=== block 1 ===
Figure 1. Cell outlines without signal wires (block 1).
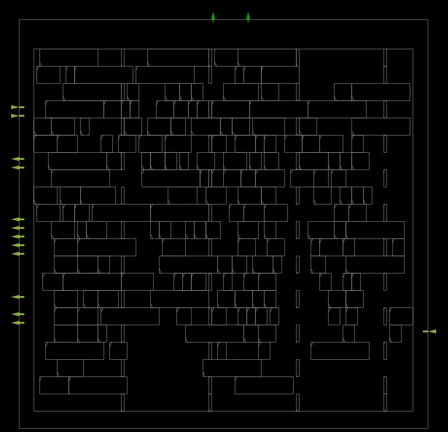

--- config.mk ---
export PLATFORM = sky130hd
export DESIGN_NAME = pll_lock_supervisor
export DESIGN_NICKNAME = d
export VERILOG_FILES = /design/src/rtl/pll_lock_supervisor.sv
export SDC_FILE = /design/constraint.sdc
export NUM_CORES = 1
export LEC_CHECK = 0
export CORE_MARGIN = 2
export CORE_UTILIZATION = 45
export DETAILED_ROUTE_END_ITERATION = 10
export GPL_TIMING_DRIVEN = 0
export PLACE_DENSITY = 0.76
export SYNTH_ARGS = -nofsm -noshare
export SYNTH_HDL_FRONTEND = slang
export SYNTH_SLANG_ARGS = --single-unit
export TNS_END_PERCENT = 5
--- constraint.sdc ---
create_clock -name i_clk -period 2.7 [get_ports i_clk]
set_clock_uncertainty 0.05 [all_clocks]
set_input_delay 0.27 -clock i_clk [delete_from_list [all_inputs] [get_ports i_clk]]
set_output_delay 0.27 -clock i_clk [all_outputs]
set_load 0.01 [all_outputs]
--- src/rtl/pll_lock_supervisor.sv ---
// rtl/pll_lock_supervisor.sv - PLL reset sequencing, lock timeout and lock-stability qualification
// Optional FAULT state after MAX_RETRIES consecutive timeouts is built when PLL_SUP_FAULT_EN is defined.
module pll_lock_supervisor #(
  parameter int RST_CYCLES    = 20,
  parameter int LOCK_TIMEOUT  = 20000,
  parameter int STABLE_CYCLES = 2000,
  parameter int MAX_RETRIES   = 3
) (
  input  logic       i_clk,
  input  logic       i_rst_n,
  input  logic       i_pll_locked,
  output logic       o_pll_rst,
  output logic       o_sys_rst_n,
  output logic       o_ready,
  output logic [7:0] o_relock_count,
  output logic       o_fault
);

  localparam int MAX_AB  = (RST_CYCLES > LOCK_TIMEOUT) ? RST_CYCLES : LOCK_TIMEOUT;
  localparam int MAX_CMP = (MAX_AB > STABLE_CYCLES) ? MAX_AB : STABLE_CYCLES;
  localparam int CNT_W   = (MAX_CMP > 1) ? $clog2(MAX_CMP) : 1;

  localparam logic [CNT_W-1:0] RST_LAST     = CNT_W'(RST_CYCLES - 1);
  localparam logic [CNT_W-1:0] TIMEOUT_LAST = CNT_W'(LOCK_TIMEOUT - 1);
  localparam logic [CNT_W-1:0] STABLE_LAST  = CNT_W'(STABLE_CYCLES - 1);

  typedef enum logic [2:0] {
    S_PLL_RST,
    S_WAIT_LOCK,
    S_STABLE,
    S_RUN,
    S_FAULT
  } state_t;

  state_t           r_state;
  logic [CNT_W-1:0] r_cnt;
  logic             r_sync1;
  logic             r_sync2;
  logic             r_pll_rst;
  logic             r_sys_rst_n;
  logic             r_ready;
  logic [7:0]       r_relock_count;
  logic             w_lock_s;

  // Raw LOCK is asynchronous to the reference clock; only the second stage is ever used.
  always_ff @(posedge i_clk or negedge i_rst_n) begin
    if (!i_rst_n) begin
      r_sync1 <= 1'b0;
      r_sync2 <= 1'b0;
    end else begin
      r_sync1 <= i_pll_locked;
      r_sync2 <= r_sync1;
    end
  end

  assign w_lock_s = r_sync2;

`ifdef PLL_SUP_FAULT_EN
  localparam int RETRY_W = (MAX_RETRIES > 1) ? $clog2(MAX_RETRIES + 1) : 1;
  localparam logic [RETRY_W-1:0] RETRY_LAST = RETRY_W'(MAX_RETRIES - 1);

  logic [RETRY_W-1:0] r_retry_cnt;
  logic               r_fault;
  logic               w_retry_last;

  assign w_retry_last = (r_retry_cnt == RETRY_LAST);
  assign o_fault      = r_fault;
`else
  assign o_fault = 1'b0;
`endif

  always_ff @(posedge i_clk or negedge i_rst_n) begin
    if (!i_rst_n) begin
      r_state        <= S_PLL_RST;
      r_cnt          <= '0;
      r_pll_rst      <= 1'b1;
      r_sys_rst_n    <= 1'b0;
      r_ready        <= 1'b0;
      r_relock_count <= 8'd0;
`ifdef PLL_SUP_FAULT_EN
      r_retry_cnt    <= '0;
      r_fault        <= 1'b0;
`endif
    end else begin
      case (r_state)
        S_PLL_RST: begin
          if (r_cnt == RST_LAST) begin
            r_state   <= S_WAIT_LOCK;
            r_cnt     <= '0;
            r_pll_rst <= 1'b0;
          end else begin
            r_cnt <= r_cnt + CNT_W'(1);
          end
        end

        S_WAIT_LOCK: begin
          if (w_lock_s) begin
            r_state <= S_STABLE;
            r_cnt   <= '0;
          end else if (r_cnt == TIMEOUT_LAST) begin
            r_cnt     <= '0;
            r_pll_rst <= 1'b1;
`ifdef PLL_SUP_FAULT_EN
            if (w_retry_last) begin
              r_state <= S_FAULT;
              r_fault <= 1'b1;
            end else begin
              r_state     <= S_PLL_RST;
              r_retry_cnt <= r_retry_cnt + RETRY_W'(1);
            end
`else
            r_state <= S_PLL_RST;
`endif
          end else begin
            r_cnt <= r_cnt + CNT_W'(1);
          end
        end

        S_STABLE: begin
          // Any dropout, however short, throws away the qualification progress.
          if (!w_lock_s) begin
            r_state <= S_WAIT_LOCK;
            r_cnt   <= '0;
          end else if (r_cnt == STABLE_LAST) begin
            r_state     <= S_RUN;
            r_cnt       <= '0;
            r_sys_rst_n <= 1'b1;
            r_ready     <= 1'b1;
`ifdef PLL_SUP_FAULT_EN
            r_retry_cnt <= '0;
`endif
          end else begin
            r_cnt <= r_cnt + CNT_W'(1);
          end
        end

        S_RUN: begin
          if (!w_lock_s) begin
            r_state     <= S_PLL_RST;
            r_cnt       <= '0;
            r_pll_rst   <= 1'b1;
            r_sys_rst_n <= 1'b0;
            r_ready     <= 1'b0;
            if (r_relock_count != 8'hFF) begin
              r_relock_count <= r_relock_count + 8'd1;
            end
          end
        end

`ifdef PLL_SUP_FAULT_EN
        S_FAULT: begin
          r_pll_rst   <= 1'b1;
          r_sys_rst_n <= 1'b0;
          r_ready     <= 1'b0;
          r_fault     <= 1'b1;
        end
`endif

        default: begin
          r_state     <= S_PLL_RST;
          r_cnt       <= '0;
          r_pll_rst   <= 1'b1;
          r_sys_rst_n <= 1'b0;
          r_ready     <= 1'b0;
        end
      endcase
    end
  end

  assign o_pll_rst      = r_pll_rst;
  assign o_sys_rst_n    = r_sys_rst_n;
  assign o_ready        = r_ready;
  assign o_relock_count = r_relock_count;

endmodule
=== block 2 ===
--- src/rtl/serial_adder_decoder_if.sv ---
// Request/result bundle for serial_adder_decoder: operands and start in, status and result out.
interface serial_adder_decoder_if #(
  parameter int WIDTH = 8
);
  logic             start;
  logic [WIDTH-1:0] A;
  logic [WIDTH-1:0] B;
  logic             Cin;
  logic             Sub;
  logic             busy;
  logic             done;
  logic [WIDTH-1:0] S;
  logic             C;
  logic             V;

  modport master (
    output start, A, B, Cin, Sub,
    input  busy, done, S, C, V
  );

  modport slave (
    input  start, A, B, Cin, Sub,
    output busy, done, S, C, V
  );
endinterface

--- src/rtl/serial_adder_decoder.sv ---
// Bit-serial WIDTH-bit adder built on a 3-to-8 minterm decoder cell, one bit per clock.
// Optional macro SERIAL_ADDER_SUB_EN enables subtraction (A + ~B + 1) selected by Sub.
module serial_adder_decoder #(
  parameter int WIDTH = 8
) (
  input  logic                  clk,
  input  logic                  rst_n,
  serial_adder_decoder_if.slave bus
);

  localparam int IDX_W = (WIDTH > 1) ? $clog2(WIDTH) : 1;
  localparam logic [IDX_W-1:0] LAST_IDX = IDX_W'(WIDTH - 1);

  typedef enum logic [1:0] {
    IDLE = 2'd0,
    RUN  = 2'd1,
    DONE = 2'd2
  } state_t;

  function automatic logic [7:0] decode3to8(input logic [2:0] sel);
    logic [7:0] d;
    d = 8'd1 << sel;
    return d;
  endfunction

  state_t           state_r, state_nxt_s;
  logic [WIDTH-1:0] a_r, a_nxt_s;
  logic [WIDTH-1:0] b_r, b_nxt_s;
  logic [WIDTH-1:0] work_r, work_nxt_s;
  logic             carry_r, carry_nxt_s;
  logic [IDX_W-1:0] idx_r, idx_nxt_s;
  logic [WIDTH-1:0] s_r, s_nxt_s;
  logic             c_r, c_nxt_s;
  logic             v_r, v_nxt_s;
  logic             busy_r, busy_nxt_s;
  logic             done_r, done_nxt_s;

  logic [7:0]       dec_s;
  logic             sum_s;
  logic             cout_s;
  logic [WIDTH-1:0] b_load_s;
  logic             c_load_s;

  // Decoder cell and operand conditioning for the accept cycle
  always_comb begin
    dec_s  = decode3to8({a_r[0], b_r[0], carry_r});
    sum_s  = dec_s[1] | dec_s[2] | dec_s[4] | dec_s[7];
    cout_s = dec_s[3] | dec_s[5] | dec_s[6] | dec_s[7];
`ifdef SERIAL_ADDER_SUB_EN
    if (bus.Sub) begin
      b_load_s = ~bus.B;
      c_load_s = 1'b1;
    end else begin
      b_load_s = bus.B;
      c_load_s = bus.Cin;
    end
`else
    b_load_s = bus.B;
    c_load_s = bus.Cin;
`endif
  end

`ifndef SERIAL_ADDER_SUB_EN
  logic unused_sub_s;
  assign unused_sub_s = bus.Sub;
`endif

  // Next-state, datapath and output-register next values
  always_comb begin
    state_nxt_s = state_r;
    a_nxt_s     = a_r;
    b_nxt_s     = b_r;
    work_nxt_s  = work_r;
    carry_nxt_s = carry_r;
    idx_nxt_s   = idx_r;
    s_nxt_s     = s_r;
    c_nxt_s     = c_r;
    v_nxt_s     = v_r;
    case (state_r)
      IDLE, DONE: begin
        if (bus.start) begin
          a_nxt_s     = bus.A;
          b_nxt_s     = b_load_s;
          carry_nxt_s = c_load_s;
          work_nxt_s  = {WIDTH{1'b0}};
          idx_nxt_s   = {IDX_W{1'b0}};
          state_nxt_s = RUN;
        end else begin
          state_nxt_s = IDLE;
        end
      end
      RUN: begin
        a_nxt_s     = a_r >> 1;
        b_nxt_s     = b_r >> 1;
        work_nxt_s  = {sum_s, work_r[WIDTH-1:1]};
        carry_nxt_s = cout_s;
        if (idx_r == LAST_IDX) begin
          // carry_r here is the carry into the MSB, cout_s the carry out of it
          s_nxt_s     = {sum_s, work_r[WIDTH-1:1]};
          c_nxt_s     = cout_s;
          v_nxt_s     = carry_r ^ cout_s;
          state_nxt_s = DONE;
        end else begin
          idx_nxt_s   = idx_r + IDX_W'(1);
        end
      end
      default: begin
        state_nxt_s = IDLE;
      end
    endcase
    busy_nxt_s = (state_nxt_s == RUN);
    done_nxt_s = (state_nxt_s == DONE);
  end

  // State, datapath and output registers with asynchronous clear
  always_ff @(posedge clk or negedge rst_n) begin
    if (!rst_n) begin
      state_r <= IDLE;
      a_r     <= {WIDTH{1'b0}};
      b_r     <= {WIDTH{1'b0}};
      work_r  <= {WIDTH{1'b0}};
      carry_r <= 1'b0;
      idx_r   <= {IDX_W{1'b0}};
      s_r     <= {WIDTH{1'b0}};
      c_r     <= 1'b0;
      v_r     <= 1'b0;
      busy_r  <= 1'b0;
      done_r  <= 1'b0;
    end else begin
      state_r <= state_nxt_s;
      a_r     <= a_nxt_s;
      b_r     <= b_nxt_s;
      work_r  <= work_nxt_s;
      carry_r <= carry_nxt_s;
      idx_r   <= idx_nxt_s;
      s_r     <= s_nxt_s;
      c_r     <= c_nxt_s;
      v_r     <= v_nxt_s;
      busy_r  <= busy_nxt_s;
      done_r  <= done_nxt_s;
    end
  end

  assign bus.busy = busy_r;
  assign bus.done = done_r;
  assign bus.S    = s_r;
  assign bus.C    = c_r;
  assign bus.V    = v_r;

endmodule

--- src/flat_wrapper.sv ---
// flat-port wrapper written by rule: the top's interface ports become plain ports
module serial_adder_decoder_flat 
#(
  parameter int WIDTH = 8
)
  (clk, rst_n, bus_start, bus_A, bus_B, bus_Cin, bus_Sub, bus_busy, bus_done, bus_S, bus_C, bus_V);
  serial_adder_decoder_if #(.WIDTH(WIDTH)) bus_i ();
  input  logic clk;
  input  logic rst_n;
  input wire logic [$bits(bus_i.start)-1:0] bus_start;
  input wire logic [$bits(bus_i.A)-1:0] bus_A;
  input wire logic [$bits(bus_i.B)-1:0] bus_B;
  input wire logic [$bits(bus_i.Cin)-1:0] bus_Cin;
  input wire logic [$bits(bus_i.Sub)-1:0] bus_Sub;
  output wire logic [$bits(bus_i.busy)-1:0] bus_busy;
  output wire logic [$bits(bus_i.done)-1:0] bus_done;
  output wire logic [$bits(bus_i.S)-1:0] bus_S;
  output wire logic [$bits(bus_i.C)-1:0] bus_C;
  output wire logic [$bits(bus_i.V)-1:0] bus_V;
  assign bus_i.start = bus_start;
  assign bus_i.A = bus_A;
  assign bus_i.B = bus_B;
  assign bus_i.Cin = bus_Cin;
  assign bus_i.Sub = bus_Sub;
  assign bus_busy = bus_i.busy;
  assign bus_done = bus_i.done;
  assign bus_S = bus_i.S;
  assign bus_C = bus_i.C;
  assign bus_V = bus_i.V;
  serial_adder_decoder #(.WIDTH(WIDTH)) u_core (.clk(clk), .rst_n(rst_n), .bus(bus_i));
endmodule
--- config.mk ---
export PLATFORM = sky130hd
export DESIGN_NAME = serial_adder_decoder_flat
export DESIGN_NICKNAME = d
export VERILOG_FILES = /design/src/rtl/serial_adder_decoder_if.sv /design/src/rtl/serial_adder_decoder.sv /design/src/flat_wrapper.sv
export SDC_FILE = /design/constraint.sdc
export NUM_CORES = 1
export LEC_CHECK = 0
export CORE_MARGIN = 2
export CORE_UTILIZATION = 55
export DETAILED_ROUTE_END_ITERATION = 6
export PLACE_DENSITY = 0.83
export SYNTH_ARGS = -nofsm -noshare
export SYNTH_HDL_FRONTEND = slang
export SYNTH_SLANG_ARGS = --single-unit
--- constraint.sdc ---
create_clock -name clk -period 4.26 [get_ports clk]
set_input_delay 0.639 -clock clk [delete_from_list [all_inputs] [get_ports clk]]
set_output_delay 0.639 -clock clk [all_outputs]
set_load 0.005 [all_outputs]

==> notes/layouts.md <==
Pictures saved along the way, in no particular order.

Supply network.
Scale: 6 px per µm. Pins as bars on the die edge.
Plate I
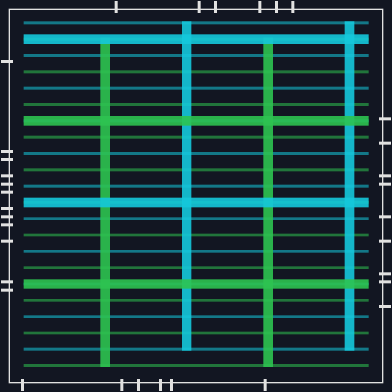
Plate II
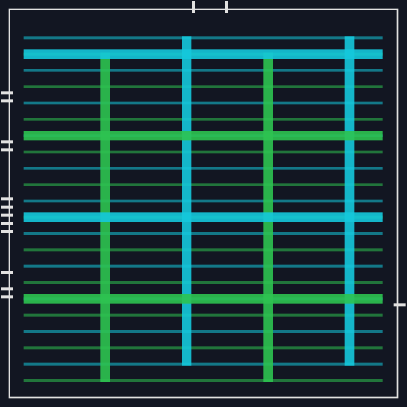
Of these, most pins: Plate I
For block 2, see Plate I.
For block 1, see Plate II.

Key to Plate II:
| net | colour |
|---|---|
| VSS | green |
| VDD | cyan |
met1 rails: 22
met5 straps: 4

Figure 2. Cell outlines without signal wires (block 2).
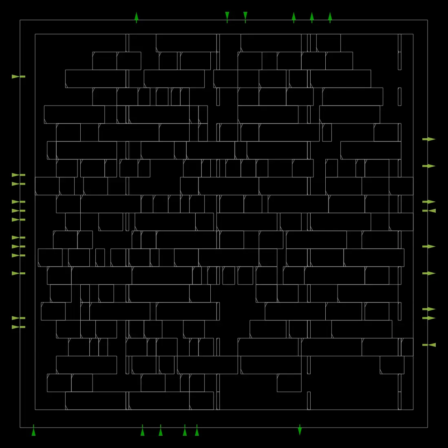
Fillers: 277
placeable core area: 3280 µm²
registers: 41

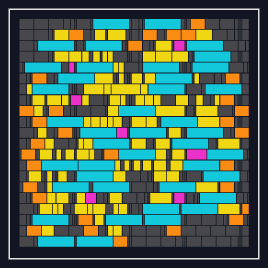
Figure 3: block 2, placed cells, one colour a class.
Scale: 4 px per µm. Fill, decap, tap and diode cells in grey.
| class | colour | cells | share of their area |
|---|---|---|---|
| flops | cyan | 41 | 48% |
| clock drivers and dummy loads | magenta | 7 | 2.6% |
| combinational and other logic | yellow | 97 | 35% |
| other buffers and delay cells | orange | 31 | 14% |

==> flow_results.org, block 2 <==
#+TITLE: Implementation results

** Placed design
- Final HPWL DP :: 2370 µm
- Pre-CTS setup slack :: 1.71 ns

** Synthesis
- Counting distinct cell types in the post-synthesis netlist gives 30.

** Flow run
- Count of warning messages emitted by the tools :: 27

** Detailed routing
- For this block, the initial DRC count from the detailed router was 56.

** Final timing
- Tightest hold margin :: 0.392 ns
- Per the timing report, the achievable frequency comes out to 456 MHz.
- Worst Max-Slew Pin Slew :: 0.873 ns

** Global routing
- met1 track demand over resource after global routing is 23.6%.

** Clocking
- Setup Fix Bufs, Post-CTS :: 0
- Per the CTS log, the root buffer master is sky130_fd_sc_hd__clkbuf_4.

** Run status
- Status :: complete, no violations

** Critical path
- Reg2Reg Launch Point :: u_core.state_r[0]

** Finish
- The layout has 7 clock buffers.
- Top logic cells by instance count in the layout :: 41 x sky130_fd_sc_hd__dfrtp_1, 30 x sky130_fd_sc_hd__clkdlybuf4s50_1, 15 x sky130_fd_sc_hd__inv_1

** Power and ir drop
- Sequential Power Share :: 46.7%
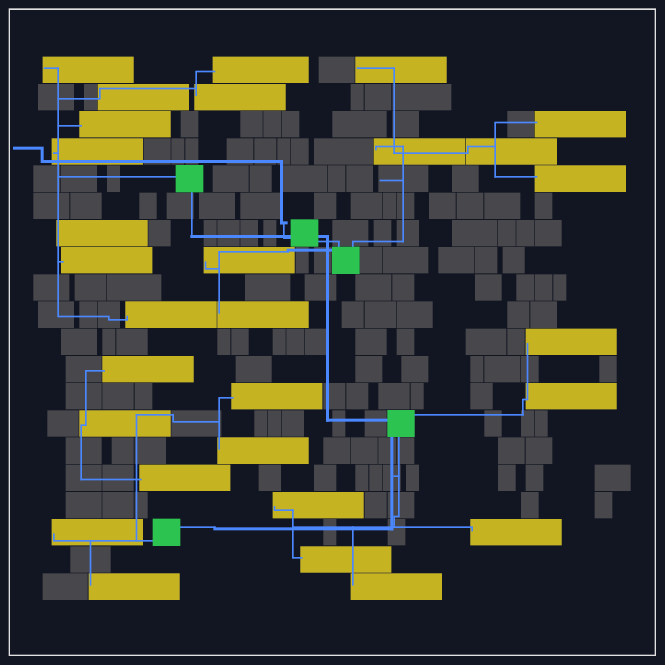
Figure 4: block 1, clock wires, drivers and flops.
Scale: 10 px per µm.
[flip-flops] yellow | count: 29
[clock drivers] green | count: 5
[clock wires] blue | length: 396 µm
routed clock nets: 6

About Figure 1:
utilization after layout: 55.9%
register share of the cell area: 38.1%
number of standard cells in the final layout excluding fillers: 232
Placement Rows: 21
placeable core area: 3420 µm²

==> flow_results.org, block 1 <==
#+TITLE: Implementation results

** Run status
- The run finished with clean final reports.

** Critical path
- STA classifies the critical path startpoint as a flop.
- Critical Path Slowest Stage Cell :: sky130_fd_sc_hd__nor3b_2
- Critical path capture point :: r_cnt[4]
- Required @ worst endpoint :: 2.90 ns

** Finish
- The area growth from synthesis to layout is 16.0%.
- Logic gate fraction of the total cell area :: 43.9%
- Summed area of non-filler cells in the final layout :: 1910 µm²
- The register with the most flip-flops in the layout has 15 of them.
- Fill cells in the final layout number 322.

** Synthesis
- Yosys reported a register bit count of 29.

** Power and ir drop
- Power per unit of standard cell area :: 693 nW/µm²
- Worst IR drop on VDD :: 401 µV
- The script computed the net switching share of total power as 37.7%.

** Floorplanning
- Fp_density :: 48.2%

=== block 3 ===
Figure 5. Cell outlines without signal wires (block 3).
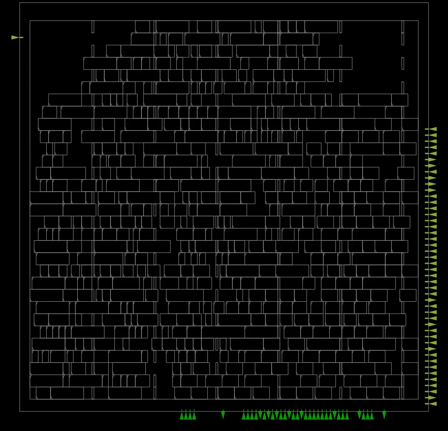

`config.mk`:
```
export PLATFORM = sky130hd
export DESIGN_NAME = input_device_selector
export DESIGN_NICKNAME = d
export VERILOG_FILES = /design/src/rtl/device_sel_pkg.sv /design/src/rtl/sel_timer.sv /design/src/rtl/input_device_selector.sv
export SDC_FILE = /design/constraint.sdc
export NUM_CORES = 1
export LEC_CHECK = 0
export CAP_MARGIN = 20
export CORE_MARGIN = 2
export CORE_UTILIZATION = 56
export DETAILED_ROUTE_END_ITERATION = 16
export GPL_TIMING_DRIVEN = 1
export PLACE_DENSITY = 0.85
export SYNTH_ARGS = -nofsm -noshare
export SYNTH_HDL_FRONTEND = slang
export SYNTH_SLANG_ARGS = --single-unit
```
`constraint.sdc`:
```
create_clock -name i_clk -period 4.5 [get_ports i_clk]
set_input_delay 0.45 -clock i_clk [delete_from_list [all_inputs] [get_ports i_clk]]
set_output_delay 0.45 -clock i_clk [all_outputs]
set_load 0.02 [all_outputs]
```
`src/rtl/device_sel_pkg.sv`:
```
// Shared definitions for the input device selector: auto-mode FSM
// states, mode encodings and a lowest-set-bit priority helper.
package device_sel_pkg;

    typedef enum logic [1:0] {
        ST_IDLE   = 2'd0,
        ST_LOCKED = 2'd1,
        ST_OPEN   = 2'd2
    } sel_state_e;

    localparam logic MODE_MANUAL = 1'b0;
    localparam logic MODE_AUTO   = 1'b1;

    // Widest channel count the selector supports.
    localparam int MAX_CH = 8;

    // Index of the lowest set bit; 0 when the vector is empty.
    function automatic logic [2:0] lowest_set(input logic [MAX_CH-1:0] v);
        logic [2:0] idx;
        idx = 3'd0;
        for (int k = MAX_CH - 1; k >= 0; k--) begin
            if (v[k]) begin
                idx = 3'(k);
            end
        end
        return idx;
    endfunction

endpackage

```
`src/rtl/sel_timer.sv`:
```
// Loadable down-counter that stops at zero instead of wrapping.
// Ports: i_clk, i_reset (sync, active-high), i_clear, i_load,
//        i_load_val [W-1:0], o_zero (count is zero).
module sel_timer #(
    parameter int W = 8
) (
    input  logic         i_clk,
    input  logic         i_reset,
    input  logic         i_clear,
    input  logic         i_load,
    input  logic [W-1:0] i_load_val,
    output logic         o_zero
);

    logic [W-1:0] count_q;
    logic [W-1:0] count_d;

    // Clear beats load; otherwise count down and stick at zero.
    always_comb begin
        count_d = count_q;
        if (i_clear) begin
            count_d = '0;
        end else if (i_load) begin
            count_d = i_load_val;
        end else if (count_q != '0) begin
            count_d = count_q - W'(1);
        end
    end

    always_ff @(posedge i_clk) begin
        if (i_reset) begin
            count_q <= '0;
        end else begin
            count_q <= count_d;
        end
    end

    assign o_zero = (count_q == '0);

endmodule

```
`src/rtl/input_device_selector.sv`:
```
// Selects one of N_CH input device channels, manually (i_sel) or by activity.
// Ports: i_clk, i_reset (sync, active-high), i_data [N_CH*WIDTH], i_valid [N_CH],
//        i_mode (0 manual / 1 auto), i_sel, o_data, o_active_ch, o_idle, o_switch.
// Macro SELECTOR_HOLD_EN: o_data shows each channel's last captured sample
// instead of the live channel data.
module input_device_selector
    import device_sel_pkg::*;
#(
    parameter int               N_CH           = 4,
    parameter int               WIDTH          = 14,
    parameter int               HOLD_CYCLES    = 50_000_000,
    parameter int               TIMEOUT_CYCLES = 250_000_000,
    parameter logic [WIDTH-1:0] DEFAULT_DATA   = '1,
    localparam int              SEL_W          = $clog2(N_CH)
) (
    input  logic                  i_clk,
    input  logic                  i_reset,
    input  logic [N_CH*WIDTH-1:0] i_data,
    input  logic [N_CH-1:0]       i_valid,
    input  logic                  i_mode,
    input  logic [SEL_W-1:0]      i_sel,
    output logic [WIDTH-1:0]      o_data,
    output logic [SEL_W-1:0]      o_active_ch,
    output logic                  o_idle,
    output logic                  o_switch
);

    localparam int TW = $clog2(TIMEOUT_CYCLES + 1);

    sel_state_e       state_q, state_d;
    logic             mode_q;
    logic [SEL_W-1:0] active_q, active_d;
    logic             idle_q, idle_d;
    logic             switch_q, switch_d;
    logic [WIDTH-1:0] data_q, data_d;

    logic             auto_run;
    logic             load_both;
    logic             reload_to;
    logic [SEL_W-1:0] sel_ch;
    logic [N_CH-1:0]  others;
    logic             hold_zero;
    logic             to_zero;
    logic [WIDTH-1:0] pick;
    logic [WIDTH-1:0] ch_data [N_CH];

    for (genvar k = 0; k < N_CH; k++) begin : g_ch
        assign ch_data[k] = i_data[k*WIDTH +: WIDTH];
    end

    // A mode change (or manual mode) parks the FSM in IDLE for the cycle.
    assign auto_run = (i_mode == MODE_AUTO) && (i_mode == mode_q);

    sel_timer #(.W(TW)) u_hold (
        .i_clk      (i_clk),
        .i_reset    (i_reset),
        .i_clear    (!auto_run),
        .i_load     (load_both),
        .i_load_val (TW'(HOLD_CYCLES)),
        .o_zero     (hold_zero)
    );

    sel_timer #(.W(TW)) u_timeout (
        .i_clk      (i_clk),
        .i_reset    (i_reset),
        .i_clear    (!auto_run),
        .i_load     (load_both || reload_to),
        .i_load_val (TW'(TIMEOUT_CYCLES)),
        .o_zero     (to_zero)
    );

    always_ff @(posedge i_clk) begin
        if (i_reset) begin
            state_q  <= ST_IDLE;
            mode_q   <= i_mode;
            active_q <= '0;
            idle_q   <= 1'b1;
            switch_q <= 1'b0;
            data_q   <= DEFAULT_DATA;
        end else begin
            state_q  <= state_d;
            mode_q   <= i_mode;
            active_q <= active_d;
            idle_q   <= idle_d;
            switch_q <= switch_d;
            data_q   <= data_d;
        end
    end

    // Next state; the selected channel's strobe outranks everyone else.
    always_comb begin
        state_d   = state_q;
        load_both = 1'b0;
        reload_to = 1'b0;
        sel_ch    = active_q;
        others    = i_valid;
        others[active_q] = 1'b0;
        if (!auto_run) begin
            state_d = ST_IDLE;
        end else begin
            unique case (state_q)
                ST_IDLE: begin
                    if (|i_valid) begin
                        sel_ch    = SEL_W'(lowest_set(MAX_CH'(i_valid)));
                        load_both = 1'b1;
                        state_d   = ST_LOCKED;
                    end
                end
                ST_LOCKED: begin
                    if (to_zero) begin
                        state_d = ST_IDLE;
                    end else begin
                        reload_to = i_valid[active_q];
                        if (hold_zero) begin
                            state_d = ST_OPEN;
                        end
                    end
                end
                ST_OPEN: begin
                    if (to_zero) begin
                        state_d = ST_IDLE;
                    end else if (i_valid[active_q]) begin
                        reload_to = 1'b1;
                    end else if (|others) begin
                        sel_ch    = SEL_W'(lowest_set(MAX_CH'(others)));
                        load_both = 1'b1;
                        state_d   = ST_LOCKED;
                    end
                end
                default: state_d = ST_IDLE;
            endcase
        end
    end

`ifdef SELECTOR_HOLD_EN
    logic [WIDTH-1:0] cap_q [N_CH];

    always_ff @(posedge i_clk) begin
        for (int k = 0; k < N_CH; k++) begin
            if (i_reset) begin
                cap_q[k] <= '0;
            end else if (i_valid[k]) begin
                cap_q[k] <= ch_data[k];
            end
        end
    end

    // A sample arriving this cycle is shown at once, not a cycle late.
    assign pick = i_valid[active_d] ? ch_data[active_d] : cap_q[active_d];
`else
    assign pick = ch_data[active_d];
`endif

    // Registered outputs; manual mode follows i_sel directly.
    always_comb begin
        active_d = (i_mode == MODE_MANUAL) ? i_sel : sel_ch;
        idle_d   = (i_mode == MODE_AUTO) && (state_d == ST_IDLE);
        switch_d = (active_d != active_q) || (idle_q && !idle_d);
        data_d   = idle_d ? DEFAULT_DATA : pick;
    end

    assign o_data      = data_q;
    assign o_active_ch = active_q;
    assign o_idle      = idle_q;
    assign o_switch    = switch_q;

endmodule

```
=== block 4 ===
### config.mk
export PLATFORM = sky130hd
export DESIGN_NAME = gamepad_pmod_multi_flat
export DESIGN_NICKNAME = d
export VERILOG_FILES = /design/src/rtl/gamepad_pmod_pkg.sv /design/src/rtl/gamepad_pmod_multi_if.sv /design/src/rtl/gamepad_pmod_pad_decode.sv /design/src/rtl/gamepad_pmod_multi.sv /design/src/flat_wrapper.sv
export SDC_FILE = /design/constraint.sdc
export NUM_CORES = 1
export LEC_CHECK = 0
export ABC_AREA = 1
export CORE_MARGIN = 2
export CORE_UTILIZATION = 42
export DETAILED_ROUTE_END_ITERATION = 8
export MAX_ROUTING_LAYER = met4
export PLACE_DENSITY = 0.69
export SYNTH_ARGS = -nofsm -noshare
export SYNTH_HDL_FRONTEND = slang
export SYNTH_SLANG_ARGS = --single-unit
export TNS_END_PERCENT = 1
### constraint.sdc
create_clock -name clk -period 1.85 [get_ports clk]
set_input_delay 0.4625 -clock clk [delete_from_list [all_inputs] [get_ports clk]]
set_output_delay 0.4625 -clock clk [all_outputs]
set_load 0.1 [all_outputs]
### src/rtl/gamepad_pmod_pkg.sv
`default_nettype none
// ============================================================================
// Module : gamepad_pmod_pkg
// Brief  : Shared constants, button indices and helpers for the Pmod receiver.
// Rev    : 1.0  initial release
// ============================================================================
package gamepad_pmod_pkg;

  localparam int C_PAD_BITS = 12;
  localparam logic [C_PAD_BITS-1:0] C_ABSENT = 12'hFFF;

  typedef enum logic [3:0] {
    BTN_R     = 4'd0,
    BTN_L     = 4'd1,
    BTN_X     = 4'd2,
    BTN_A     = 4'd3,
    BTN_RT    = 4'd4,
    BTN_LT    = 4'd5,
    BTN_DN    = 4'd6,
    BTN_UP    = 4'd7,
    BTN_START = 4'd8,
    BTN_SEL   = 4'd9,
    BTN_Y     = 4'd10,
    BTN_B     = 4'd11
  } btn_idx_e;

  // An unplugged pad leaves the data line pulled high for its whole slot.
  function automatic logic pad_present(input logic [C_PAD_BITS-1:0] slice);
    return slice != C_ABSENT;
  endfunction

endpackage
`default_nettype wire

### src/rtl/gamepad_pmod_multi_if.sv
`default_nettype none
// ============================================================================
// Module : gamepad_pmod_multi_if
// Brief  : Pmod pin inputs and decoded controller outputs of the receiver.
// Rev    : 1.0  initial release
// ============================================================================
interface gamepad_pmod_multi_if
  import gamepad_pmod_pkg::*;
#(
  parameter int NUM_PADS = 2
) ();

  logic                           pmod_data;
  logic                           pmod_clk;
  logic                           pmod_latch;
  logic [NUM_PADS*C_PAD_BITS-1:0] buttons;
  logic [NUM_PADS*C_PAD_BITS-1:0] pressed;
  logic [NUM_PADS*C_PAD_BITS-1:0] released;
  logic [NUM_PADS-1:0]            is_present;
  logic                           frame_valid;
  logic                           frame_error;
  logic                           link_alive;

  modport master (
    output pmod_data, pmod_clk, pmod_latch,
    input  buttons, pressed, released, is_present,
    input  frame_valid, frame_error, link_alive
  );

  modport slave (
    input  pmod_data, pmod_clk, pmod_latch,
    output buttons, pressed, released, is_present,
    output frame_valid, frame_error, link_alive
  );

endinterface
`default_nettype wire

### src/rtl/gamepad_pmod_pad_decode.sv
`default_nettype none
// ============================================================================
// Module : gamepad_pmod_pad_decode
// Brief  : Per-pad presence, masking, registered buttons and edge events.
// Rev    : 1.0  initial release
// ============================================================================
module gamepad_pmod_pad_decode
  import gamepad_pmod_pkg::*;
(
  input  logic                  clk,
  input  logic                  rst_n,
  input  logic                  load,
  input  logic [C_PAD_BITS-1:0] slice,
  output logic [C_PAD_BITS-1:0] buttons,
  output logic [C_PAD_BITS-1:0] pressed,
  output logic [C_PAD_BITS-1:0] released,
  output logic                  is_present
);

  logic                  w_present;
  logic [C_PAD_BITS-1:0] w_new;

  assign w_present = pad_present(slice);
  assign w_new     = w_present ? slice : '0;

  always_ff @(posedge clk) begin
    if (!rst_n) begin
      buttons    <= '0;
      pressed    <= '0;
      released   <= '0;
      is_present <= 1'b0;
    end else begin
      pressed  <= '0;
      released <= '0;
      if (load) begin
        buttons    <= w_new;
        is_present <= w_present;
        pressed    <= w_new & ~buttons;
        released   <= ~w_new & buttons;
      end
    end
  end

endmodule
`default_nettype wire

### src/rtl/gamepad_pmod_multi.sv
`default_nettype none
// ============================================================================
// Module : gamepad_pmod_multi
// Brief  : Daisy-chained Gamepad Pmod receiver with framing check and watchdog.
// Rev    : 1.0  initial release
// ============================================================================
module gamepad_pmod_multi
  import gamepad_pmod_pkg::*;
#(
  parameter int NUM_PADS    = 2,
  parameter int PAD_BITS    = C_PAD_BITS,
  parameter int SYNC_STAGES = 2,
  parameter int TIMEOUT_W   = 20
) (
  input  logic                 clk,
  input  logic                 rst_n,
  gamepad_pmod_multi_if.slave  bus
);

  localparam int                   C_FRAME_BITS = NUM_PADS * PAD_BITS;
  localparam int                   C_CNT_W      = $clog2(C_FRAME_BITS + 2);
  localparam logic [C_CNT_W-1:0]   C_CNT_FULL   = C_CNT_W'(C_FRAME_BITS);
  localparam logic [C_CNT_W-1:0]   C_CNT_SAT    = C_CNT_W'(C_FRAME_BITS + 1);
  localparam logic [TIMEOUT_W-1:0] C_WDOG_MAX   = '1;
  localparam logic [TIMEOUT_W-1:0] C_WDOG_LAST  = C_WDOG_MAX - TIMEOUT_W'(1);

  logic [SYNC_STAGES-1:0]  r_sync_data, r_sync_clk, r_sync_latch;
  logic                    r_clk_prev, r_latch_prev;
  logic [C_FRAME_BITS-1:0] r_shift;
  logic [C_CNT_W-1:0]      r_bit_cnt;
  logic [TIMEOUT_W-1:0]    r_wdog;
  logic                    r_frame_valid, r_frame_error, r_link_alive;

  logic                    w_data, w_clk_rise, w_latch_rise;
  logic                    w_good, w_bad, w_timeout, w_load;
  logic [C_FRAME_BITS-1:0] w_load_data;
  logic [C_FRAME_BITS-1:0] w_buttons, w_pressed, w_released;
  logic [NUM_PADS-1:0]     w_present;

  always_ff @(posedge clk) begin
    if (!rst_n) begin
      r_sync_data  <= '0;
      r_sync_clk   <= '0;
      r_sync_latch <= '0;
      r_clk_prev   <= 1'b0;
      r_latch_prev <= 1'b0;
    end else begin
      r_sync_data  <= {r_sync_data[SYNC_STAGES-2:0], bus.pmod_data};
      r_sync_clk   <= {r_sync_clk[SYNC_STAGES-2:0], bus.pmod_clk};
      r_sync_latch <= {r_sync_latch[SYNC_STAGES-2:0], bus.pmod_latch};
      r_clk_prev   <= r_sync_clk[SYNC_STAGES-1];
      r_latch_prev <= r_sync_latch[SYNC_STAGES-1];
    end
  end

  assign w_data       = r_sync_data[SYNC_STAGES-1];
  assign w_clk_rise   = r_sync_clk[SYNC_STAGES-1] & ~r_clk_prev;
  assign w_latch_rise = r_sync_latch[SYNC_STAGES-1] & ~r_latch_prev;

  // A good latch wins over a coincident timeout; the commit reads the pre-shift register.
  assign w_good      = w_latch_rise && (r_bit_cnt == C_CNT_FULL);
  assign w_bad       = w_latch_rise && !w_good;
  assign w_timeout   = !w_good && (r_wdog == C_WDOG_LAST);
  assign w_load      = w_good || w_timeout;
  assign w_load_data = w_good ? r_shift : '1;

  always_ff @(posedge clk) begin
    if (!rst_n) begin
      r_shift       <= '0;
      r_bit_cnt     <= '0;
      r_wdog        <= '0;
      r_frame_valid <= 1'b0;
      r_frame_error <= 1'b0;
      r_link_alive  <= 1'b0;
    end else begin
      r_frame_valid <= w_good;
      r_frame_error <= w_bad;
      if (w_clk_rise)
        r_shift <= {r_shift[C_FRAME_BITS-2:0], w_data};
      if (w_latch_rise)
        r_bit_cnt <= w_clk_rise ? C_CNT_W'(1) : '0;
      else if (w_clk_rise && (r_bit_cnt != C_CNT_SAT))
        r_bit_cnt <= r_bit_cnt + C_CNT_W'(1);
      if (w_good)
        r_wdog <= '0;
      else if (r_wdog != C_WDOG_MAX)
        r_wdog <= r_wdog + TIMEOUT_W'(1);
      if (w_good)
        r_link_alive <= 1'b1;
      else if (w_timeout)
        r_link_alive <= 1'b0;
    end
  end

  for (genvar g = 0; g < NUM_PADS; g++) begin : g_pad
    gamepad_pmod_pad_decode u_decode (
      .clk        (clk),
      .rst_n      (rst_n),
      .load       (w_load),
      .slice      (w_load_data[g*PAD_BITS +: PAD_BITS]),
      .buttons    (w_buttons[g*PAD_BITS +: PAD_BITS]),
      .pressed    (w_pressed[g*PAD_BITS +: PAD_BITS]),
      .released   (w_released[g*PAD_BITS +: PAD_BITS]),
      .is_present (w_present[g])
    );
  end

  assign bus.buttons     = w_buttons;
  assign bus.pressed     = w_pressed;
  assign bus.released    = w_released;
  assign bus.is_present  = w_present;
  assign bus.frame_valid = r_frame_valid;
  assign bus.frame_error = r_frame_error;
  assign bus.link_alive  = r_link_alive;

endmodule
`default_nettype wire

### src/flat_wrapper.sv
// flat-port wrapper written by rule: the top's interface ports become plain ports
module gamepad_pmod_multi_flat import gamepad_pmod_pkg::*;
#(
  parameter int NUM_PADS    = 2,
  parameter int PAD_BITS    = C_PAD_BITS,
  parameter int SYNC_STAGES = 2,
  parameter int TIMEOUT_W   = 20
)
  (clk, rst_n, bus_pmod_data, bus_pmod_clk, bus_pmod_latch, bus_buttons, bus_pressed, bus_released, bus_is_present, bus_frame_valid, bus_frame_error, bus_link_alive);
  gamepad_pmod_multi_if #(.NUM_PADS(NUM_PADS)) bus_i ();
  input  logic clk;
  input  logic rst_n;
  input wire logic [$bits(bus_i.pmod_data)-1:0] bus_pmod_data;
  input wire logic [$bits(bus_i.pmod_clk)-1:0] bus_pmod_clk;
  input wire logic [$bits(bus_i.pmod_latch)-1:0] bus_pmod_latch;
  output wire logic [$bits(bus_i.buttons)-1:0] bus_buttons;
  output wire logic [$bits(bus_i.pressed)-1:0] bus_pressed;
  output wire logic [$bits(bus_i.released)-1:0] bus_released;
  output wire logic [$bits(bus_i.is_present)-1:0] bus_is_present;
  output wire logic [$bits(bus_i.frame_valid)-1:0] bus_frame_valid;
  output wire logic [$bits(bus_i.frame_error)-1:0] bus_frame_error;
  output wire logic [$bits(bus_i.link_alive)-1:0] bus_link_alive;
  assign bus_i.pmod_data = bus_pmod_data;
  assign bus_i.pmod_clk = bus_pmod_clk;
  assign bus_i.pmod_latch = bus_pmod_latch;
  assign bus_buttons = bus_i.buttons;
  assign bus_pressed = bus_i.pressed;
  assign bus_released = bus_i.released;
  assign bus_is_present = bus_i.is_present;
  assign bus_frame_valid = bus_i.frame_valid;
  assign bus_frame_error = bus_i.frame_error;
  assign bus_link_alive = bus_i.link_alive;
  gamepad_pmod_multi #(.NUM_PADS(NUM_PADS), .PAD_BITS(PAD_BITS), .SYNC_STAGES(SYNC_STAGES), .TIMEOUT_W(TIMEOUT_W)) u_core (.clk(clk), .rst_n(rst_n), .bus(bus_i));
endmodule
=== block 5 ===
--- src/rtl/zero_run_decoder.sv ---
// Zero-run token expander: each token n becomes n zeros plus a terminating one, or DATA_WIDTH zeros with no one.
// Optional sticky out-of-range flag `err` is built when the ZRD_ERR_EN macro is defined.
module zero_run_decoder #(
  parameter int DATA_WIDTH = 32
) (
  input  logic                            clk,
  input  logic                            resetn,
  input  logic [$clog2(DATA_WIDTH):0]     din,
  input  logic                            din_valid,
  output logic                            din_ready,
  output logic                            dout,
  output logic                            dout_valid,
  input  logic                            dout_ready,
  output logic                            dout_last
`ifdef ZRD_ERR_EN
  ,
  output logic                            err
`endif
);

  localparam int CW = $clog2(DATA_WIDTH) + 1;
  localparam logic [CW-1:0] DW_C  = CW'(DATA_WIDTH);
  localparam logic [CW-1:0] ONE_C = CW'(1);

  typedef enum logic [1:0] {
    IDLE  = 2'd0,
    ZEROS = 2'd1,
    ONE   = 2'd2
  } state_t;

  state_t        state_q, state_d;
  logic [CW-1:0] cnt_q, cnt_d;
  logic          term_q, term_d;
  logic          dout_q, dout_d;
  logic          dout_valid_q, dout_valid_d;
  logic          dout_last_q, dout_last_d;

  logic          hs;
  logic          last_hs;
  logic          accept;
  logic [CW-1:0] tok;

  assign hs        = dout_valid_q & dout_ready;
  assign last_hs   = hs & dout_last_q;
  assign din_ready = (state_q == IDLE) | last_hs;
  assign accept    = din_valid & din_ready;
  assign tok       = (din > DW_C) ? DW_C : din;

  assign dout       = dout_q;
  assign dout_valid = dout_valid_q;
  assign dout_last  = dout_last_q;

  always_ff @(posedge clk or negedge resetn) begin
    if (!resetn) begin
      state_q      <= IDLE;
      cnt_q        <= '0;
      term_q       <= 1'b0;
      dout_q       <= 1'b0;
      dout_valid_q <= 1'b0;
      dout_last_q  <= 1'b0;
    end else begin
      state_q      <= state_d;
      cnt_q        <= cnt_d;
      term_q       <= term_d;
      dout_q       <= dout_d;
      dout_valid_q <= dout_valid_d;
      dout_last_q  <= dout_last_d;
    end
  end

  // A token can only be accepted in IDLE or on the last handshake, so it overrides the drain path.
  always_comb begin
    state_d = state_q;
    cnt_d   = cnt_q;
    term_d  = term_q;
    case (state_q)
      ZEROS: begin
        if (hs) begin
          if (cnt_q != ONE_C) begin
            cnt_d = cnt_q - ONE_C;
          end else if (term_q) begin
            state_d = ONE;
            cnt_d   = '0;
          end else begin
            state_d = IDLE;
            cnt_d   = '0;
          end
        end
      end
      ONE: begin
        if (hs) begin
          state_d = IDLE;
          cnt_d   = '0;
        end
      end
      default: ;
    endcase
    if (accept) begin
      term_d  = (tok != DW_C);
      cnt_d   = tok;
      state_d = (tok == '0) ? ONE : ZEROS;
    end
  end

  // Outputs are registered from the next state so they line up with the state they describe.
  always_comb begin
    dout_valid_d = (state_d != IDLE);
    dout_d       = (state_d == ONE);
    dout_last_d  = (state_d == ONE) |
                   ((state_d == ZEROS) & (cnt_d == ONE_C) & ~term_d);
  end

`ifdef ZRD_ERR_EN
  logic err_q;

  always_ff @(posedge clk or negedge resetn) begin
    if (!resetn) begin
      err_q <= 1'b0;
    end else if (accept && (din > DW_C)) begin
      err_q <= 1'b1;
    end
  end

  assign err = err_q;
`endif

endmodule

--- config.mk ---
export PLATFORM = sky130hd
export DESIGN_NAME = zero_run_decoder
export DESIGN_NICKNAME = d
export VERILOG_FILES = /design/src/rtl/zero_run_decoder.sv
export SDC_FILE = /design/constraint.sdc
export NUM_CORES = 1
export LEC_CHECK = 0
export CAP_MARGIN = 20
export CORE_MARGIN = 4
export CORE_UTILIZATION = 55
export DETAILED_ROUTE_END_ITERATION = 6
export GPL_TIMING_DRIVEN = 1
export HOLD_SLACK_MARGIN = 0.03
export PLACE_DENSITY = 0.89
export SETUP_SLACK_MARGIN = 0.4
export SYNTH_ARGS = -nofsm -noshare
export SYNTH_HDL_FRONTEND = slang
export SYNTH_SLANG_ARGS = --single-unit
--- constraint.sdc ---
create_clock -name clk -period 4.9 [get_ports clk]
set_clock_uncertainty 0.15 [all_clocks]
set_input_delay 0.735 -clock clk [delete_from_list [all_inputs] [get_ports clk]]
set_output_delay 0.735 -clock clk [all_outputs]
set_load 0.005 [all_outputs]
=== block 6 ===
**src/rtl/xor_parity_rx_pkg.sv**
```systemverilog
// Shared types and line-level constants for the XOR parity serial link.
package xor_parity_pkg;

  typedef enum logic [1:0] {IDLE, DATA, PARITY, STOP} rx_state_t;

  localparam logic START_BIT = 1'b0;
  localparam logic STOP_BIT  = 1'b1;

endpackage

```
**src/rtl/xor_parity_acc.sv**
```systemverilog
// One-bit XOR accumulator with clear and enable; shared by the link transmitter and receiver.
module xor_parity_acc (
  input  logic clk,
  input  logic rst_n,
  input  logic clr,
  input  logic en,
  input  logic d,
  output logic acc
);

  // Clear wins over enable so a new frame always starts from zero parity.
  always_ff @(posedge clk) begin
    if (!rst_n || clr) begin
      acc <= 1'b0;
    end else if (en) begin
      acc <= acc ^ d;
    end
  end

endmodule

```
**src/rtl/xor_parity_rx.sv**
```systemverilog
// Serial receiver for start/data/parity/stop frames with XOR parity checking.
// Optional error/frame statistics counters are enabled by defining XOR_PARITY_RX_STATS_EN.
module xor_parity_rx
  import xor_parity_pkg::*;
#(
  parameter int n   = 4,
  parameter bit ODD = 1'b0,
  parameter int CW  = 8
) (
  input  logic          clk,
  input  logic          rst_n,
  input  logic          bit_en,
  input  logic          rx_bit,
  output logic [n-1:0]  data_o,
  output logic          valid_o,
  output logic          parity_err_o,
  output logic          frame_err_o,
`ifdef XOR_PARITY_RX_STATS_EN
  output logic [CW-1:0] frame_cnt_o,
  output logic [CW-1:0] perr_cnt_o,
  output logic [CW-1:0] ferr_cnt_o,
`endif
  output logic          busy_o
);

  localparam int CNT_W = (n > 1) ? $clog2(n) : 1;

  rx_state_t        state_q, state_d;
  logic [CNT_W-1:0] cnt_q;
  logic [n-1:0]     shift_q;
  logic             acc, acc_clr, acc_en;
  logic             start_frame, data_bit, parity_bit, stop_bit, last_bit;
  logic             perr_q, ferr_q, done_q;

  xor_parity_acc u_acc (
    .clk  (clk),
    .rst_n(rst_n),
    .clr  (acc_clr),
    .en   (acc_en),
    .d    (rx_bit),
    .acc  (acc)
  );

  assign last_bit = (cnt_q == CNT_W'(n - 1));
  assign busy_o   = (state_q != IDLE);

  always_ff @(posedge clk) begin
    if (!rst_n) begin
      state_q <= IDLE;
    end else begin
      state_q <= state_d;
    end
  end

  // Every state step is gated by the bit strobe; without it the frame simply waits.
  always_comb begin
    state_d     = state_q;
    acc_clr     = 1'b0;
    acc_en      = 1'b0;
    start_frame = 1'b0;
    data_bit    = 1'b0;
    parity_bit  = 1'b0;
    stop_bit    = 1'b0;
    if (bit_en) begin
      case (state_q)
        IDLE: begin
          if (rx_bit == START_BIT) begin
            state_d     = DATA;
            acc_clr     = 1'b1;
            start_frame = 1'b1;
          end
        end
        DATA: begin
          acc_en   = 1'b1;
          data_bit = 1'b1;
          if (last_bit) begin
            state_d = PARITY;
          end
        end
        PARITY: begin
          parity_bit = 1'b1;
          state_d    = STOP;
        end
        STOP: begin
          stop_bit = 1'b1;
          state_d  = IDLE;
        end
        default: state_d = IDLE;
      endcase
    end
  end

  // The word is published one clock after the stop strobe; shift_q survives that
  // clock even when a back-to-back start bit clears it on the same edge.
  always_ff @(posedge clk) begin
    if (!rst_n) begin
      cnt_q        <= '0;
      shift_q      <= '0;
      perr_q       <= 1'b0;
      ferr_q       <= 1'b0;
      done_q       <= 1'b0;
      data_o       <= '0;
      valid_o      <= 1'b0;
      parity_err_o <= 1'b0;
      frame_err_o  <= 1'b0;
    end else begin
      done_q  <= stop_bit;
      valid_o <= done_q;
      if (start_frame) begin
        cnt_q   <= '0;
        shift_q <= '0;
      end
      if (data_bit) begin
        for (int i = 0; i < n; i++) begin
          if (cnt_q == CNT_W'(i)) begin
            shift_q[i] <= rx_bit;
          end
        end
        if (!last_bit) begin
          cnt_q <= cnt_q + 1'b1;
        end
      end
      if (parity_bit) begin
        perr_q <= acc ^ rx_bit ^ ODD;
      end
      if (stop_bit) begin
        ferr_q <= (rx_bit != STOP_BIT);
      end
      if (done_q) begin
        data_o       <= shift_q;
        parity_err_o <= perr_q;
        frame_err_o  <= ferr_q;
      end
    end
  end

`ifdef XOR_PARITY_RX_STATS_EN
  // Saturating counters so a long-running link never wraps back to small values.
  always_ff @(posedge clk) begin
    if (!rst_n) begin
      frame_cnt_o <= '0;
      perr_cnt_o  <= '0;
      ferr_cnt_o  <= '0;
    end else if (valid_o) begin
      if (frame_cnt_o != '1) frame_cnt_o <= frame_cnt_o + 1'b1;
      if (parity_err_o && perr_cnt_o != '1) perr_cnt_o <= perr_cnt_o + 1'b1;
      if (frame_err_o && ferr_cnt_o != '1) ferr_cnt_o <= ferr_cnt_o + 1'b1;
    end
  end
`endif

endmodule

```
**config.mk**
```make
export PLATFORM = sky130hd
export DESIGN_NAME = xor_parity_rx
export DESIGN_NICKNAME = d
export VERILOG_FILES = /design/src/rtl/xor_parity_rx_pkg.sv /design/src/rtl/xor_parity_acc.sv /design/src/rtl/xor_parity_rx.sv
export SDC_FILE = /design/constraint.sdc
export NUM_CORES = 1
export LEC_CHECK = 0
export CORE_UTILIZATION = 25
export CTS_BUF_LIST = sky130_fd_sc_hd__clkbuf_4 sky130_fd_sc_hd__clkbuf_8 sky130_fd_sc_hd__clkbuf_16
export DETAILED_ROUTE_END_ITERATION = 8
export PLACE_DENSITY = 0.43
export SKIP_CTS_REPAIR_TIMING = 1
export SLEW_MARGIN = 20
export SYNTH_ARGS = -nofsm -noshare
export SYNTH_HDL_FRONTEND = slang
export SYNTH_HIERARCHICAL = 1
export SYNTH_SLANG_ARGS = --single-unit
```
**constraint.sdc**
```tcl
create_clock -name clk -period 1.1 [get_ports clk]
set_clock_uncertainty 0.05 [all_clocks]
set_input_delay 0.22 -clock clk [delete_from_list [all_inputs] [get_ports clk]]
set_output_delay 0.22 -clock clk [all_outputs]
set_load 0.005 [all_outputs]
```

==> layout pictures side by side <==
Supply network.
picture 1
Scale: 4 px per µm. Pins as bars on the die edge.
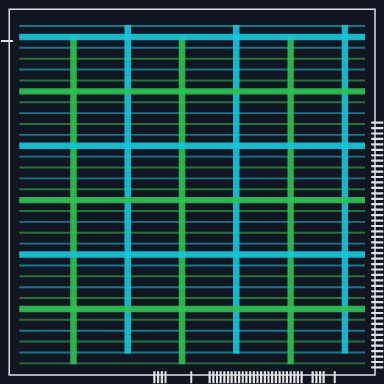
picture 2
Scale: 6 px per µm. Pins as bars on the die edge.
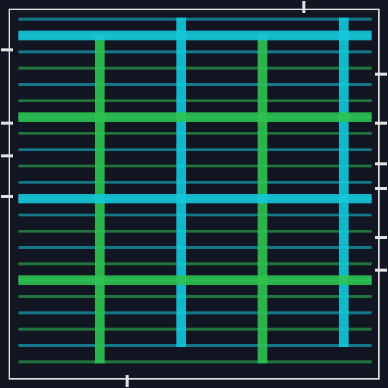
picture 3
Scale: 3 px per µm. Pins as bars on the die edge.
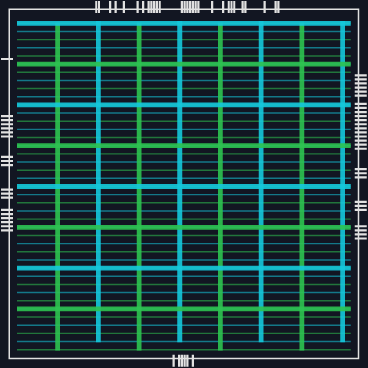
picture 4
Scale: 8 px per µm. Pins as bars on the die edge.
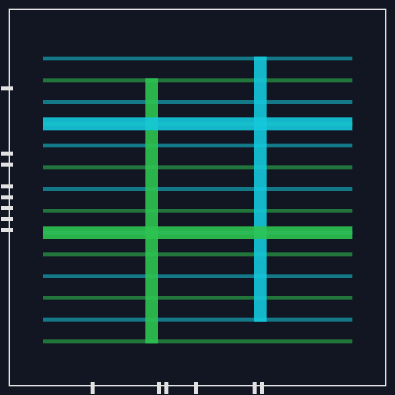
- picture 4 = block 5
- picture 3 = block 4
- picture 2 = block 6
- picture 1 = block 3
- smallest die: picture 4
- largest die: picture 3

Figure 6. Placed cells, one colour a class (block 3).
Scale: 3 px per µm. Fill, decap, tap and diode cells in grey.
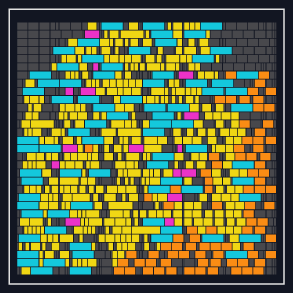
| class | colour | cells | share of their area |
|---|---|---|---|
| flops | cyan | 77 | 30% |
| other buffers and delay cells | orange | 86 | 17% |
| combinational and other logic | yellow | 376 | 50% |
| clock drivers and dummy loads | magenta | 15 | 3.2% |

## Picture notes: Figure 5
number of standard cells in the final layout excluding fillers: 653
tapcells inserted: 99
registers: 77
placeable core area: 7290 µm²

==> flow_results.org, block 3 <==
#+TITLE: Implementation results

** Finish
- The final layout report lists a non-clock buffer count of 86.
- Per the run report, area growth between synthesis and finish was 24.1%.
- Cell class ranked first by area :: combinational gates
- Multi-input combinational cell count :: 365

** Synthesis
- The number of cells reported by Yosys stat comes to 482.
- Among the non-sequential cells, AND-OR/OR-AND gates take the most area.
- Dominant cell by count in the synthesized netlist :: sky130_fd_sc_hd__dfxtp_1
- Dominant flop cell :: sky130_fd_sc_hd__dfxtp_1

** Min path
- The worst hold path passes through 2 cells.

** Power and ir drop
- Static leakage power :: 2.03 nW
- Portion of total power attributed to the clock network :: 21.4%

** Critical path
- STA classifies the critical path startpoint as a flop.
- Critical path depth in cells :: 6
- The critical path contains buffers and inverters numbering 0 combined.
- The worst register-to-register path begins at o_active_ch[0].

** Clocking
- The tree is rooted in a sky130_fd_sc_hd__clkbuf_8.
- TritonCTS built the clock tree.
- Clock insertion delay at the later pin of the skew report :: 0.35 ns

** Final timing
- Tightest hold margin :: 0.480 ns
- Final-report setup violation count :: 0
- Minimum setup slack in the final design :: 1.44 ns

** Placed design
- Pre-CTS setup slack :: 1.15 ns

** Floorplanning
- After floorplanning, the core was divided into 31 placement rows.
- According to the floorplan report, the die height is 91.1 µm.

** Global routing
- Entering global routing, the biggest net connects 27 pins.

** Run status
- Status :: complete, no violations
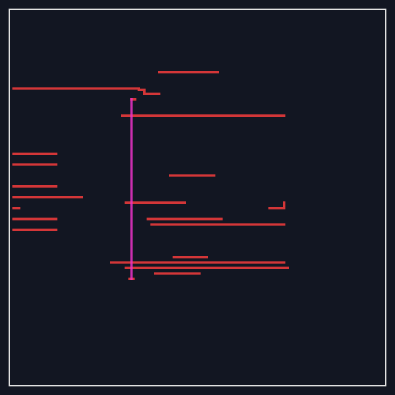
Figure 7: block 5, signal wires by layer.
Scale: 8 px per µm. Only two layers are drawn.
| layer | colour | wire length |
|---|---|---|
| metal 3 | red | 175 µm |
| metal 4 | magenta | 22.4 µm |

==> flow_results.org, block 5 <==
#+TITLE: Implementation results

** Detailed routing
- The detailed router put a total of 860 µm of wire on met1.

** Finish
- The final report gives the core utilization as 72.4%.
- Relative to the synthesized area, the layout overhead comes to 19.1%.
- Fill cells in the final layout number 111.
- The count of cells in the finished layout, fillers not included, comes to 120.
- With fillers left out, the area of the finished cells amounts to 990 µm².

** Critical path
- For the worst flop-to-flop path, the logic depth is 8.
- Critical path capture point :: din_ready
- Looking at the critical path, the highest net fanout was 4.
- Family of cells with the greatest summed delay on the critical path :: buffers and inverters

** Final timing
- The final timing report lists a max-slew violation count of 0.

** Global routing
- The initial antenna violation count was 0.

** Synthesis
- Among all flip-flop cells after synthesis, the most frequent one is sky130_fd_sc_hd__dfrtp_1.
- Area share, top type :: 36.1%

** Run status
- Status :: complete, no violations

** Clocking
- CTS tree :: done

** Placed design
- The placement report lists the number of port buffers as 13.
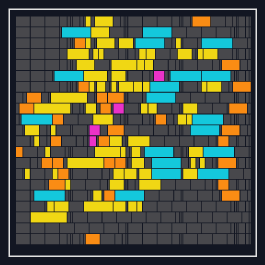
Figure 8: block 6, placed cells, one colour a class.
Scale: 4 px per µm. Fill, decap, tap and diode cells in grey.
| class | colour | cells | share of their area |
|---|---|---|---|
| combinational and other logic | yellow | 69 | 47% |
| clock drivers and dummy loads | magenta | 4 | 2.1% |
| flops | cyan | 19 | 30% |
| other buffers and delay cells | orange | 30 | 21% |

==> flow_results.org, block 6 <==
#+TITLE: Implementation results

** Power and ir drop
- In the power breakdown, the internal column shows 0.00105 W.
- Power spread over the standard cell area amounts to 1080 nW/µm².
- Combinational power for this build is 0.000402 W.
- Per report_power, the clock group accounts for 24.1% of the total.

** Floorplanning
- The die covers 3770 µm².
- Die Wd :: 61.4 µm
- For this floorplan the total number of well-tap instances is 46.

** Critical path
- Walking the critical path from launch to capture passes 4 cell instances.
- Number of cells on the worst reg-to-reg path :: 7
- Per the timing report, the most critical flop-to-flop path finishes at state_q[0].

** Run status
- Status :: finished with violations
- Violated checks :: negative setup slack

** Final timing
- Setup slack on the critical path of the routed design comes to -0.166 ns.
- For this run, the final setup violation count is recorded as 10.

** Global routing
- Total GRT Usage :: 11.2%

** Synthesis
- Library cell with the largest summed area after synthesis :: sky130_fd_sc_hd__dfxtp_1
- Post-synthesis share of cell area spent on and, or, nand and nor gates :: 18.9%

** Detailed routing
- Routed len/inst :: 11.5 µm

** Placed design
- Per the placement report, the placed cell count is 161.

** Finish
- Sequential cells make up 28.5% of the cell area.
- Largest registers ranked by flip-flop count :: data_o (4), shift_q (4)
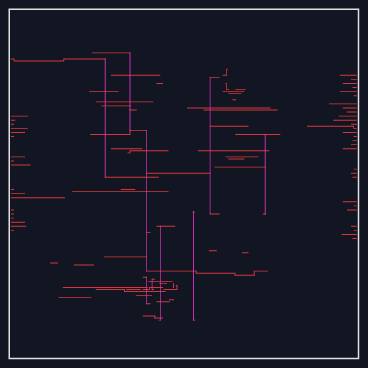
Figure 9: block 4, signal wires by layer.
Scale: 3 px per µm. Only two layers are drawn.
| layer | colour | wire length |
|---|---|---|
| metal 3 | red | 738 µm |
| metal 4 | magenta | 265 µm |

==> flow_results.org, block 4 <==
#+TITLE: Implementation results

** Run status
- The run finished with clean final reports.

** Detailed routing
- Drt drc :: 0
- Remaining antenna violation count :: 0

** Synthesis
- For this run the top cell type by instance count after synthesis was sky130_fd_sc_hd__nand2_1.
- Averaged over all synthesized cells, the footprint is 8.19 µm².
- Total cell area reported by yosys after synthesis :: 5260 µm²
- After synthesis, the most frequently instantiated cells are 142 x sky130_fd_sc_hd__nand2_1, 134 x sky130_fd_sc_hd__dfxtp_1, 65 x sky130_fd_sc_hd__inv_1.

** Floorplanning
- Die span in y :: 116 µm

** Global routing
- Number of antenna violations at the first check in global routing :: 0
- Top Usage Layer GRT :: met2

** Critical path
- Setup slack, reg-to-reg :: 0.06 ns

** Final timing
- Minimum setup slack in the final design :: 0.0627 ns
- Final-report setup violation count :: 0

** Power and ir drop
- Group drawing the most power :: the clock network
- Comb power frac :: 2.8%
- The power report lists cell-internal power as 0.00492 W.

** Flow run
- Summing over the stages, the warning tally comes to 30.
- Number of maximum-capacitance violations :: 0

** Placed design
- The final weighted congestion recorded by global placement is 0.880.

** Finish
- 0 antenna diodes ended up in the layout.

=== block 7 ===
[src/rtl/cpu_mon_pkg.sv]
// Shared types and constants for the CPU run-control / performance-monitor block.
// Run-state encoding and fixed counter-bank slot indices.
package cpu_mon_pkg;

   typedef enum logic [2:0] {
      ST_RUN    = 3'd0,
      ST_PAUSE  = 3'd1,
      ST_HALT   = 3'd2,
      ST_STEP   = 3'd3,
      ST_RESUME = 3'd4
   } run_state_t;

   localparam int CNT_CYC = 0;
   localparam int CNT_RET = 1;
   localparam int CNT_EV0 = 2;

endpackage

[src/rtl/mon_counter.sv]
// Single performance counter with synchronous clear and a sticky overflow flag.
// Reaching all-ones either wraps to zero or sticks, depending on SATURATE.
module mon_counter #(
   parameter int CNT_W    = 32,
   parameter bit SATURATE = 1'b0
) (
   input  logic             clk,
   input  logic             rst,
   input  logic             en,
   input  logic             clr,
   output logic [CNT_W-1:0] value,
   output logic             ovf
);

   logic [CNT_W-1:0] value_reg;
   logic             ovf_reg;

   always_ff @(posedge clk or posedge rst) begin
      if (rst) begin
         value_reg <= '0;
         ovf_reg   <= 1'b0;
      end else if (clr) begin
         value_reg <= '0;
         ovf_reg   <= 1'b0;
      end else if (en) begin
         if (&value_reg) begin
            ovf_reg <= 1'b1;
            if (!SATURATE)
               value_reg <= '0;
         end else begin
            value_reg <= value_reg + 1'b1;
         end
      end
   end

   assign value = value_reg;
   assign ovf   = ovf_reg;

endmodule

[src/rtl/cpu_run_monitor.sv]
// Run/pause/halt/step control of the core's PC-advance enable, plus a counter
// bank (cycles, retirements, per-event counts) behind a registered read port.
module cpu_run_monitor
   import cpu_mon_pkg::*;
#(
   parameter int CNT_W    = 32,
   parameter int NUM_EV   = 2,
   parameter bit SATURATE = 1'b0,
   parameter int SEL_W    = $clog2(NUM_EV + 2)
) (
   input  logic              clk,
   input  logic              rst,
   input  logic              pause,
   input  logic              step,
   input  logic              halt_req,
   input  logic [NUM_EV-1:0] ev,
   input  logic              clr,
   input  logic [SEL_W-1:0]  rd_sel,
   output logic              pc_enable,
   output logic [2:0]        run_state,
   output logic [CNT_W-1:0]  rd_data,
   output logic              rd_ovf
);

   localparam int NUM_CNT = NUM_EV + 2;

   run_state_t       state_reg;
   logic             pause_q_reg;
   logic             pe;
   logic [NUM_CNT-1:0] cnt_en;
   logic [NUM_CNT-1:0] cnt_ovf;
   logic [CNT_W-1:0] cnt_value [NUM_CNT];
   logic [CNT_W-1:0] rd_data_reg, rd_data_next;
   logic             rd_ovf_reg, rd_ovf_next;

   // Only the press edge counts, so a held button toggles the state once.
   assign pe = pause & ~pause_q_reg;

   // STEP and RESUME retire one instruction even with halt_req high.
   assign pc_enable = ((state_reg == ST_RUN) && !halt_req) ||
                      (state_reg == ST_STEP) || (state_reg == ST_RESUME);
   assign run_state = state_reg;

   always_ff @(posedge clk or posedge rst) begin
      if (rst) begin
         state_reg   <= ST_RUN;
         pause_q_reg <= 1'b0;
      end else begin
         pause_q_reg <= pause;
         case (state_reg)
            ST_RUN: begin
               if (pe)            state_reg <= ST_PAUSE;
               else if (halt_req) state_reg <= ST_HALT;
            end
            ST_PAUSE: begin
               if (pe)            state_reg <= ST_RUN;
               else if (step)     state_reg <= ST_STEP;
            end
            ST_HALT: begin
               if (pe)            state_reg <= ST_RESUME;
            end
            ST_STEP:              state_reg <= ST_PAUSE;
            ST_RESUME:            state_reg <= ST_RUN;
            default:              state_reg <= ST_RUN;
         endcase
      end
   end

   assign cnt_en[CNT_CYC] = 1'b1;
   assign cnt_en[CNT_RET] = pc_enable;

   generate
      for (genvar gi = 0; gi < NUM_EV; gi++) begin : g_ev_en
         assign cnt_en[CNT_EV0 + gi] = ev[gi] & pc_enable;
      end

      for (genvar gi = 0; gi < NUM_CNT; gi++) begin : g_cnt
         mon_counter #(
            .CNT_W    (CNT_W),
            .SATURATE (SATURATE)
         ) u_cnt (
            .clk   (clk),
            .rst   (rst),
            .en    (cnt_en[gi]),
            .clr   (clr),
            .value (cnt_value[gi]),
            .ovf   (cnt_ovf[gi])
         );
      end
   endgenerate

   // Out-of-range selects fall through to zero.
   always_comb begin
      rd_data_next = '0;
      rd_ovf_next  = 1'b0;
      for (int k = 0; k < NUM_CNT; k++) begin
         if (int'(rd_sel) == k) begin
            rd_data_next = cnt_value[k];
            rd_ovf_next  = cnt_ovf[k];
         end
      end
   end

   always_ff @(posedge clk or posedge rst) begin
      if (rst) begin
         rd_data_reg <= '0;
         rd_ovf_reg  <= 1'b0;
      end else begin
         rd_data_reg <= rd_data_next;
         rd_ovf_reg  <= rd_ovf_next;
      end
   end

   assign rd_data = rd_data_reg;
   assign rd_ovf  = rd_ovf_reg;

endmodule

[config.mk]
export PLATFORM = sky130hd
export DESIGN_NAME = cpu_run_monitor
export DESIGN_NICKNAME = d
export VERILOG_FILES = /design/src/rtl/cpu_mon_pkg.sv /design/src/rtl/mon_counter.sv /design/src/rtl/cpu_run_monitor.sv
export SDC_FILE = /design/constraint.sdc
export NUM_CORES = 1
export LEC_CHECK = 0
export CELL_PAD_IN_SITES_DETAIL_PLACEMENT = 1
export CELL_PAD_IN_SITES_GLOBAL_PLACEMENT = 1
export CORE_ASPECT_RATIO = 0.8
export CORE_MARGIN = 2
export CORE_UTILIZATION = 43
export CTS_CLUSTER_SIZE = 14
export DETAILED_ROUTE_END_ITERATION = 8
export PLACE_DENSITY_LB_ADDON = 0.3
export SLEW_MARGIN = 0
export SYNTH_ARGS = -nofsm -noshare
export SYNTH_HDL_FRONTEND = slang
export SYNTH_SLANG_ARGS = --single-unit
[constraint.sdc]
create_clock -name clk -period 4.8 [get_ports clk]
set_input_delay 0.48 -clock clk [delete_from_list [all_inputs] [get_ports clk]]
set_output_delay 0.48 -clock clk [all_outputs]
set_load 0.02 [all_outputs]
=== block 8 ===
<file path="src/rtl/mod_sub_pipe.sv">
// mod_sub_pipe: two-stage valid/ready pipelined modular subtractor, r = (a - b) mod (2^N - k)
module mod_sub_pipe #(
  parameter int N    = 7,
  parameter int KMAX = 63
) (
  input  logic         clk,
  input  logic         rst_n,
  input  logic         in_valid,
  output logic         in_ready,
  input  logic [N-1:0] a,
  input  logic [N-1:0] b,
  input  logic [N-1:0] k,
  output logic         out_valid,
  input  logic         out_ready,
  output logic [N-1:0] r,
  output logic         err
);
  localparam logic [N:0] kmax_w = (N+1)'(KMAX);
  localparam logic [N:0] two_n  = (N+1)'(1) << N;
  logic         v1, v2, adv1, adv2, b1, e1;
  logic [N-1:0] d1, k1;
  logic [N:0]   d, m;
  assign d         = {1'b0, a} + {1'b0, ~b} + (N+1)'(1);
  assign m         = two_n - {1'b0, k};
  assign adv2      = ~v2 | out_ready;
  assign adv1      = ~v1 | adv2;
  assign in_ready  = adv1;
  assign out_valid = v2;
  // Stage 1: raw difference, borrow, per-beat k and operand legality
  always_ff @(posedge clk or negedge rst_n) begin
    if (!rst_n) begin
      v1 <= 1'b0;
      d1 <= '0;
      b1 <= 1'b0;
      k1 <= '0;
      e1 <= 1'b0;
    end else if (adv1) begin
      v1 <= in_valid;
      if (in_valid) begin
        d1 <= d[N-1:0];
        b1 <= ~d[N];
        k1 <= k;
        e1 <= ({1'b0, a} >= m) | ({1'b0, b} >= m) | ({1'b0, k} > kmax_w);
      end
    end
  end
  // Stage 2: on borrow, the wrapped difference already carries +2^N, so subtracting k lands on the residue
  always_ff @(posedge clk or negedge rst_n) begin
    if (!rst_n) begin
      v2  <= 1'b0;
      r   <= '0;
      err <= 1'b0;
    end else if (adv2) begin
      v2 <= v1;
      if (v1) begin
        r   <= b1 ? d1 - k1 : d1;
        err <= e1;
      end
    end
  end
endmodule

</file>
<file path="config.mk">
export PLATFORM = sky130hd
export DESIGN_NAME = mod_sub_pipe
export DESIGN_NICKNAME = d
export VERILOG_FILES = /design/src/rtl/mod_sub_pipe.sv
export SDC_FILE = /design/constraint.sdc
export NUM_CORES = 1
export LEC_CHECK = 0
export ABC_AREA = 1
export CAP_MARGIN = 20
export CELL_PAD_IN_SITES_DETAIL_PLACEMENT = 1
export CELL_PAD_IN_SITES_GLOBAL_PLACEMENT = 1
export CORE_MARGIN = 3
export CORE_UTILIZATION = 35
export DETAILED_ROUTE_END_ITERATION = 6
export PLACE_DENSITY = 0.84
export SLEW_MARGIN = 20
export SYNTH_ARGS = -nofsm -noshare
export SYNTH_HDL_FRONTEND = slang
export SYNTH_SLANG_ARGS = --single-unit
</file>
<file path="constraint.sdc">
create_clock -name clk -period 2.2 [get_ports clk]
set_clock_uncertainty 0.05 [all_clocks]
set_input_delay 0.44 -clock clk [delete_from_list [all_inputs] [get_ports clk]]
set_output_delay 0.44 -clock clk [all_outputs]
set_load 0.005 [all_outputs]
</file>
=== block 9 ===
--- config.mk ---
export PLATFORM = sky130hd
export DESIGN_NAME = regfile_mp_flat
export DESIGN_NICKNAME = d
export VERILOG_FILES = /design/src/rtl/regfile_pkg.sv /design/src/rtl/regfile_mp_if.sv /design/src/rtl/regfile_scoreboard.sv /design/src/rtl/regfile_mp.sv /design/src/flat_wrapper.sv
export SDC_FILE = /design/constraint.sdc
export NUM_CORES = 2
export LEC_CHECK = 0
export ABC_AREA = 1
export CORE_ASPECT_RATIO = 1.4
export CORE_UTILIZATION = 35
export CTS_CLUSTER_SIZE = 12
export DETAILED_ROUTE_END_ITERATION = 7
export PLACE_DENSITY = 0.6
export SKIP_LAST_GASP = 1
export SLEW_MARGIN = 20
export SYNTH_ARGS = -nofsm -noshare
export SYNTH_HDL_FRONTEND = slang
export SYNTH_SLANG_ARGS = --single-unit
--- constraint.sdc ---
create_clock -name clk -period 3.2 [get_ports clk]
set_input_delay 0.8 -clock clk [delete_from_list [all_inputs] [get_ports clk]]
set_output_delay 0.8 -clock clk [all_outputs]
set_load 0.005 [all_outputs]
--- src/rtl/regfile_pkg.sv ---
// Shared constants and types for the multi-port register file slice.
// Defaults mirror the original 32x32, two-read-port decode-stage file.
package regfile_pkg;

  localparam int DEF_DATA_W = 32;
  localparam int DEF_ADDR_W = 5;
  localparam int DEF_NUM_RD = 2;
  localparam int ZERO_IDX   = 0;

  typedef logic [DEF_ADDR_W-1:0] reg_idx_t;
  typedef logic [DEF_DATA_W-1:0] reg_data_t;

endpackage

--- src/rtl/regfile_mp_if.sv ---
// Decode-stage bus between the pipeline (master) and the register file (slave).
// Read ports are flattened: port k lives in slice k of each vector.
interface regfile_mp_if import regfile_pkg::*; #(
  parameter int DATA_W = DEF_DATA_W,
  parameter int ADDR_W = DEF_ADDR_W,
  parameter int NUM_RD = DEF_NUM_RD
);

  logic [NUM_RD-1:0]        rd_en;
  logic [NUM_RD*ADDR_W-1:0] rd_addr;
  logic [NUM_RD*DATA_W-1:0] rd_data;
  logic [NUM_RD-1:0]        rd_pending;
  logic                     stall;
  logic                     wr_en;
  logic [ADDR_W-1:0]        wr_addr;
  logic [DATA_W-1:0]        wr_data;
  logic                     iss_en;
  logic [ADDR_W-1:0]        iss_addr;

  modport master (
    output rd_en, rd_addr, wr_en, wr_addr, wr_data, iss_en, iss_addr,
    input  rd_data, rd_pending, stall
  );

  modport slave (
    input  rd_en, rd_addr, wr_en, wr_addr, wr_data, iss_en, iss_addr,
    output rd_data, rd_pending, stall
  );

endinterface

--- src/rtl/regfile_scoreboard.sv ---
// Per-register write-pending bits: issue sets, writeback clears.
// When both hit the same register on one edge the set wins (newer producer in flight).
module regfile_scoreboard import regfile_pkg::*; #(
  parameter int ADDR_W   = DEF_ADDR_W,
  parameter int ZERO_REG = 1
) (
  input  logic                     clk,
  input  logic                     rst_n,
  input  logic                     wr_en,
  input  logic [ADDR_W-1:0]        wr_addr,
  input  logic                     iss_en,
  input  logic [ADDR_W-1:0]        iss_addr,
  output logic [(1<<ADDR_W)-1:0]   pend
);

  logic wr_ok;
  logic iss_ok;

  // The hardwired zero register never has a producer in flight.
  assign wr_ok  = wr_en  && !((ZERO_REG != 0) && (wr_addr  == ADDR_W'(ZERO_IDX)));
  assign iss_ok = iss_en && !((ZERO_REG != 0) && (iss_addr == ADDR_W'(ZERO_IDX)));

  always_ff @(posedge clk or negedge rst_n) begin
    if (!rst_n) begin
      pend <= '0;
    end else begin
      if (wr_ok)  pend[wr_addr]  <= 1'b0;
      if (iss_ok) pend[iss_addr] <= 1'b1;
    end
  end

endmodule

--- src/rtl/regfile_mp.sv ---
// Parametrised multi-read-port register file with write-pending hazard stall.
// Define REGFILE_BYPASS_EN to forward a same-cycle writeback to matching read ports.
module regfile_mp import regfile_pkg::*; #(
  parameter int DATA_W   = DEF_DATA_W,
  parameter int ADDR_W   = DEF_ADDR_W,
  parameter int NUM_RD   = DEF_NUM_RD,
  parameter int ZERO_REG = 1
) (
  input logic          clk,
  input logic          rst_n,
  regfile_mp_if.slave  bus
);

  localparam int DEPTH = 1 << ADDR_W;

  logic [DATA_W-1:0]        mem [DEPTH];
  logic [DEPTH-1:0]         pend;
  logic                     wr_ok;
  logic [NUM_RD*DATA_W-1:0] rd_data_v;
  logic [NUM_RD-1:0]        rd_pend_v;

  assign wr_ok = bus.wr_en && !((ZERO_REG != 0) && (bus.wr_addr == ADDR_W'(ZERO_IDX)));

  // Reset seeds every entry with its own index so a fresh file is easy to recognise.
  always_ff @(posedge clk or negedge rst_n) begin
    if (!rst_n) begin
      for (int i = 0; i < DEPTH; i++) mem[i] <= DATA_W'(i);
    end else if (wr_ok) begin
      mem[bus.wr_addr] <= bus.wr_data;
    end
  end

  regfile_scoreboard #(
    .ADDR_W   (ADDR_W),
    .ZERO_REG (ZERO_REG)
  ) u_scoreboard (
    .clk      (clk),
    .rst_n    (rst_n),
    .wr_en    (bus.wr_en),
    .wr_addr  (bus.wr_addr),
    .iss_en   (bus.iss_en),
    .iss_addr (bus.iss_addr),
    .pend     (pend)
  );

  for (genvar k = 0; k < NUM_RD; k++) begin : g_rd
    logic [ADDR_W-1:0] ra;
    logic              is_zero;
    logic              byp;

    assign ra      = bus.rd_addr[k*ADDR_W +: ADDR_W];
    assign is_zero = (ZERO_REG != 0) && (ra == ADDR_W'(ZERO_IDX));
`ifdef REGFILE_BYPASS_EN
    assign byp = bus.wr_en && (bus.wr_addr == ra) && !is_zero;
`else
    assign byp = 1'b0;
`endif
    assign rd_data_v[k*DATA_W +: DATA_W] = is_zero ? '0 : (byp ? bus.wr_data : mem[ra]);
    assign rd_pend_v[k] = pend[ra] & ~byp;
  end

  assign bus.rd_data    = rd_data_v;
  assign bus.rd_pending = rd_pend_v;
  assign bus.stall      = |(bus.rd_en & rd_pend_v);

endmodule

--- src/flat_wrapper.sv ---
// flat-port wrapper written by rule: the top's interface ports become plain ports
module regfile_mp_flat import regfile_pkg::*;
#(
  parameter int DATA_W   = DEF_DATA_W,
  parameter int ADDR_W   = DEF_ADDR_W,
  parameter int NUM_RD   = DEF_NUM_RD,
  parameter int ZERO_REG = 1
)
  (clk, rst_n, bus_rd_en, bus_rd_addr, bus_wr_en, bus_wr_addr, bus_wr_data, bus_iss_en, bus_iss_addr, bus_rd_data, bus_rd_pending, bus_stall);
  regfile_mp_if #(.DATA_W(DATA_W), .ADDR_W(ADDR_W), .NUM_RD(NUM_RD)) bus_i ();
  input logic clk;
  input logic rst_n;
  input wire logic [$bits(bus_i.rd_en)-1:0] bus_rd_en;
  input wire logic [$bits(bus_i.rd_addr)-1:0] bus_rd_addr;
  input wire logic [$bits(bus_i.wr_en)-1:0] bus_wr_en;
  input wire logic [$bits(bus_i.wr_addr)-1:0] bus_wr_addr;
  input wire logic [$bits(bus_i.wr_data)-1:0] bus_wr_data;
  input wire logic [$bits(bus_i.iss_en)-1:0] bus_iss_en;
  input wire logic [$bits(bus_i.iss_addr)-1:0] bus_iss_addr;
  output wire logic [$bits(bus_i.rd_data)-1:0] bus_rd_data;
  output wire logic [$bits(bus_i.rd_pending)-1:0] bus_rd_pending;
  output wire logic [$bits(bus_i.stall)-1:0] bus_stall;
  assign bus_i.rd_en = bus_rd_en;
  assign bus_i.rd_addr = bus_rd_addr;
  assign bus_i.wr_en = bus_wr_en;
  assign bus_i.wr_addr = bus_wr_addr;
  assign bus_i.wr_data = bus_wr_data;
  assign bus_i.iss_en = bus_iss_en;
  assign bus_i.iss_addr = bus_iss_addr;
  assign bus_rd_data = bus_i.rd_data;
  assign bus_rd_pending = bus_i.rd_pending;
  assign bus_stall = bus_i.stall;
  regfile_mp #(.DATA_W(DATA_W), .ADDR_W(ADDR_W), .NUM_RD(NUM_RD), .ZERO_REG(ZERO_REG)) u_core (.clk(clk), .rst_n(rst_n), .bus(bus_i));
endmodule
Figure 10. Placed cells, one colour a class (block 8).
Scale: 3 px per µm. Fill, decap, tap and diode cells in grey.
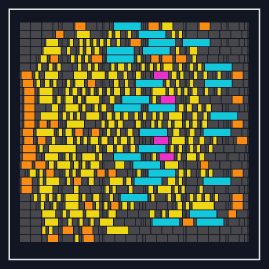
| class | colour | cells | share of their area |
|---|---|---|---|
| clock drivers and dummy loads | magenta | 4 | 2.1% |
| other buffers and delay cells | orange | 51 | 18% |
| combinational and other logic | yellow | 245 | 55% |
| flops | cyan | 26 | 25% |

==> flow_results.org, block 8 <==
#+TITLE: Implementation results

** Final timing
- The pin closest to its max-slew limit shows a slew of 0.377 ns.
- After layout, the worst setup slack is 0.144 ns.
- Number of pins with negative max-slew slack in the final report :: 0
- In the finished design, the share of the clock period the worst path needs comes to 93.4%.

** Detailed routing
- In this run the remaining antenna-violating nets after routing total 0.
- Wires add up to 5130 µm.
- Metal3 WL :: 108 µm
- Max layer used :: met4
- Detailed-route iteration 0 reported a violation count of 92.
- Routed len/inst :: 12.9 µm

** Finish
- Register share of the cell area :: 24.0%
- Counting plain and timing-repair buffers in the layout gives 51.
- The finished layout holds 398 standard cells, fillers aside.
- Combinational Area :: 1280 µm²

** Placed design
- Placed cell count :: 394

** Power and ir drop
- Power in combinational cells :: 0.000859 W
- IR analysis of the VDD net gives a maximum drop of 300 µV.

** Synthesis
- Count of distinct cell types in the synthesized netlist :: 30
- The commonest cells after synthesis are 71 x sky130_fd_sc_hd__nand2_1, 31 x sky130_fd_sc_hd__inv_1, 29 x sky130_fd_sc_hd__ha_1.
- Fraction of synthesis flops using an asynchronous set or reset pin :: 100%

** Min path
- The path class of the tightest hold or removal check is flop to flop.
- The number of cells on the worst hold path is listed as 2.

** Global routing
- For met2 alone, demand over resource in global routing was 30.0%.
- Per the GRT log, the top usage layer is met2.

** Run status
- Status :: complete, no violations

** Critical path
- Number of cells on the worst reg-to-reg path :: 13
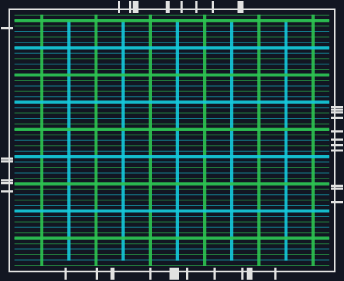
Figure 11: block 7, supply network.
Scale: 2 px per µm. Pins as bars on the die edge.
| net | colour |
|---|---|
| VSS | green |
| VDD | cyan |
signal pins: 47
rows: 46
met5 straps: 9
met4 straps: 11

==> flow_results.org, block 7 <==
#+TITLE: Implementation results

** Run status
- The flow ran to the end, and the final reports show no timing, DRC or antenna violations.

** Critical path
- The most numerous cell type found on the critical path is sky130_fd_sc_hd__clkdlybuf4s50_1.
- In the setup report, the worst path falls into the class input port to primary output.

** Floorplanning
- The floorplan has 46 rows.
- The die is 130 µm tall.

** Finish
- Inserted Diodes :: 0
- Leaving out filler cells and counting taps, the final layout contains 1136.
- Logic gate fraction of the total cell area :: 41.9%
- Leaving out the clock tree, the finished layout contains an inverter count of 12.

** Synthesis
- Area share, top type :: 49.2%
- Top cells by area, synth :: sky130_fd_sc_hd__dfrtp_1 49%, sky130_fd_sc_hd__mux4_2 8.7%, sky130_fd_sc_hd__xor2_1 5.8%, sky130_fd_sc_hd__nor2_1 5.2%, sky130_fd_sc_hd__xnor2_1 4.2%
- Sorting the synthesis cell report by count puts at the top sky130_fd_sc_hd__dfrtp_1.

** Clocking
- Clock input transition at the sequential cells of the worst setup and hold paths :: 0.07 ns
- In this run the post-CTS setup repair buffer count came out at 0.

** Detailed routing
- The script parses the final routing iteration and logs DRC violations as 0.
- For this block, wires on met1 add up to 11600 µm.

** Power and ir drop
- Sw Pwr :: 0.000890 W
- The dominant power group in this design is registers.
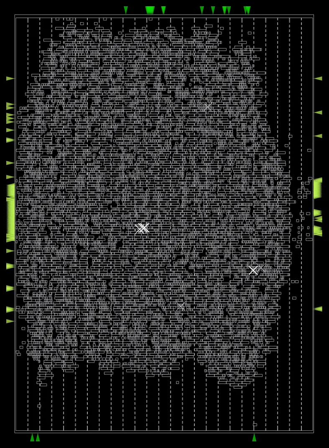
Figure 12: block 9, cell outlines without signal wires.
Fillers: 15700
tapcells inserted: 2136
Placement Rows: 176

==> flow_results.org, block 9 <==
#+TITLE: Implementation results

** Detailed routing
- According to the report, the first pass of detailed routing completed in 8 iterations.
- Drt drc :: 28
- Max layer used :: met5
- Final wirelength :: 281000 µm

** Synthesis
- Top cells by area, synth :: sky130_fd_sc_hd__dfrtp_1 42%, sky130_fd_sc_hd__nand2_1 16%, sky130_fd_sc_hd__o21ai_0 12%, sky130_fd_sc_hd__nand3_1 8.6%, sky130_fd_sc_hd__a21oi_1 5.2%
- In this run the mean area of a mapped cell was 7.02 µm².
- Total cell area reported by yosys after synthesis :: 58400 µm²
- After synthesis, the largest area contributor takes up 41.9% of total cell area.
- Xor and xnor area share after synthesis :: 0%
- After synthesis, flip-flops and latches occupy 45.5% of the total area.
- After technology mapping, the gate count stands at 8309.

** Finish
- Logic gate fraction of the total cell area :: 38.4%
- The count of cells in the finished layout, fillers not included, comes to 10900.
- Counting the inverters off the clock network in the layout gives 302.
- By area, combinational gates come first.

** Critical path
- WP data arrival :: 2.67 ns

** Final timing
- In the final report, the number of hold violations comes to 0.
- Setup repair after global routing could not meet its margin everywhere.
- The critical path in the final layout is reported with a setup slack of -0.268 ns.
- For this run, the final setup violation count is recorded as 56.

** Global routing
- In the global route stage, met1 resource usage came out at 38.7%.

** Power and ir drop
- The flow reports power dissipated in sequential cells as 0.0183 W.
- Power per unit of standard cell area :: 549 nW/µm²

** Run status
- The run finished, with violations left.
- Violated checks :: design-rule violations, negative setup slack

** Min path
- Worst Hold Depth :: 0

** Clocking
- Count of hold-fix buffers inserted at cts :: 1
- Number of buffers on the longest clock path :: 3

** Floorplanning
- Placeable core area :: 165000 µm²

=== block 10 ===
Figure 13. Placed cells, one colour a class (block 10).
Scale: 6 px per µm. Fill, decap, tap and diode cells in grey.
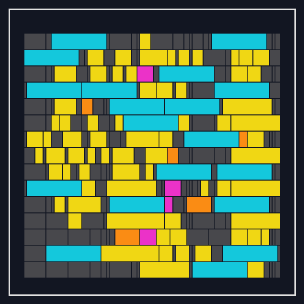

### src/rtl/cb_arb_pkg.sv
// Shared definitions for the write arbiter: state encodings and a width helper.
package cb_arb_pkg;

  localparam logic ST_IDLE = 1'b0;
  localparam logic ST_OWN  = 1'b1;

  // Ceiling log2, never below 1 so a counter or index always has at least one bit.
  function automatic int clog2(input int n);
    int r;
    r = 0;
    for (int v = 1; v < n; v = v * 2) begin
      r++;
    end
    return (r < 1) ? 1 : r;
  endfunction

endpackage

### src/rtl/cb_dff_en_vec.sv
// Clock-enabled register bank holding the single shared value.
module cb_dff_en_vec #(
  parameter int WIDTH = 8
) (
  input  logic             clk,
  input  logic             rst,
  input  logic             en,
  input  logic [WIDTH-1:0] d,
  output logic [WIDTH-1:0] q
);

  logic [WIDTH-1:0] q_reg;

  always_ff @(posedge clk or posedge rst) begin
    if (rst) begin
      q_reg <= '0;
    end else if (en) begin
      q_reg <= d;
    end
  end

  assign q = q_reg;

endmodule

### src/rtl/cb_dff_write_arbiter.sv
// Round-robin arbiter granting bounded write bursts into one shared clock-enabled register.
module cb_dff_write_arbiter
  import cb_arb_pkg::*;
#(
  parameter int NREQ      = 4,
  parameter int WIDTH     = 8,
  parameter int MAX_BURST = 4
) (
  input  logic                  clk,
  input  logic                  rst,
  input  logic [NREQ-1:0]       req,
  input  logic [NREQ*WIDTH-1:0] wdata,
  output logic [NREQ-1:0]       grant,
  output logic                  en_out,
  output logic [WIDTH-1:0]      d_out,
  output logic [WIDTH-1:0]      q,
  output logic                  busy
);

  localparam int PW = clog2(NREQ);
  localparam int CW = clog2(MAX_BURST);

  logic             state_reg;
  logic [PW-1:0]    ptr_reg;
  logic [PW-1:0]    owner_reg;
  logic [CW-1:0]    cnt_reg;
  logic [NREQ-1:0]  grant_reg;

  logic [WIDTH-1:0] wdata_arr [NREQ];
  logic [PW-1:0]    cand_idx  [NREQ];
  logic [NREQ-1:0]  rot_req;
  logic [PW-1:0]    winner;
  logic [PW-1:0]    next_ptr;
  logic             last_write;

  // cand_idx[k] is the requester examined k places after ptr in the rotation.
  generate
    for (genvar gi = 0; gi < NREQ; gi++) begin : g_lane
      assign wdata_arr[gi] = wdata[gi*WIDTH +: WIDTH];
      assign cand_idx[gi]  = PW'((int'(ptr_reg) + gi) % NREQ);
      assign rot_req[gi]   = req[cand_idx[gi]];
    end
  endgenerate

  // Scan from the far end so the requester closest to ptr overrides the rest.
  always_comb begin
    winner = '0;
    for (int k = NREQ - 1; k >= 0; k--) begin
      if (rot_req[k]) begin
        winner = cand_idx[k];
      end
    end
  end

  assign next_ptr   = (owner_reg == PW'(NREQ - 1)) ? '0 : PW'(owner_reg + 1'b1);
  assign last_write = (cnt_reg == CW'(MAX_BURST - 1));

  always_ff @(posedge clk or posedge rst) begin
    if (rst) begin
      state_reg <= ST_IDLE;
      ptr_reg   <= '0;
      owner_reg <= '0;
      cnt_reg   <= '0;
      grant_reg <= '0;
    end else begin
      case (state_reg)
        ST_IDLE: begin
          if (|req) begin
            owner_reg <= winner;
            grant_reg <= {{(NREQ-1){1'b0}}, 1'b1} << winner;
            cnt_reg   <= '0;
            state_reg <= ST_OWN;
          end
        end
        ST_OWN: begin
          if (req[owner_reg]) begin
            cnt_reg <= cnt_reg + 1'b1;
            if (last_write) begin
              state_reg <= ST_IDLE;
              grant_reg <= '0;
              ptr_reg   <= next_ptr;
            end
          end else begin
            // Owner released early: hand the turn on without a write.
            state_reg <= ST_IDLE;
            grant_reg <= '0;
            ptr_reg   <= next_ptr;
          end
        end
        default: begin
          state_reg <= ST_IDLE;
          grant_reg <= '0;
        end
      endcase
    end
  end

  assign en_out = (state_reg == ST_OWN) && req[owner_reg];
  assign d_out  = en_out ? wdata_arr[owner_reg] : '0;
  assign busy   = (state_reg == ST_OWN);
  assign grant  = grant_reg;

  cb_dff_en_vec #(
    .WIDTH (WIDTH)
  ) u_reg (
    .clk (clk),
    .rst (rst),
    .en  (en_out),
    .d   (d_out),
    .q   (q)
  );

endmodule

### config.mk
export PLATFORM = sky130hd
export DESIGN_NAME = cb_dff_write_arbiter
export DESIGN_NICKNAME = d
export VERILOG_FILES = /design/src/rtl/cb_arb_pkg.sv /design/src/rtl/cb_dff_en_vec.sv /design/src/rtl/cb_dff_write_arbiter.sv
export SDC_FILE = /design/constraint.sdc
export NUM_CORES = 1
export LEC_CHECK = 0
export CORE_MARGIN = 2
export CORE_UTILIZATION = 60
export CTS_CLUSTER_SIZE = 10
export DETAILED_ROUTE_END_ITERATION = 12
export DONT_BUFFER_PORTS = 1
export GPL_TIMING_DRIVEN = 0
export PLACE_DENSITY = 0.84
export SLEW_MARGIN = 20
export SYNTH_ARGS = -nofsm -noshare
export SYNTH_HDL_FRONTEND = slang
export SYNTH_SLANG_ARGS = --single-unit
### constraint.sdc
create_clock -name clk -period 3.77 [get_ports clk]
set_input_delay 0.377 -clock clk [delete_from_list [all_inputs] [get_ports clk]]
set_output_delay 0.377 -clock clk [all_outputs]
set_load 0.01 [all_outputs]
=== block 11 ===
===== src/rtl/apb_cmd_master.sv =====
// APB requester: turns a valid/ready read/write command into one APB transfer and
// returns the result on a valid/ready response channel. Define APB_TIMEOUT_EN to abort stuck transfers.
module apb_cmd_master #(
   parameter logic [31:0] BASE_ADDR    = 32'h7000_0000,
   parameter int unsigned WINDOW_BYTES = 16,
   parameter int unsigned TIMEOUT_CYC  = 16
) (
   input  logic        pclk,
   input  logic        preset,
   input  logic        cmd_valid,
   output logic        cmd_ready,
   input  logic        cmd_write,
   input  logic [31:0] cmd_addr,
   input  logic [31:0] cmd_wdata,
   output logic        rsp_valid,
   input  logic        rsp_ready,
   output logic [31:0] rsp_rdata,
   output logic        rsp_err,
   output logic        psel,
   output logic        penable,
   output logic        pwrite,
   output logic [31:0] paddr,
   output logic [31:0] pwdata,
   input  logic [31:0] prdata,
   input  logic        pready,
   input  logic        pslverr
);

   typedef enum logic [1:0] {StIdle, StSetup, StAccess, StResp} state_e;

   state_e state_q;

   // Subtracting the base first lets addresses below the window wrap to large offsets.
   logic [31:0] cmd_off;
   logic        cmd_ok;

   assign cmd_off = cmd_addr - BASE_ADDR;
   assign cmd_ok  = (cmd_off < WINDOW_BYTES) && (cmd_addr[1:0] == 2'b00);

   if ((WINDOW_BYTES < 4) || ((WINDOW_BYTES & (WINDOW_BYTES - 1)) != 0)) begin : g_bad_window
      $error("WINDOW_BYTES must be a power of two and at least 4");
   end
   if (TIMEOUT_CYC < 1) begin : g_bad_timeout
      $error("TIMEOUT_CYC must be at least 1");
   end

`ifdef APB_TIMEOUT_EN
   localparam int unsigned TmoW = $clog2(TIMEOUT_CYC + 1);
   logic [TmoW-1:0] tmo_cnt_q;
`endif

   always_ff @(posedge pclk) begin
      if (preset) begin
         state_q   <= StIdle;
         cmd_ready <= 1'b0;
         rsp_valid <= 1'b0;
         rsp_rdata <= '0;
         rsp_err   <= 1'b0;
         psel      <= 1'b0;
         penable   <= 1'b0;
         pwrite    <= 1'b0;
         paddr     <= '0;
         pwdata    <= '0;
`ifdef APB_TIMEOUT_EN
         tmo_cnt_q <= '0;
`endif
      end else begin
         unique case (state_q)
            StIdle: begin
               if (cmd_valid && cmd_ready) begin
                  cmd_ready <= 1'b0;
                  if (cmd_ok) begin
                     state_q <= StSetup;
                     psel    <= 1'b1;
                     pwrite  <= cmd_write;
                     paddr   <= cmd_addr;
                     pwdata  <= cmd_wdata;
                  end else begin
                     // Rejected locally; the bus is never touched.
                     state_q   <= StResp;
                     rsp_valid <= 1'b1;
                     rsp_err   <= 1'b1;
                     rsp_rdata <= '0;
                  end
               end else begin
                  cmd_ready <= 1'b1;
               end
            end

            StSetup: begin
               penable <= 1'b1;
               state_q <= StAccess;
`ifdef APB_TIMEOUT_EN
               tmo_cnt_q <= '0;
`endif
            end

            StAccess: begin
               if (pready) begin
                  state_q   <= StResp;
                  rsp_valid <= 1'b1;
                  rsp_err   <= pslverr;
                  rsp_rdata <= pwrite ? 32'h0 : prdata;
                  psel      <= 1'b0;
                  penable   <= 1'b0;
                  pwrite    <= 1'b0;
                  paddr     <= '0;
                  pwdata    <= '0;
               end
`ifdef APB_TIMEOUT_EN
               else if (tmo_cnt_q == TmoW'(TIMEOUT_CYC - 1)) begin
                  state_q   <= StResp;
                  rsp_valid <= 1'b1;
                  rsp_err   <= 1'b1;
                  rsp_rdata <= '0;
                  psel      <= 1'b0;
                  penable   <= 1'b0;
                  pwrite    <= 1'b0;
                  paddr     <= '0;
                  pwdata    <= '0;
               end else begin
                  tmo_cnt_q <= tmo_cnt_q + 1'b1;
               end
`endif
            end

            StResp: begin
               if (rsp_ready) begin
                  state_q   <= StIdle;
                  rsp_valid <= 1'b0;
                  rsp_err   <= 1'b0;
                  rsp_rdata <= '0;
                  cmd_ready <= 1'b1;
               end
            end

            default: state_q <= StIdle;
         endcase
      end
   end

endmodule


===== config.mk =====
export PLATFORM = sky130hd
export DESIGN_NAME = apb_cmd_master
export DESIGN_NICKNAME = d
export VERILOG_FILES = /design/src/rtl/apb_cmd_master.sv
export SDC_FILE = /design/constraint.sdc
export NUM_CORES = 1
export LEC_CHECK = 0
export ABC_AREA = 1
export CAP_MARGIN = 20
export CORE_MARGIN = 5
export CORE_UTILIZATION = 39
export DETAILED_ROUTE_END_ITERATION = 6
export GPL_ROUTABILITY_DRIVEN = 0
export PLACE_DENSITY_LB_ADDON = 0.15
export SETUP_SLACK_MARGIN = 0.1
export SKIP_CTS_REPAIR_TIMING = 1
export SYNTH_ARGS = -nofsm -noshare
export SYNTH_HDL_FRONTEND = slang
export SYNTH_SLANG_ARGS = --single-unit

===== constraint.sdc =====
create_clock -name pclk -period 1.9 [get_ports pclk]
set_input_delay 0.475 -clock pclk [delete_from_list [all_inputs] [get_ports pclk]]
set_output_delay 0.475 -clock pclk [all_outputs]
set_load 0.02 [all_outputs]

Figure 14. Clock wires, drivers and flops (block 10).
Scale: 12 px per µm.
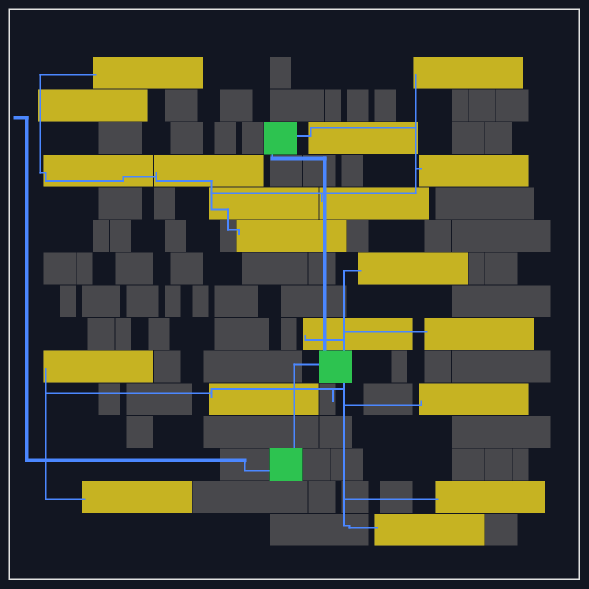
[clock wires] blue | length: 251 µm
[clock drivers] green | count: 3
[flip-flops] yellow | count: 19
routed clock nets: 4

About Figure 13:
| class | colour | cells | share of their area |
|---|---|---|---|
| other buffers and delay cells | orange | 5 | 3.1% |
| combinational and other logic | yellow | 70 | 53% |
| flops | cyan | 19 | 41% |
| clock drivers and dummy loads | magenta | 4 | 2.3% |

==> flow_results.org, block 10 <==
#+TITLE: Implementation results

** Floorplanning
- Die span in y :: 47.4 µm

** Placed design
- Logged for this run, the post-placement worst setup slack is 1.87 ns.
- Gp weighted congestion :: 0.799

** Synthesis
- The synthesized netlist occupies a cell area of 1130 µm².
- The share of synthesized area in the top cell type comes to 42.1%.
- Registers, synthesis :: 19

** Min path
- STA reports the tightest min-delay check as being of type input port to async pin.

** Final timing
- Number of pins with negative max-slew slack in the final report :: 0
- On the final layout, the worst hold slack is 0.0760 ns.
- The flow reports an fmax of 449 MHz.
- Worst Max-Slew Pin Slew :: 0.730 ns

** Power and ir drop
- Looking at the VDD voltage map, the peak drop is 510 µV.
- Power per unit of standard cell area :: 882 nW/µm²
- Seq. pwr :: 0.000411 W
- Sequential Power Share :: 39.3%
- Group drawing the most power :: combinational cells

** Critical path
- Number of cells on the worst reg-to-reg path :: 4
- Along the worst path, the maximum fanout reaches 10.
- Setup slack, reg-to-reg :: 2.04 ns
- Per STA, the endpoint of the critical path is en_out.
- Critical path depth in cells :: 4

** Clocking
- Clock insertion delay at the later pin of the skew report :: 0.30 ns

** Detailed routing
- The script logs the mean routed wire length per placed instance as 20.2 µm.
- The script logs the ratio of routed vias to standard cells as 6.57.

** Finish
- Top logic cells by instance count in the layout :: 19 x sky130_fd_sc_hd__dfrtp_1, 11 x sky130_fd_sc_hd__a21o_1, 8 x sky130_fd_sc_hd__and3_1
- FF/Latch Area :: 475 µm²

** Run status
- The run finished with clean final reports.
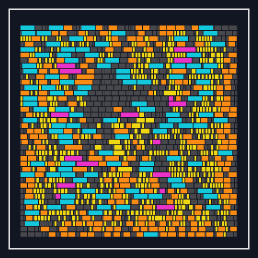
Figure 15: block 11, placed cells, one colour a class.
Scale: 2 px per µm. Fill, decap, tap and diode cells in grey.
| class | colour | cells | share of their area |
|---|---|---|---|
| combinational and other logic | yellow | 555 | 32% |
| other buffers and delay cells | orange | 234 | 35% |
| flops | cyan | 104 | 28% |
| clock drivers and dummy loads | magenta | 16 | 4.7% |

==> flow_results.org, block 11 <==
#+TITLE: Implementation results

** Run status
- The flow ran to the end, and the final reports show no timing, DRC or antenna violations.

** Synthesis
- Per the post-synthesis report, the nets total 810.
- Seq share, synth :: 44.9%
- Summing the areas of all fa, ha and maj instances in the mapped netlist gives 1.08% of the synthesized area.

** Finish
- Largest registers ranked by flip-flop count :: paddr (32), pwdata (32), rsp_rdata (32)
- Non-CTS buffers :: 234

** Detailed routing
- Final wirelength :: 14600 µm
- The script logs the ratio of routed vias to standard cells as 4.69.
- Starting DRT DRC Count :: 344
- Vias after detailed routing :: 4931

** Critical path
- The worst setup path is captured at a primary output.
- Setup slack, reg-to-reg :: 0.19 ns

** Placed design
- The placed instances occupy a cell area of 6880 µm².
- IO buf count :: 204

** Final timing
- RSZ-0062 raised after global routing :: true
- Final-report setup violation count :: 0

** Global routing
- The total overflow left after global routing is 0.
- The global routing stage identified its most utilized layer as met2.
- For met3 alone, demand over resource in global routing was 6.68%.

** Clocking
- Clock tree sinks :: 104

** Min path
- Worst Min Path Start :: paddr[22]

=== block 12 ===
Figure 16. Cell outlines without signal wires (block 12).
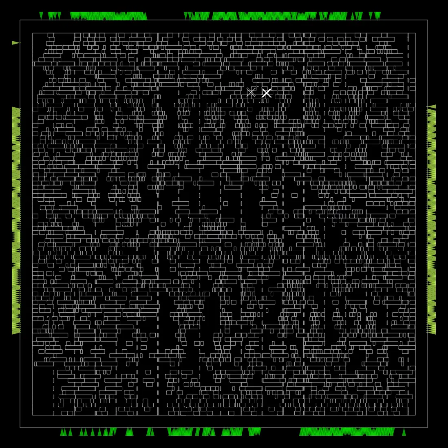

--- src/rtl/exec_pipe_chain_pkg.sv ---
// ============================================================================
// exec_pipe_chain_pkg: shared entry type and constants for the execute chain.
// Rev 1.0
// ============================================================================
`default_nettype none

package exec_pipe_chain_pkg;

  localparam int PIPE_TAG_W  = 5;
  localparam int PIPE_DATA_W = 32;

  localparam logic [PIPE_TAG_W-1:0] REG_ZERO = '0;

  typedef struct packed {
    logic                   valid;
    logic [PIPE_TAG_W-1:0]  dst;
    logic                   wen;
    logic                   rdy;
    logic [PIPE_DATA_W-1:0] data;
  } pipe_entry_t;

endpackage

`default_nettype wire

--- src/rtl/exec_pipe_chain_lookup.sv ---
// ============================================================================
// pipe_bypass_lookup: youngest-first search of in-flight writers for one reg.
// Rev 1.0
// ============================================================================
`default_nettype none

module pipe_bypass_lookup
  import exec_pipe_chain_pkg::*;
#(
  parameter int LANES  = 2,
  parameter int STAGES = 3
) (
  input  pipe_entry_t [STAGES-1:0][LANES-1:0] ents,
  input  logic [PIPE_TAG_W-1:0]               reg_id,
  output logic                                hit,
  output logic                                rdy,
  output logic [PIPE_DATA_W-1:0]              data
);

  // Scan oldest-to-youngest so the last match written is the youngest writer.
  always_comb begin
    hit  = 1'b0;
    rdy  = 1'b0;
    data = '0;
    for (int s = STAGES - 1; s >= 0; s--) begin
      for (int l = 0; l < LANES; l++) begin
        if (ents[s][l].valid && ents[s][l].wen &&
            (ents[s][l].dst == reg_id) && (reg_id != REG_ZERO)) begin
          hit  = 1'b1;
          rdy  = ents[s][l].rdy;
          data = ents[s][l].data;
        end
      end
    end
  end

endmodule

`default_nettype wire

--- src/rtl/exec_pipe_chain.sv ---
// ============================================================================
// exec_pipe_chain: multi-lane issue-to-commit register chain with stall,
// flush, late-result update and bypass lookup.  Rev 1.0
// ============================================================================
`default_nettype none

module exec_pipe_chain
  import exec_pipe_chain_pkg::*;
#(
  parameter int LANES   = 2,
  parameter int STAGES  = 3,
  parameter int DATA_W  = PIPE_DATA_W,
  parameter int TAG_W   = PIPE_TAG_W,
  parameter int QUERIES = 4
) (
  input  logic                                        clk,
  input  logic                                        resetn,
  input  logic [LANES-1:0]                            in_valid,
  input  logic [LANES-1:0][TAG_W-1:0]                 in_dst,
  input  logic [LANES-1:0]                            in_wen,
  input  logic [LANES-1:0]                            in_rdy,
  input  logic [LANES-1:0][DATA_W-1:0]                in_data,
  input  logic                                        stall,
  input  logic                                        flush_young,
  input  logic                                        flush_all,
  input  logic [STAGES-1:0][LANES-1:0]                upd_en,
  input  logic [STAGES-1:0][LANES-1:0][DATA_W-1:0]    upd_data,
  output logic [LANES-1:0]                            out_valid,
  output logic [LANES-1:0][TAG_W-1:0]                 out_dst,
  output logic [LANES-1:0]                            out_wen,
  output logic [LANES-1:0][DATA_W-1:0]                out_data,
  input  logic [QUERIES-1:0][TAG_W-1:0]               q_reg,
  output logic [QUERIES-1:0]                          q_hit,
  output logic [QUERIES-1:0]                          q_rdy,
  output logic [QUERIES-1:0][DATA_W-1:0]              q_data,
  output logic                                        busy
);

  pipe_entry_t                        st  [STAGES][LANES];
  pipe_entry_t [STAGES-1:0][LANES-1:0] eff;

  // Late results only land on live entries.
  always_comb begin
    for (int s = 0; s < STAGES; s++) begin
      for (int l = 0; l < LANES; l++) begin
        eff[s][l] = st[s][l];
        if (upd_en[s][l] && st[s][l].valid) begin
          eff[s][l].data = upd_data[s][l];
          eff[s][l].rdy  = 1'b1;
        end
      end
    end
  end

  always_ff @(posedge clk) begin
    if (!resetn || flush_all) begin
      for (int s = 0; s < STAGES; s++)
        for (int l = 0; l < LANES; l++)
          st[s][l] <= '0;
    end else if (stall) begin
      for (int s = 0; s < STAGES - 1; s++)
        for (int l = 0; l < LANES; l++)
          st[s][l] <= eff[s][l];
      for (int l = 0; l < LANES; l++)
        st[STAGES-1][l] <= '0;
    end else begin
      for (int s = 0; s < STAGES - 1; s++)
        for (int l = 0; l < LANES; l++)
          st[s+1][l] <= eff[s][l];
      for (int l = 0; l < LANES; l++) begin
        if (flush_young) begin
          st[0][l] <= '0;
        end else begin
          st[0][l].valid <= in_valid[l];
          st[0][l].dst   <= in_dst[l];
          st[0][l].wen   <= in_wen[l] & in_valid[l];
          st[0][l].rdy   <= in_rdy[l];
          st[0][l].data  <= in_data[l];
        end
      end
    end
  end

  generate
    for (genvar l = 0; l < LANES; l++) begin : g_out
      assign out_valid[l] = st[STAGES-1][l].valid;
      assign out_dst[l]   = st[STAGES-1][l].dst;
      assign out_wen[l]   = st[STAGES-1][l].wen;
      assign out_data[l]  = st[STAGES-1][l].data;
    end

    for (genvar q = 0; q < QUERIES; q++) begin : g_query
      pipe_bypass_lookup #(
        .LANES  (LANES),
        .STAGES (STAGES)
      ) u_lookup (
        .ents   (eff),
        .reg_id (q_reg[q]),
        .hit    (q_hit[q]),
        .rdy    (q_rdy[q]),
        .data   (q_data[q])
      );
    end
  endgenerate

  always_comb begin
    busy = 1'b0;
    for (int s = 0; s < STAGES; s++)
      for (int l = 0; l < LANES; l++)
        busy = busy | st[s][l].valid;
  end

endmodule

`default_nettype wire

--- config.mk ---
export PLATFORM = sky130hd
export DESIGN_NAME = exec_pipe_chain
export DESIGN_NICKNAME = d
export VERILOG_FILES = /design/src/rtl/exec_pipe_chain_pkg.sv /design/src/rtl/exec_pipe_chain_lookup.sv /design/src/rtl/exec_pipe_chain.sv
export SDC_FILE = /design/constraint.sdc
export NUM_CORES = 1
export LEC_CHECK = 0
export CAP_MARGIN = 40
export CORE_MARGIN = 8
export CORE_UTILIZATION = 30
export CTS_CLUSTER_DIAMETER = 60
export DETAILED_ROUTE_END_ITERATION = 6
export HOLD_SLACK_MARGIN = 0.03
export PLACE_DENSITY_LB_ADDON = 0.05
export SYNTH_ARGS = -nofsm -noshare
export SYNTH_HDL_FRONTEND = slang
export SYNTH_SLANG_ARGS = --single-unit
--- constraint.sdc ---
create_clock -name clk -period 5.97 [get_ports clk]
set_input_delay 0.597 -clock clk [delete_from_list [all_inputs] [get_ports clk]]
set_output_delay 0.597 -clock clk [all_outputs]
set_load 0.05 [all_outputs]
=== block 13 ===
===== config.mk =====
export PLATFORM = sky130hd
export DESIGN_NAME = alu_div_seq_flat
export DESIGN_NICKNAME = d
export VERILOG_FILES = /design/src/rtl/alu_div_seq_if.sv /design/src/rtl/alu_div_seq.sv /design/src/flat_wrapper.sv
export SDC_FILE = /design/constraint.sdc
export NUM_CORES = 1
export LEC_CHECK = 0
export CORE_ASPECT_RATIO = 1.75
export CORE_MARGIN = 4
export CORE_UTILIZATION = 30
export CTS_CLUSTER_DIAMETER = 150
export CTS_CLUSTER_SIZE = 14
export DETAILED_ROUTE_END_ITERATION = 16
export PLACE_DENSITY = 0.68
export RECOVER_POWER = 25
export SYNTH_ARGS = -nofsm -noshare
export SYNTH_HDL_FRONTEND = slang
export SYNTH_SLANG_ARGS = --single-unit

===== constraint.sdc =====
create_clock -name clk -period 6.3 [get_ports clk]
set_input_delay 1.575 -clock clk [delete_from_list [all_inputs] [get_ports clk]]
set_output_delay 1.575 -clock clk [all_outputs]
set_load 0.005 [all_outputs]

===== src/rtl/alu_div_seq_if.sv =====
// Start/done handshake bundle for the ALU-sequenced divider.
// master = requester, slave = divider.
interface alu_div_seq_if #(
  parameter int WIDTH = 32
) ();
  logic             start;
  logic             start_ready;
  logic [WIDTH-1:0] dividend;
  logic [WIDTH-1:0] divisor;
  logic             done_valid;
  logic             done_ready;
  logic [WIDTH-1:0] quotient;
  logic [WIDTH-1:0] remainder;
  logic             div_by_zero;

  modport master (
    output start, dividend, divisor, done_ready,
    input  start_ready, done_valid,
    input  quotient, remainder, div_by_zero
  );

  modport slave (
    input  start, dividend, divisor, done_ready,
    output start_ready, done_valid,
    output quotient, remainder, div_by_zero
  );
endinterface


===== src/rtl/alu_div_seq.sv =====
// Restoring unsigned divider, one quotient bit per pass,
// borrowing the shared ALU and stalling the datapath meanwhile.
module alu_div_seq #(
  parameter int WIDTH = 32,
  parameter int CNT_W = 5
) (
  input  logic             clk,
  input  logic             rst_n,
  alu_div_seq_if.slave     bus,
  input  logic [2:0]       dp_alu_op,
  input  logic [WIDTH-1:0] dp_alu_a,
  input  logic [WIDTH-1:0] dp_alu_b,
  output logic             dp_stall,
  output logic [2:0]       alu_op,
  output logic [WIDTH-1:0] alu_a,
  output logic [WIDTH-1:0] alu_b,
  input  logic [WIDTH-1:0] alu_res
);

  localparam logic [1:0] S_IDLE = 2'd0;
  localparam logic [1:0] S_CMP  = 2'd1;
  localparam logic [1:0] S_SUB  = 2'd2;
  localparam logic [1:0] S_DONE = 2'd3;

  localparam logic [2:0] OP_GE  = 3'd7;
  localparam logic [2:0] OP_SUB = 3'd6;

  logic [1:0]       state_q, state_d;
  logic [WIDTH-1:0] rem_q, rem_d;
  logic [WIDTH-1:0] quo_q, quo_d;
  logic [WIDTH-1:0] dvs_q, dvs_d;
  logic [CNT_W-1:0] cnt_q, cnt_d;
  logic             dbz_q, dbz_d;

  logic [WIDTH-1:0] rs;
  logic             ge;
  logic             last;
  logic             st_cmp;
  logic             st_sub;

  assign rs     = {rem_q[WIDTH-2:0], quo_q[WIDTH-1]};
  // A 1 shifted out of rem means the true value exceeds any divisor.
  assign ge     = alu_res[0] | rem_q[WIDTH-1];
  assign last   = (cnt_q == CNT_W'(WIDTH-1));
  assign st_cmp = (state_q == S_CMP);
  assign st_sub = (state_q == S_SUB);

  always_comb begin
    state_d = state_q;
    rem_d   = rem_q;
    quo_d   = quo_q;
    dvs_d   = dvs_q;
    cnt_d   = cnt_q;
    dbz_d   = dbz_q;
    unique case (state_q)
      S_IDLE: begin
        if (bus.start) begin
          quo_d = bus.dividend;
          dvs_d = bus.divisor;
          rem_d = '0;
          cnt_d = '0;
          if (bus.divisor == '0) begin
            quo_d   = '1;
            rem_d   = bus.dividend;
            dbz_d   = 1'b1;
            state_d = S_DONE;
          end else begin
            dbz_d   = 1'b0;
            state_d = S_CMP;
          end
        end
      end
      S_CMP: begin
        rem_d = rs;
        quo_d = {quo_q[WIDTH-2:0], ge};
        if (ge) begin
          state_d = S_SUB;
        end else if (last) begin
          state_d = S_DONE;
        end else begin
          cnt_d = cnt_q + CNT_W'(1);
        end
      end
      S_SUB: begin
        rem_d = alu_res;
        if (last) begin
          state_d = S_DONE;
        end else begin
          cnt_d   = cnt_q + CNT_W'(1);
          state_d = S_CMP;
        end
      end
      S_DONE: begin
        if (bus.done_ready) state_d = S_IDLE;
      end
      default: state_d = S_IDLE;
    endcase
  end

  always_ff @(posedge clk or negedge rst_n) begin
    if (!rst_n) begin
      state_q <= S_IDLE;
      rem_q   <= '0;
      quo_q   <= '0;
      dvs_q   <= '0;
      cnt_q   <= '0;
      dbz_q   <= 1'b0;
    end else begin
      state_q <= state_d;
      rem_q   <= rem_d;
      quo_q   <= quo_d;
      dvs_q   <= dvs_d;
      cnt_q   <= cnt_d;
      dbz_q   <= dbz_d;
    end
  end

  always_comb begin
    alu_op = dp_alu_op;
    alu_a  = dp_alu_a;
    alu_b  = dp_alu_b;
    unique case (1'b1)
      st_cmp: begin
        alu_op = OP_GE;
        alu_a  = rs;
        alu_b  = ~dvs_q;
      end
      st_sub: begin
        alu_op = OP_SUB;
        alu_a  = rem_q;
        alu_b  = ~dvs_q;
      end
      default: begin
        alu_op = dp_alu_op;
      end
    endcase
  end

  assign bus.start_ready = (state_q == S_IDLE);
  assign bus.done_valid  = (state_q == S_DONE);
  assign bus.quotient    = quo_q;
  assign bus.remainder   = rem_q;
  assign bus.div_by_zero = dbz_q;
  assign dp_stall        = (state_q != S_IDLE);

endmodule


===== src/flat_wrapper.sv =====
// flat-port wrapper written by rule: the top's interface ports become plain ports
module alu_div_seq_flat 
#(
  parameter int WIDTH = 32,
  parameter int CNT_W = 5
)
  (clk, rst_n, dp_alu_op, dp_alu_a, dp_alu_b, dp_stall, alu_op, alu_a, alu_b, alu_res, bus_start, bus_dividend, bus_divisor, bus_done_ready, bus_start_ready, bus_done_valid, bus_quotient, bus_remainder, bus_div_by_zero);
  alu_div_seq_if #(.WIDTH(WIDTH)) bus_i ();
  input  logic clk;
  input  logic rst_n;
  input  logic [2:0] dp_alu_op;
  input  logic [WIDTH-1:0] dp_alu_a;
  input  logic [WIDTH-1:0] dp_alu_b;
  output logic dp_stall;
  output logic [2:0] alu_op;
  output logic [WIDTH-1:0] alu_a;
  output logic [WIDTH-1:0] alu_b;
  input  logic [WIDTH-1:0] alu_res;
  input wire logic [$bits(bus_i.start)-1:0] bus_start;
  input wire logic [$bits(bus_i.dividend)-1:0] bus_dividend;
  input wire logic [$bits(bus_i.divisor)-1:0] bus_divisor;
  input wire logic [$bits(bus_i.done_ready)-1:0] bus_done_ready;
  output wire logic [$bits(bus_i.start_ready)-1:0] bus_start_ready;
  output wire logic [$bits(bus_i.done_valid)-1:0] bus_done_valid;
  output wire logic [$bits(bus_i.quotient)-1:0] bus_quotient;
  output wire logic [$bits(bus_i.remainder)-1:0] bus_remainder;
  output wire logic [$bits(bus_i.div_by_zero)-1:0] bus_div_by_zero;
  assign bus_i.start = bus_start;
  assign bus_i.dividend = bus_dividend;
  assign bus_i.divisor = bus_divisor;
  assign bus_i.done_ready = bus_done_ready;
  assign bus_start_ready = bus_i.start_ready;
  assign bus_done_valid = bus_i.done_valid;
  assign bus_quotient = bus_i.quotient;
  assign bus_remainder = bus_i.remainder;
  assign bus_div_by_zero = bus_i.div_by_zero;
  alu_div_seq #(.WIDTH(WIDTH), .CNT_W(CNT_W)) u_core (.clk(clk), .rst_n(rst_n), .bus(bus_i), .dp_alu_op(dp_alu_op), .dp_alu_a(dp_alu_a), .dp_alu_b(dp_alu_b), .dp_stall(dp_stall), .alu_op(alu_op), .alu_a(alu_a), .alu_b(alu_b), .alu_res(alu_res));
endmodule

Figure 17. Placed cells, one colour a class (block 12).
Scale: 1 px per µm. Fill, decap, tap and diode cells in grey.
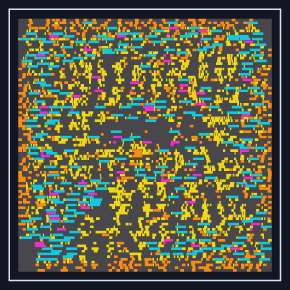
| class | colour | cells | share of their area |
|---|---|---|---|
| flops | cyan | 240 | 28% |
| other buffers and delay cells | orange | 584 | 23% |
| combinational and other logic | yellow | 1835 | 44% |
| clock drivers and dummy loads | magenta | 68 | 5.0% |

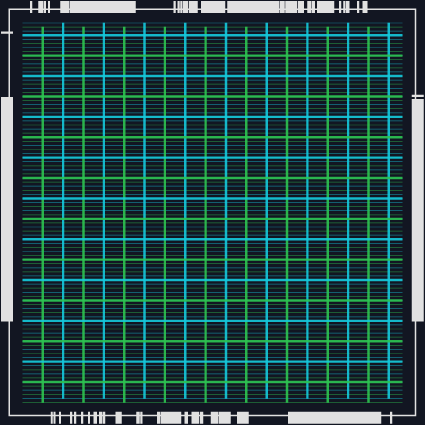
Figure 18: block 12, supply network.
Scale: 1.5 px per µm. Pins as bars on the die edge.
| net | colour |
|---|---|
| VSS | green |
| VDD | cyan |
rows: 93
signal pins: 518
met5 straps: 18
met4 straps: 18
met1 rails: 94

Notes on Figure 16 above:
register share of the cell area: 26.7%
number of standard cells in the final layout excluding fillers: 3590
utilization after layout: 42.1%
registers: 240
placeable core area: 64100 µm²

==> flow_results.org, block 12 <==
#+TITLE: Implementation results

** Final timing
- Setup_tns :: 0 ns
- Hold-check failures listed in the final report amount to 0.
- Number of pins with negative max-slew slack in the final report :: 0

** Clocking
- Count of hold-fix buffers inserted at cts :: 0
- The registers of the reported paths see a clock transition of 0.06 ns.

** Detailed routing
- Drt drc :: 10
- Per the post-route antenna check, the number of violating nets is 0.

** Flow run
- Count of warning messages emitted by the tools :: 26

** Critical path
- Cell occurring most often along the worst timing path :: sky130_fd_sc_hd__clkdlybuf4s50_1
- Max fanout on the critical path was recorded as 20.
- The largest individual stage delay along the critical path comes from the cell sky130_fd_sc_hd__clkdlybuf4s50_1.

** Placed design
- Summing all placed instances gives a cell area of 25700 µm².

** Run status
- Status :: finished with violations
- Violated checks :: design-rule violations

** Finish
- In the final layout, excluding clock buffers the buffer count is 584.
- The area growth from synthesis to layout is 39.7%.

** Power and ir drop
- Summed over all nets, the switching power comes to 0.00153 W.
- The combinational power reported by the tool is 0.000953 W.
- Group drawing the most power :: the clock network

** Min path
- Worst Hold Depth :: 1

** Floorplanning
- Placement Rows :: 93
- From left edge to right edge, the die measures 270 µm.

** Synthesis
- Synth logic family :: AND-OR/OR-AND gates
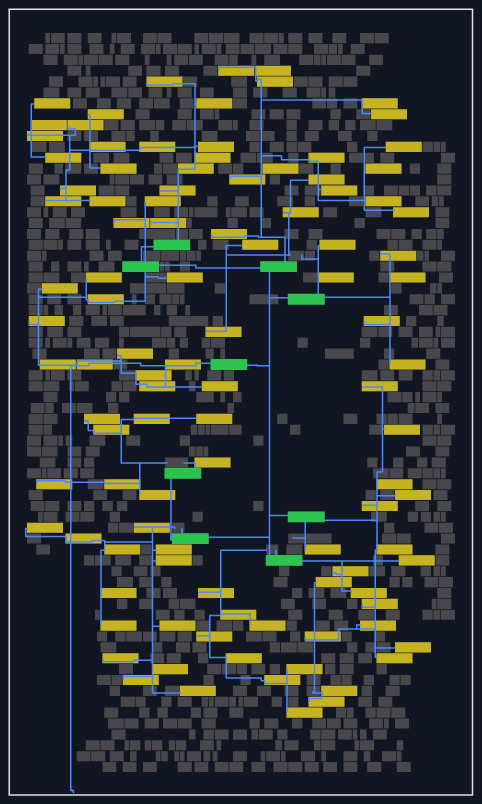
Figure 19: block 13, clock wires, drivers and flops.
Scale: 4 px per µm.
[clock drivers] green | count: 9
[flip-flops] yellow | count: 104
[clock wires] blue | length: 1570 µm
flops lie: spread over the die

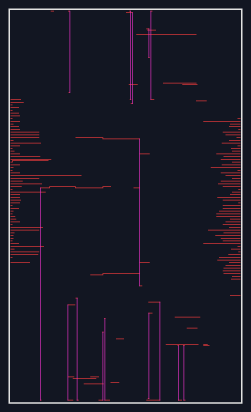
Figure 20: block 13, signal wires by layer.
Scale: 2 px per µm. Only two layers are drawn.
| layer | colour | wire length |
|---|---|---|
| metal 3 | red | 1130 µm |
| metal 4 | magenta | 688 µm |

==> flow_results.org, block 13 <==
#+TITLE: Implementation results

** Run status
- The run finished, with violations left.
- The final reports fail on max-capacitance violations, max-slew violations.

** Global routing
- Number of antenna violations at the first check in global routing :: 1

** Final timing
- Counting pins that exceed their max-slew limit in the final report gives 71.

** Finish
- Multi-input combinational cell count :: 380
- For this run, the post-layout net count is 1021.
- Fraction of cell area in non-clock buffers :: 32.3%

** Clocking
- Root Buffer :: sky130_fd_sc_hd__clkbuf_16
- Post-cts resize count :: 0

** Min path
- In the hold timing report, the worst path depth is 2.
- The path with the worst hold slack has its endpoint at u_core.bus.div_by_zero.

** Power and ir drop
- Comb power frac :: 63.6%
- Power per unit of standard cell area :: 505 nW/µm²

** Flow run
- Number of maximum-capacitance violations :: 1
- The number of warnings reported in the stage logs is 31.

** Detailed routing
- For this block, the initial DRC count from the detailed router was 323.

** Critical path
- STA classifies the critical path endpoint as an async pin.

** Floorplanning
- Die Area :: 22600 µm²


==> notes/layouts.md <==
Pictures saved along the way, in no particular order.

Clock wires, drivers and flops.
(a)
Scale: 4 px per µm.
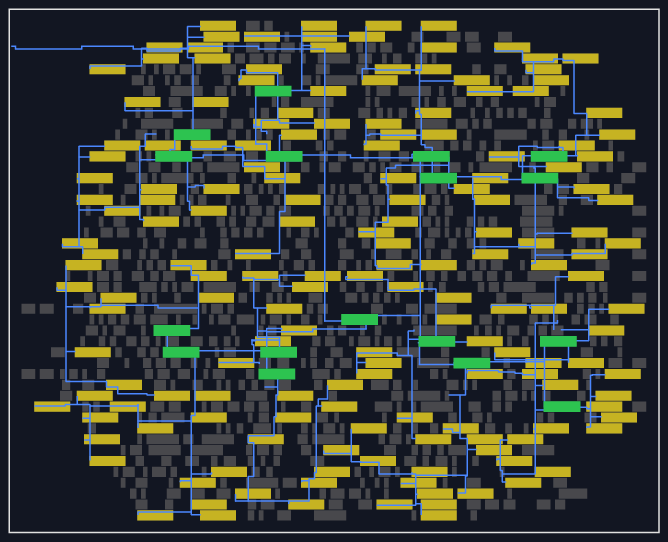
(b)
Scale: 10 px per µm.
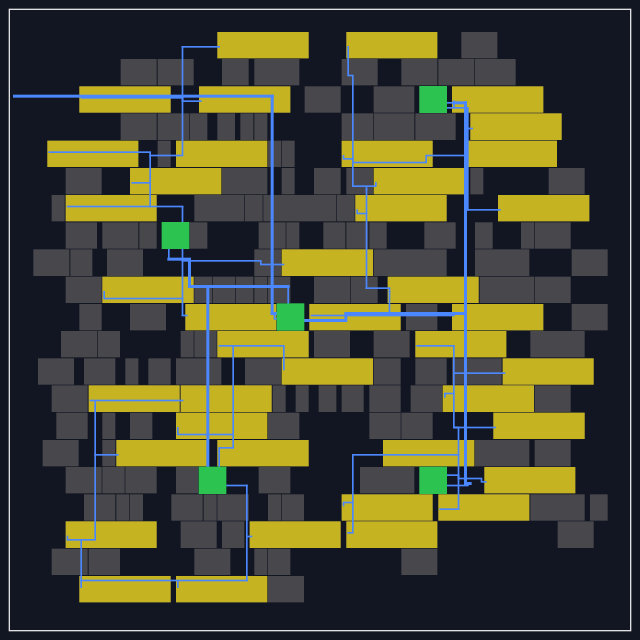
(c)
Scale: 6 px per µm.
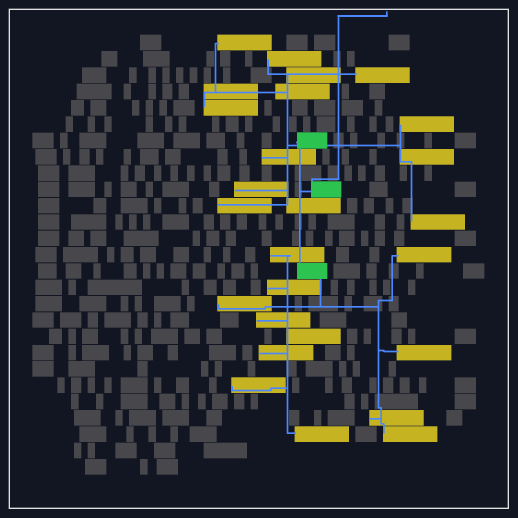
(d)
Scale: 12 px per µm.
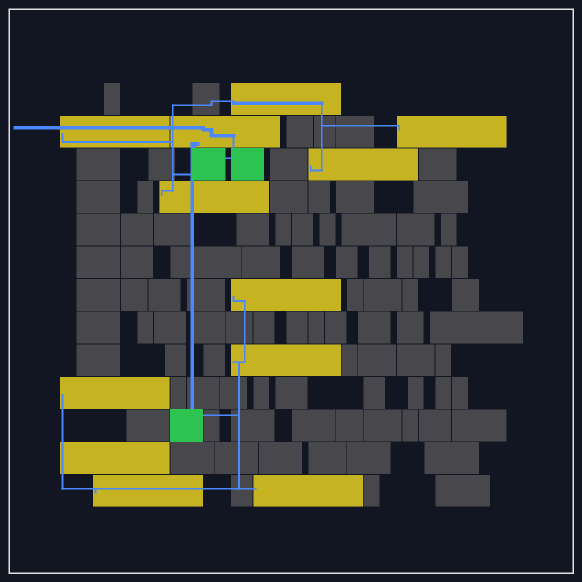
(e)
Scale: 4 px per µm.
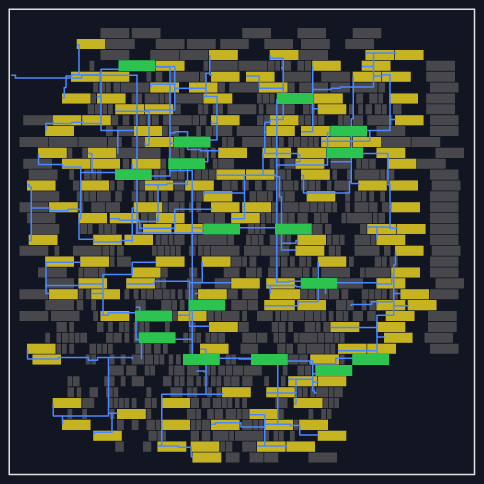
(f)
Scale: 4 px per µm.
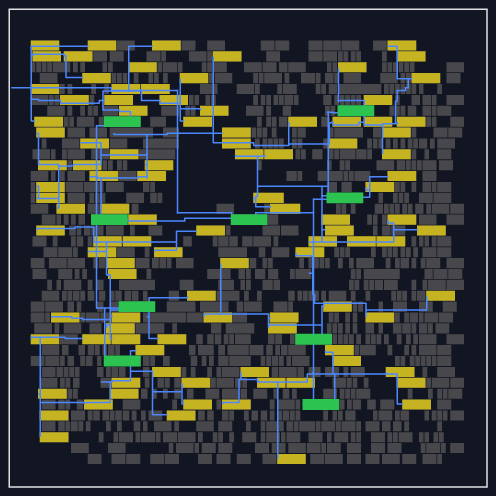
Of these, fewest sequential cells: (d)
Of these, most sequential cells: (a)
block 5: (d)
block 8: (c)
block 7: (a)
block 11: (f)
block 2: (b)
block 4: (e)

Key to (c):
[flip-flops] yellow | count: 26
[clock wires] blue | length: 325 µm
[clock drivers] green | count: 3
routed clock nets: 4


==> gallery <==
Clock wires, drivers and flops.
image #1
Scale: 1 px per µm.
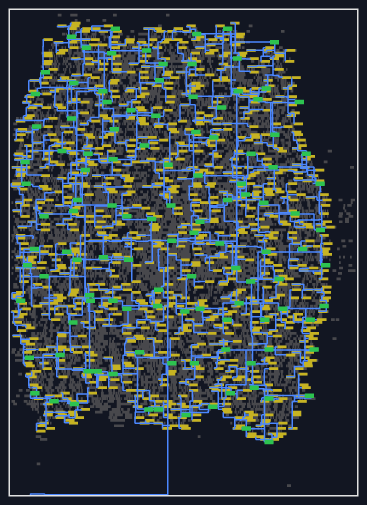
image #2
Scale: 6 px per µm.
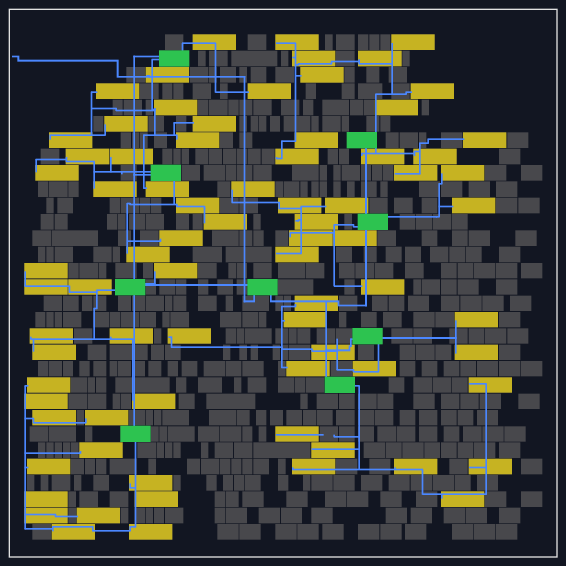
image #3
Scale: 10 px per µm.
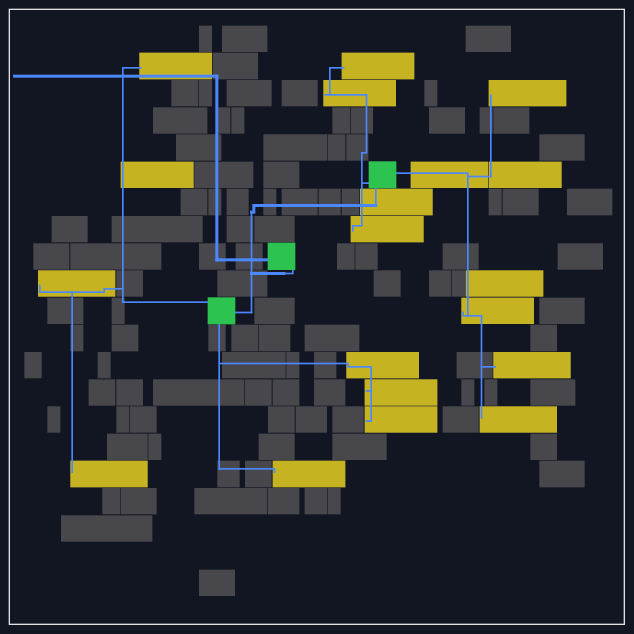
image #4
Scale: 2 px per µm.
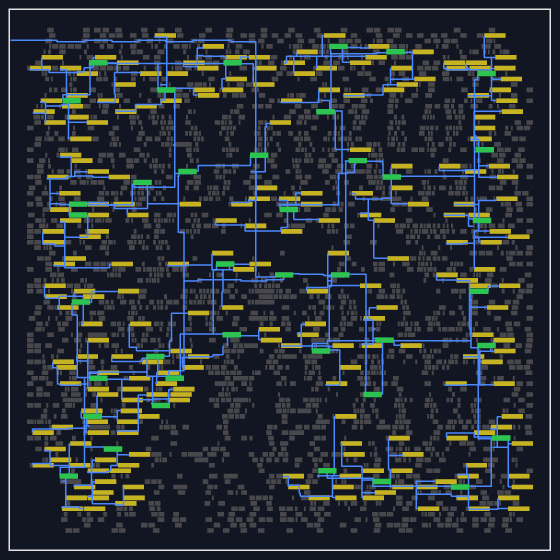
Image #1 is block 9.
Image #4 is block 12.
Image #2 is block 3.
Image #3 is block 6.
Of these, most sequential cells: image #1
Of these, largest die: image #1

No activity file was given, so power comes from the tool's default toggle rates.
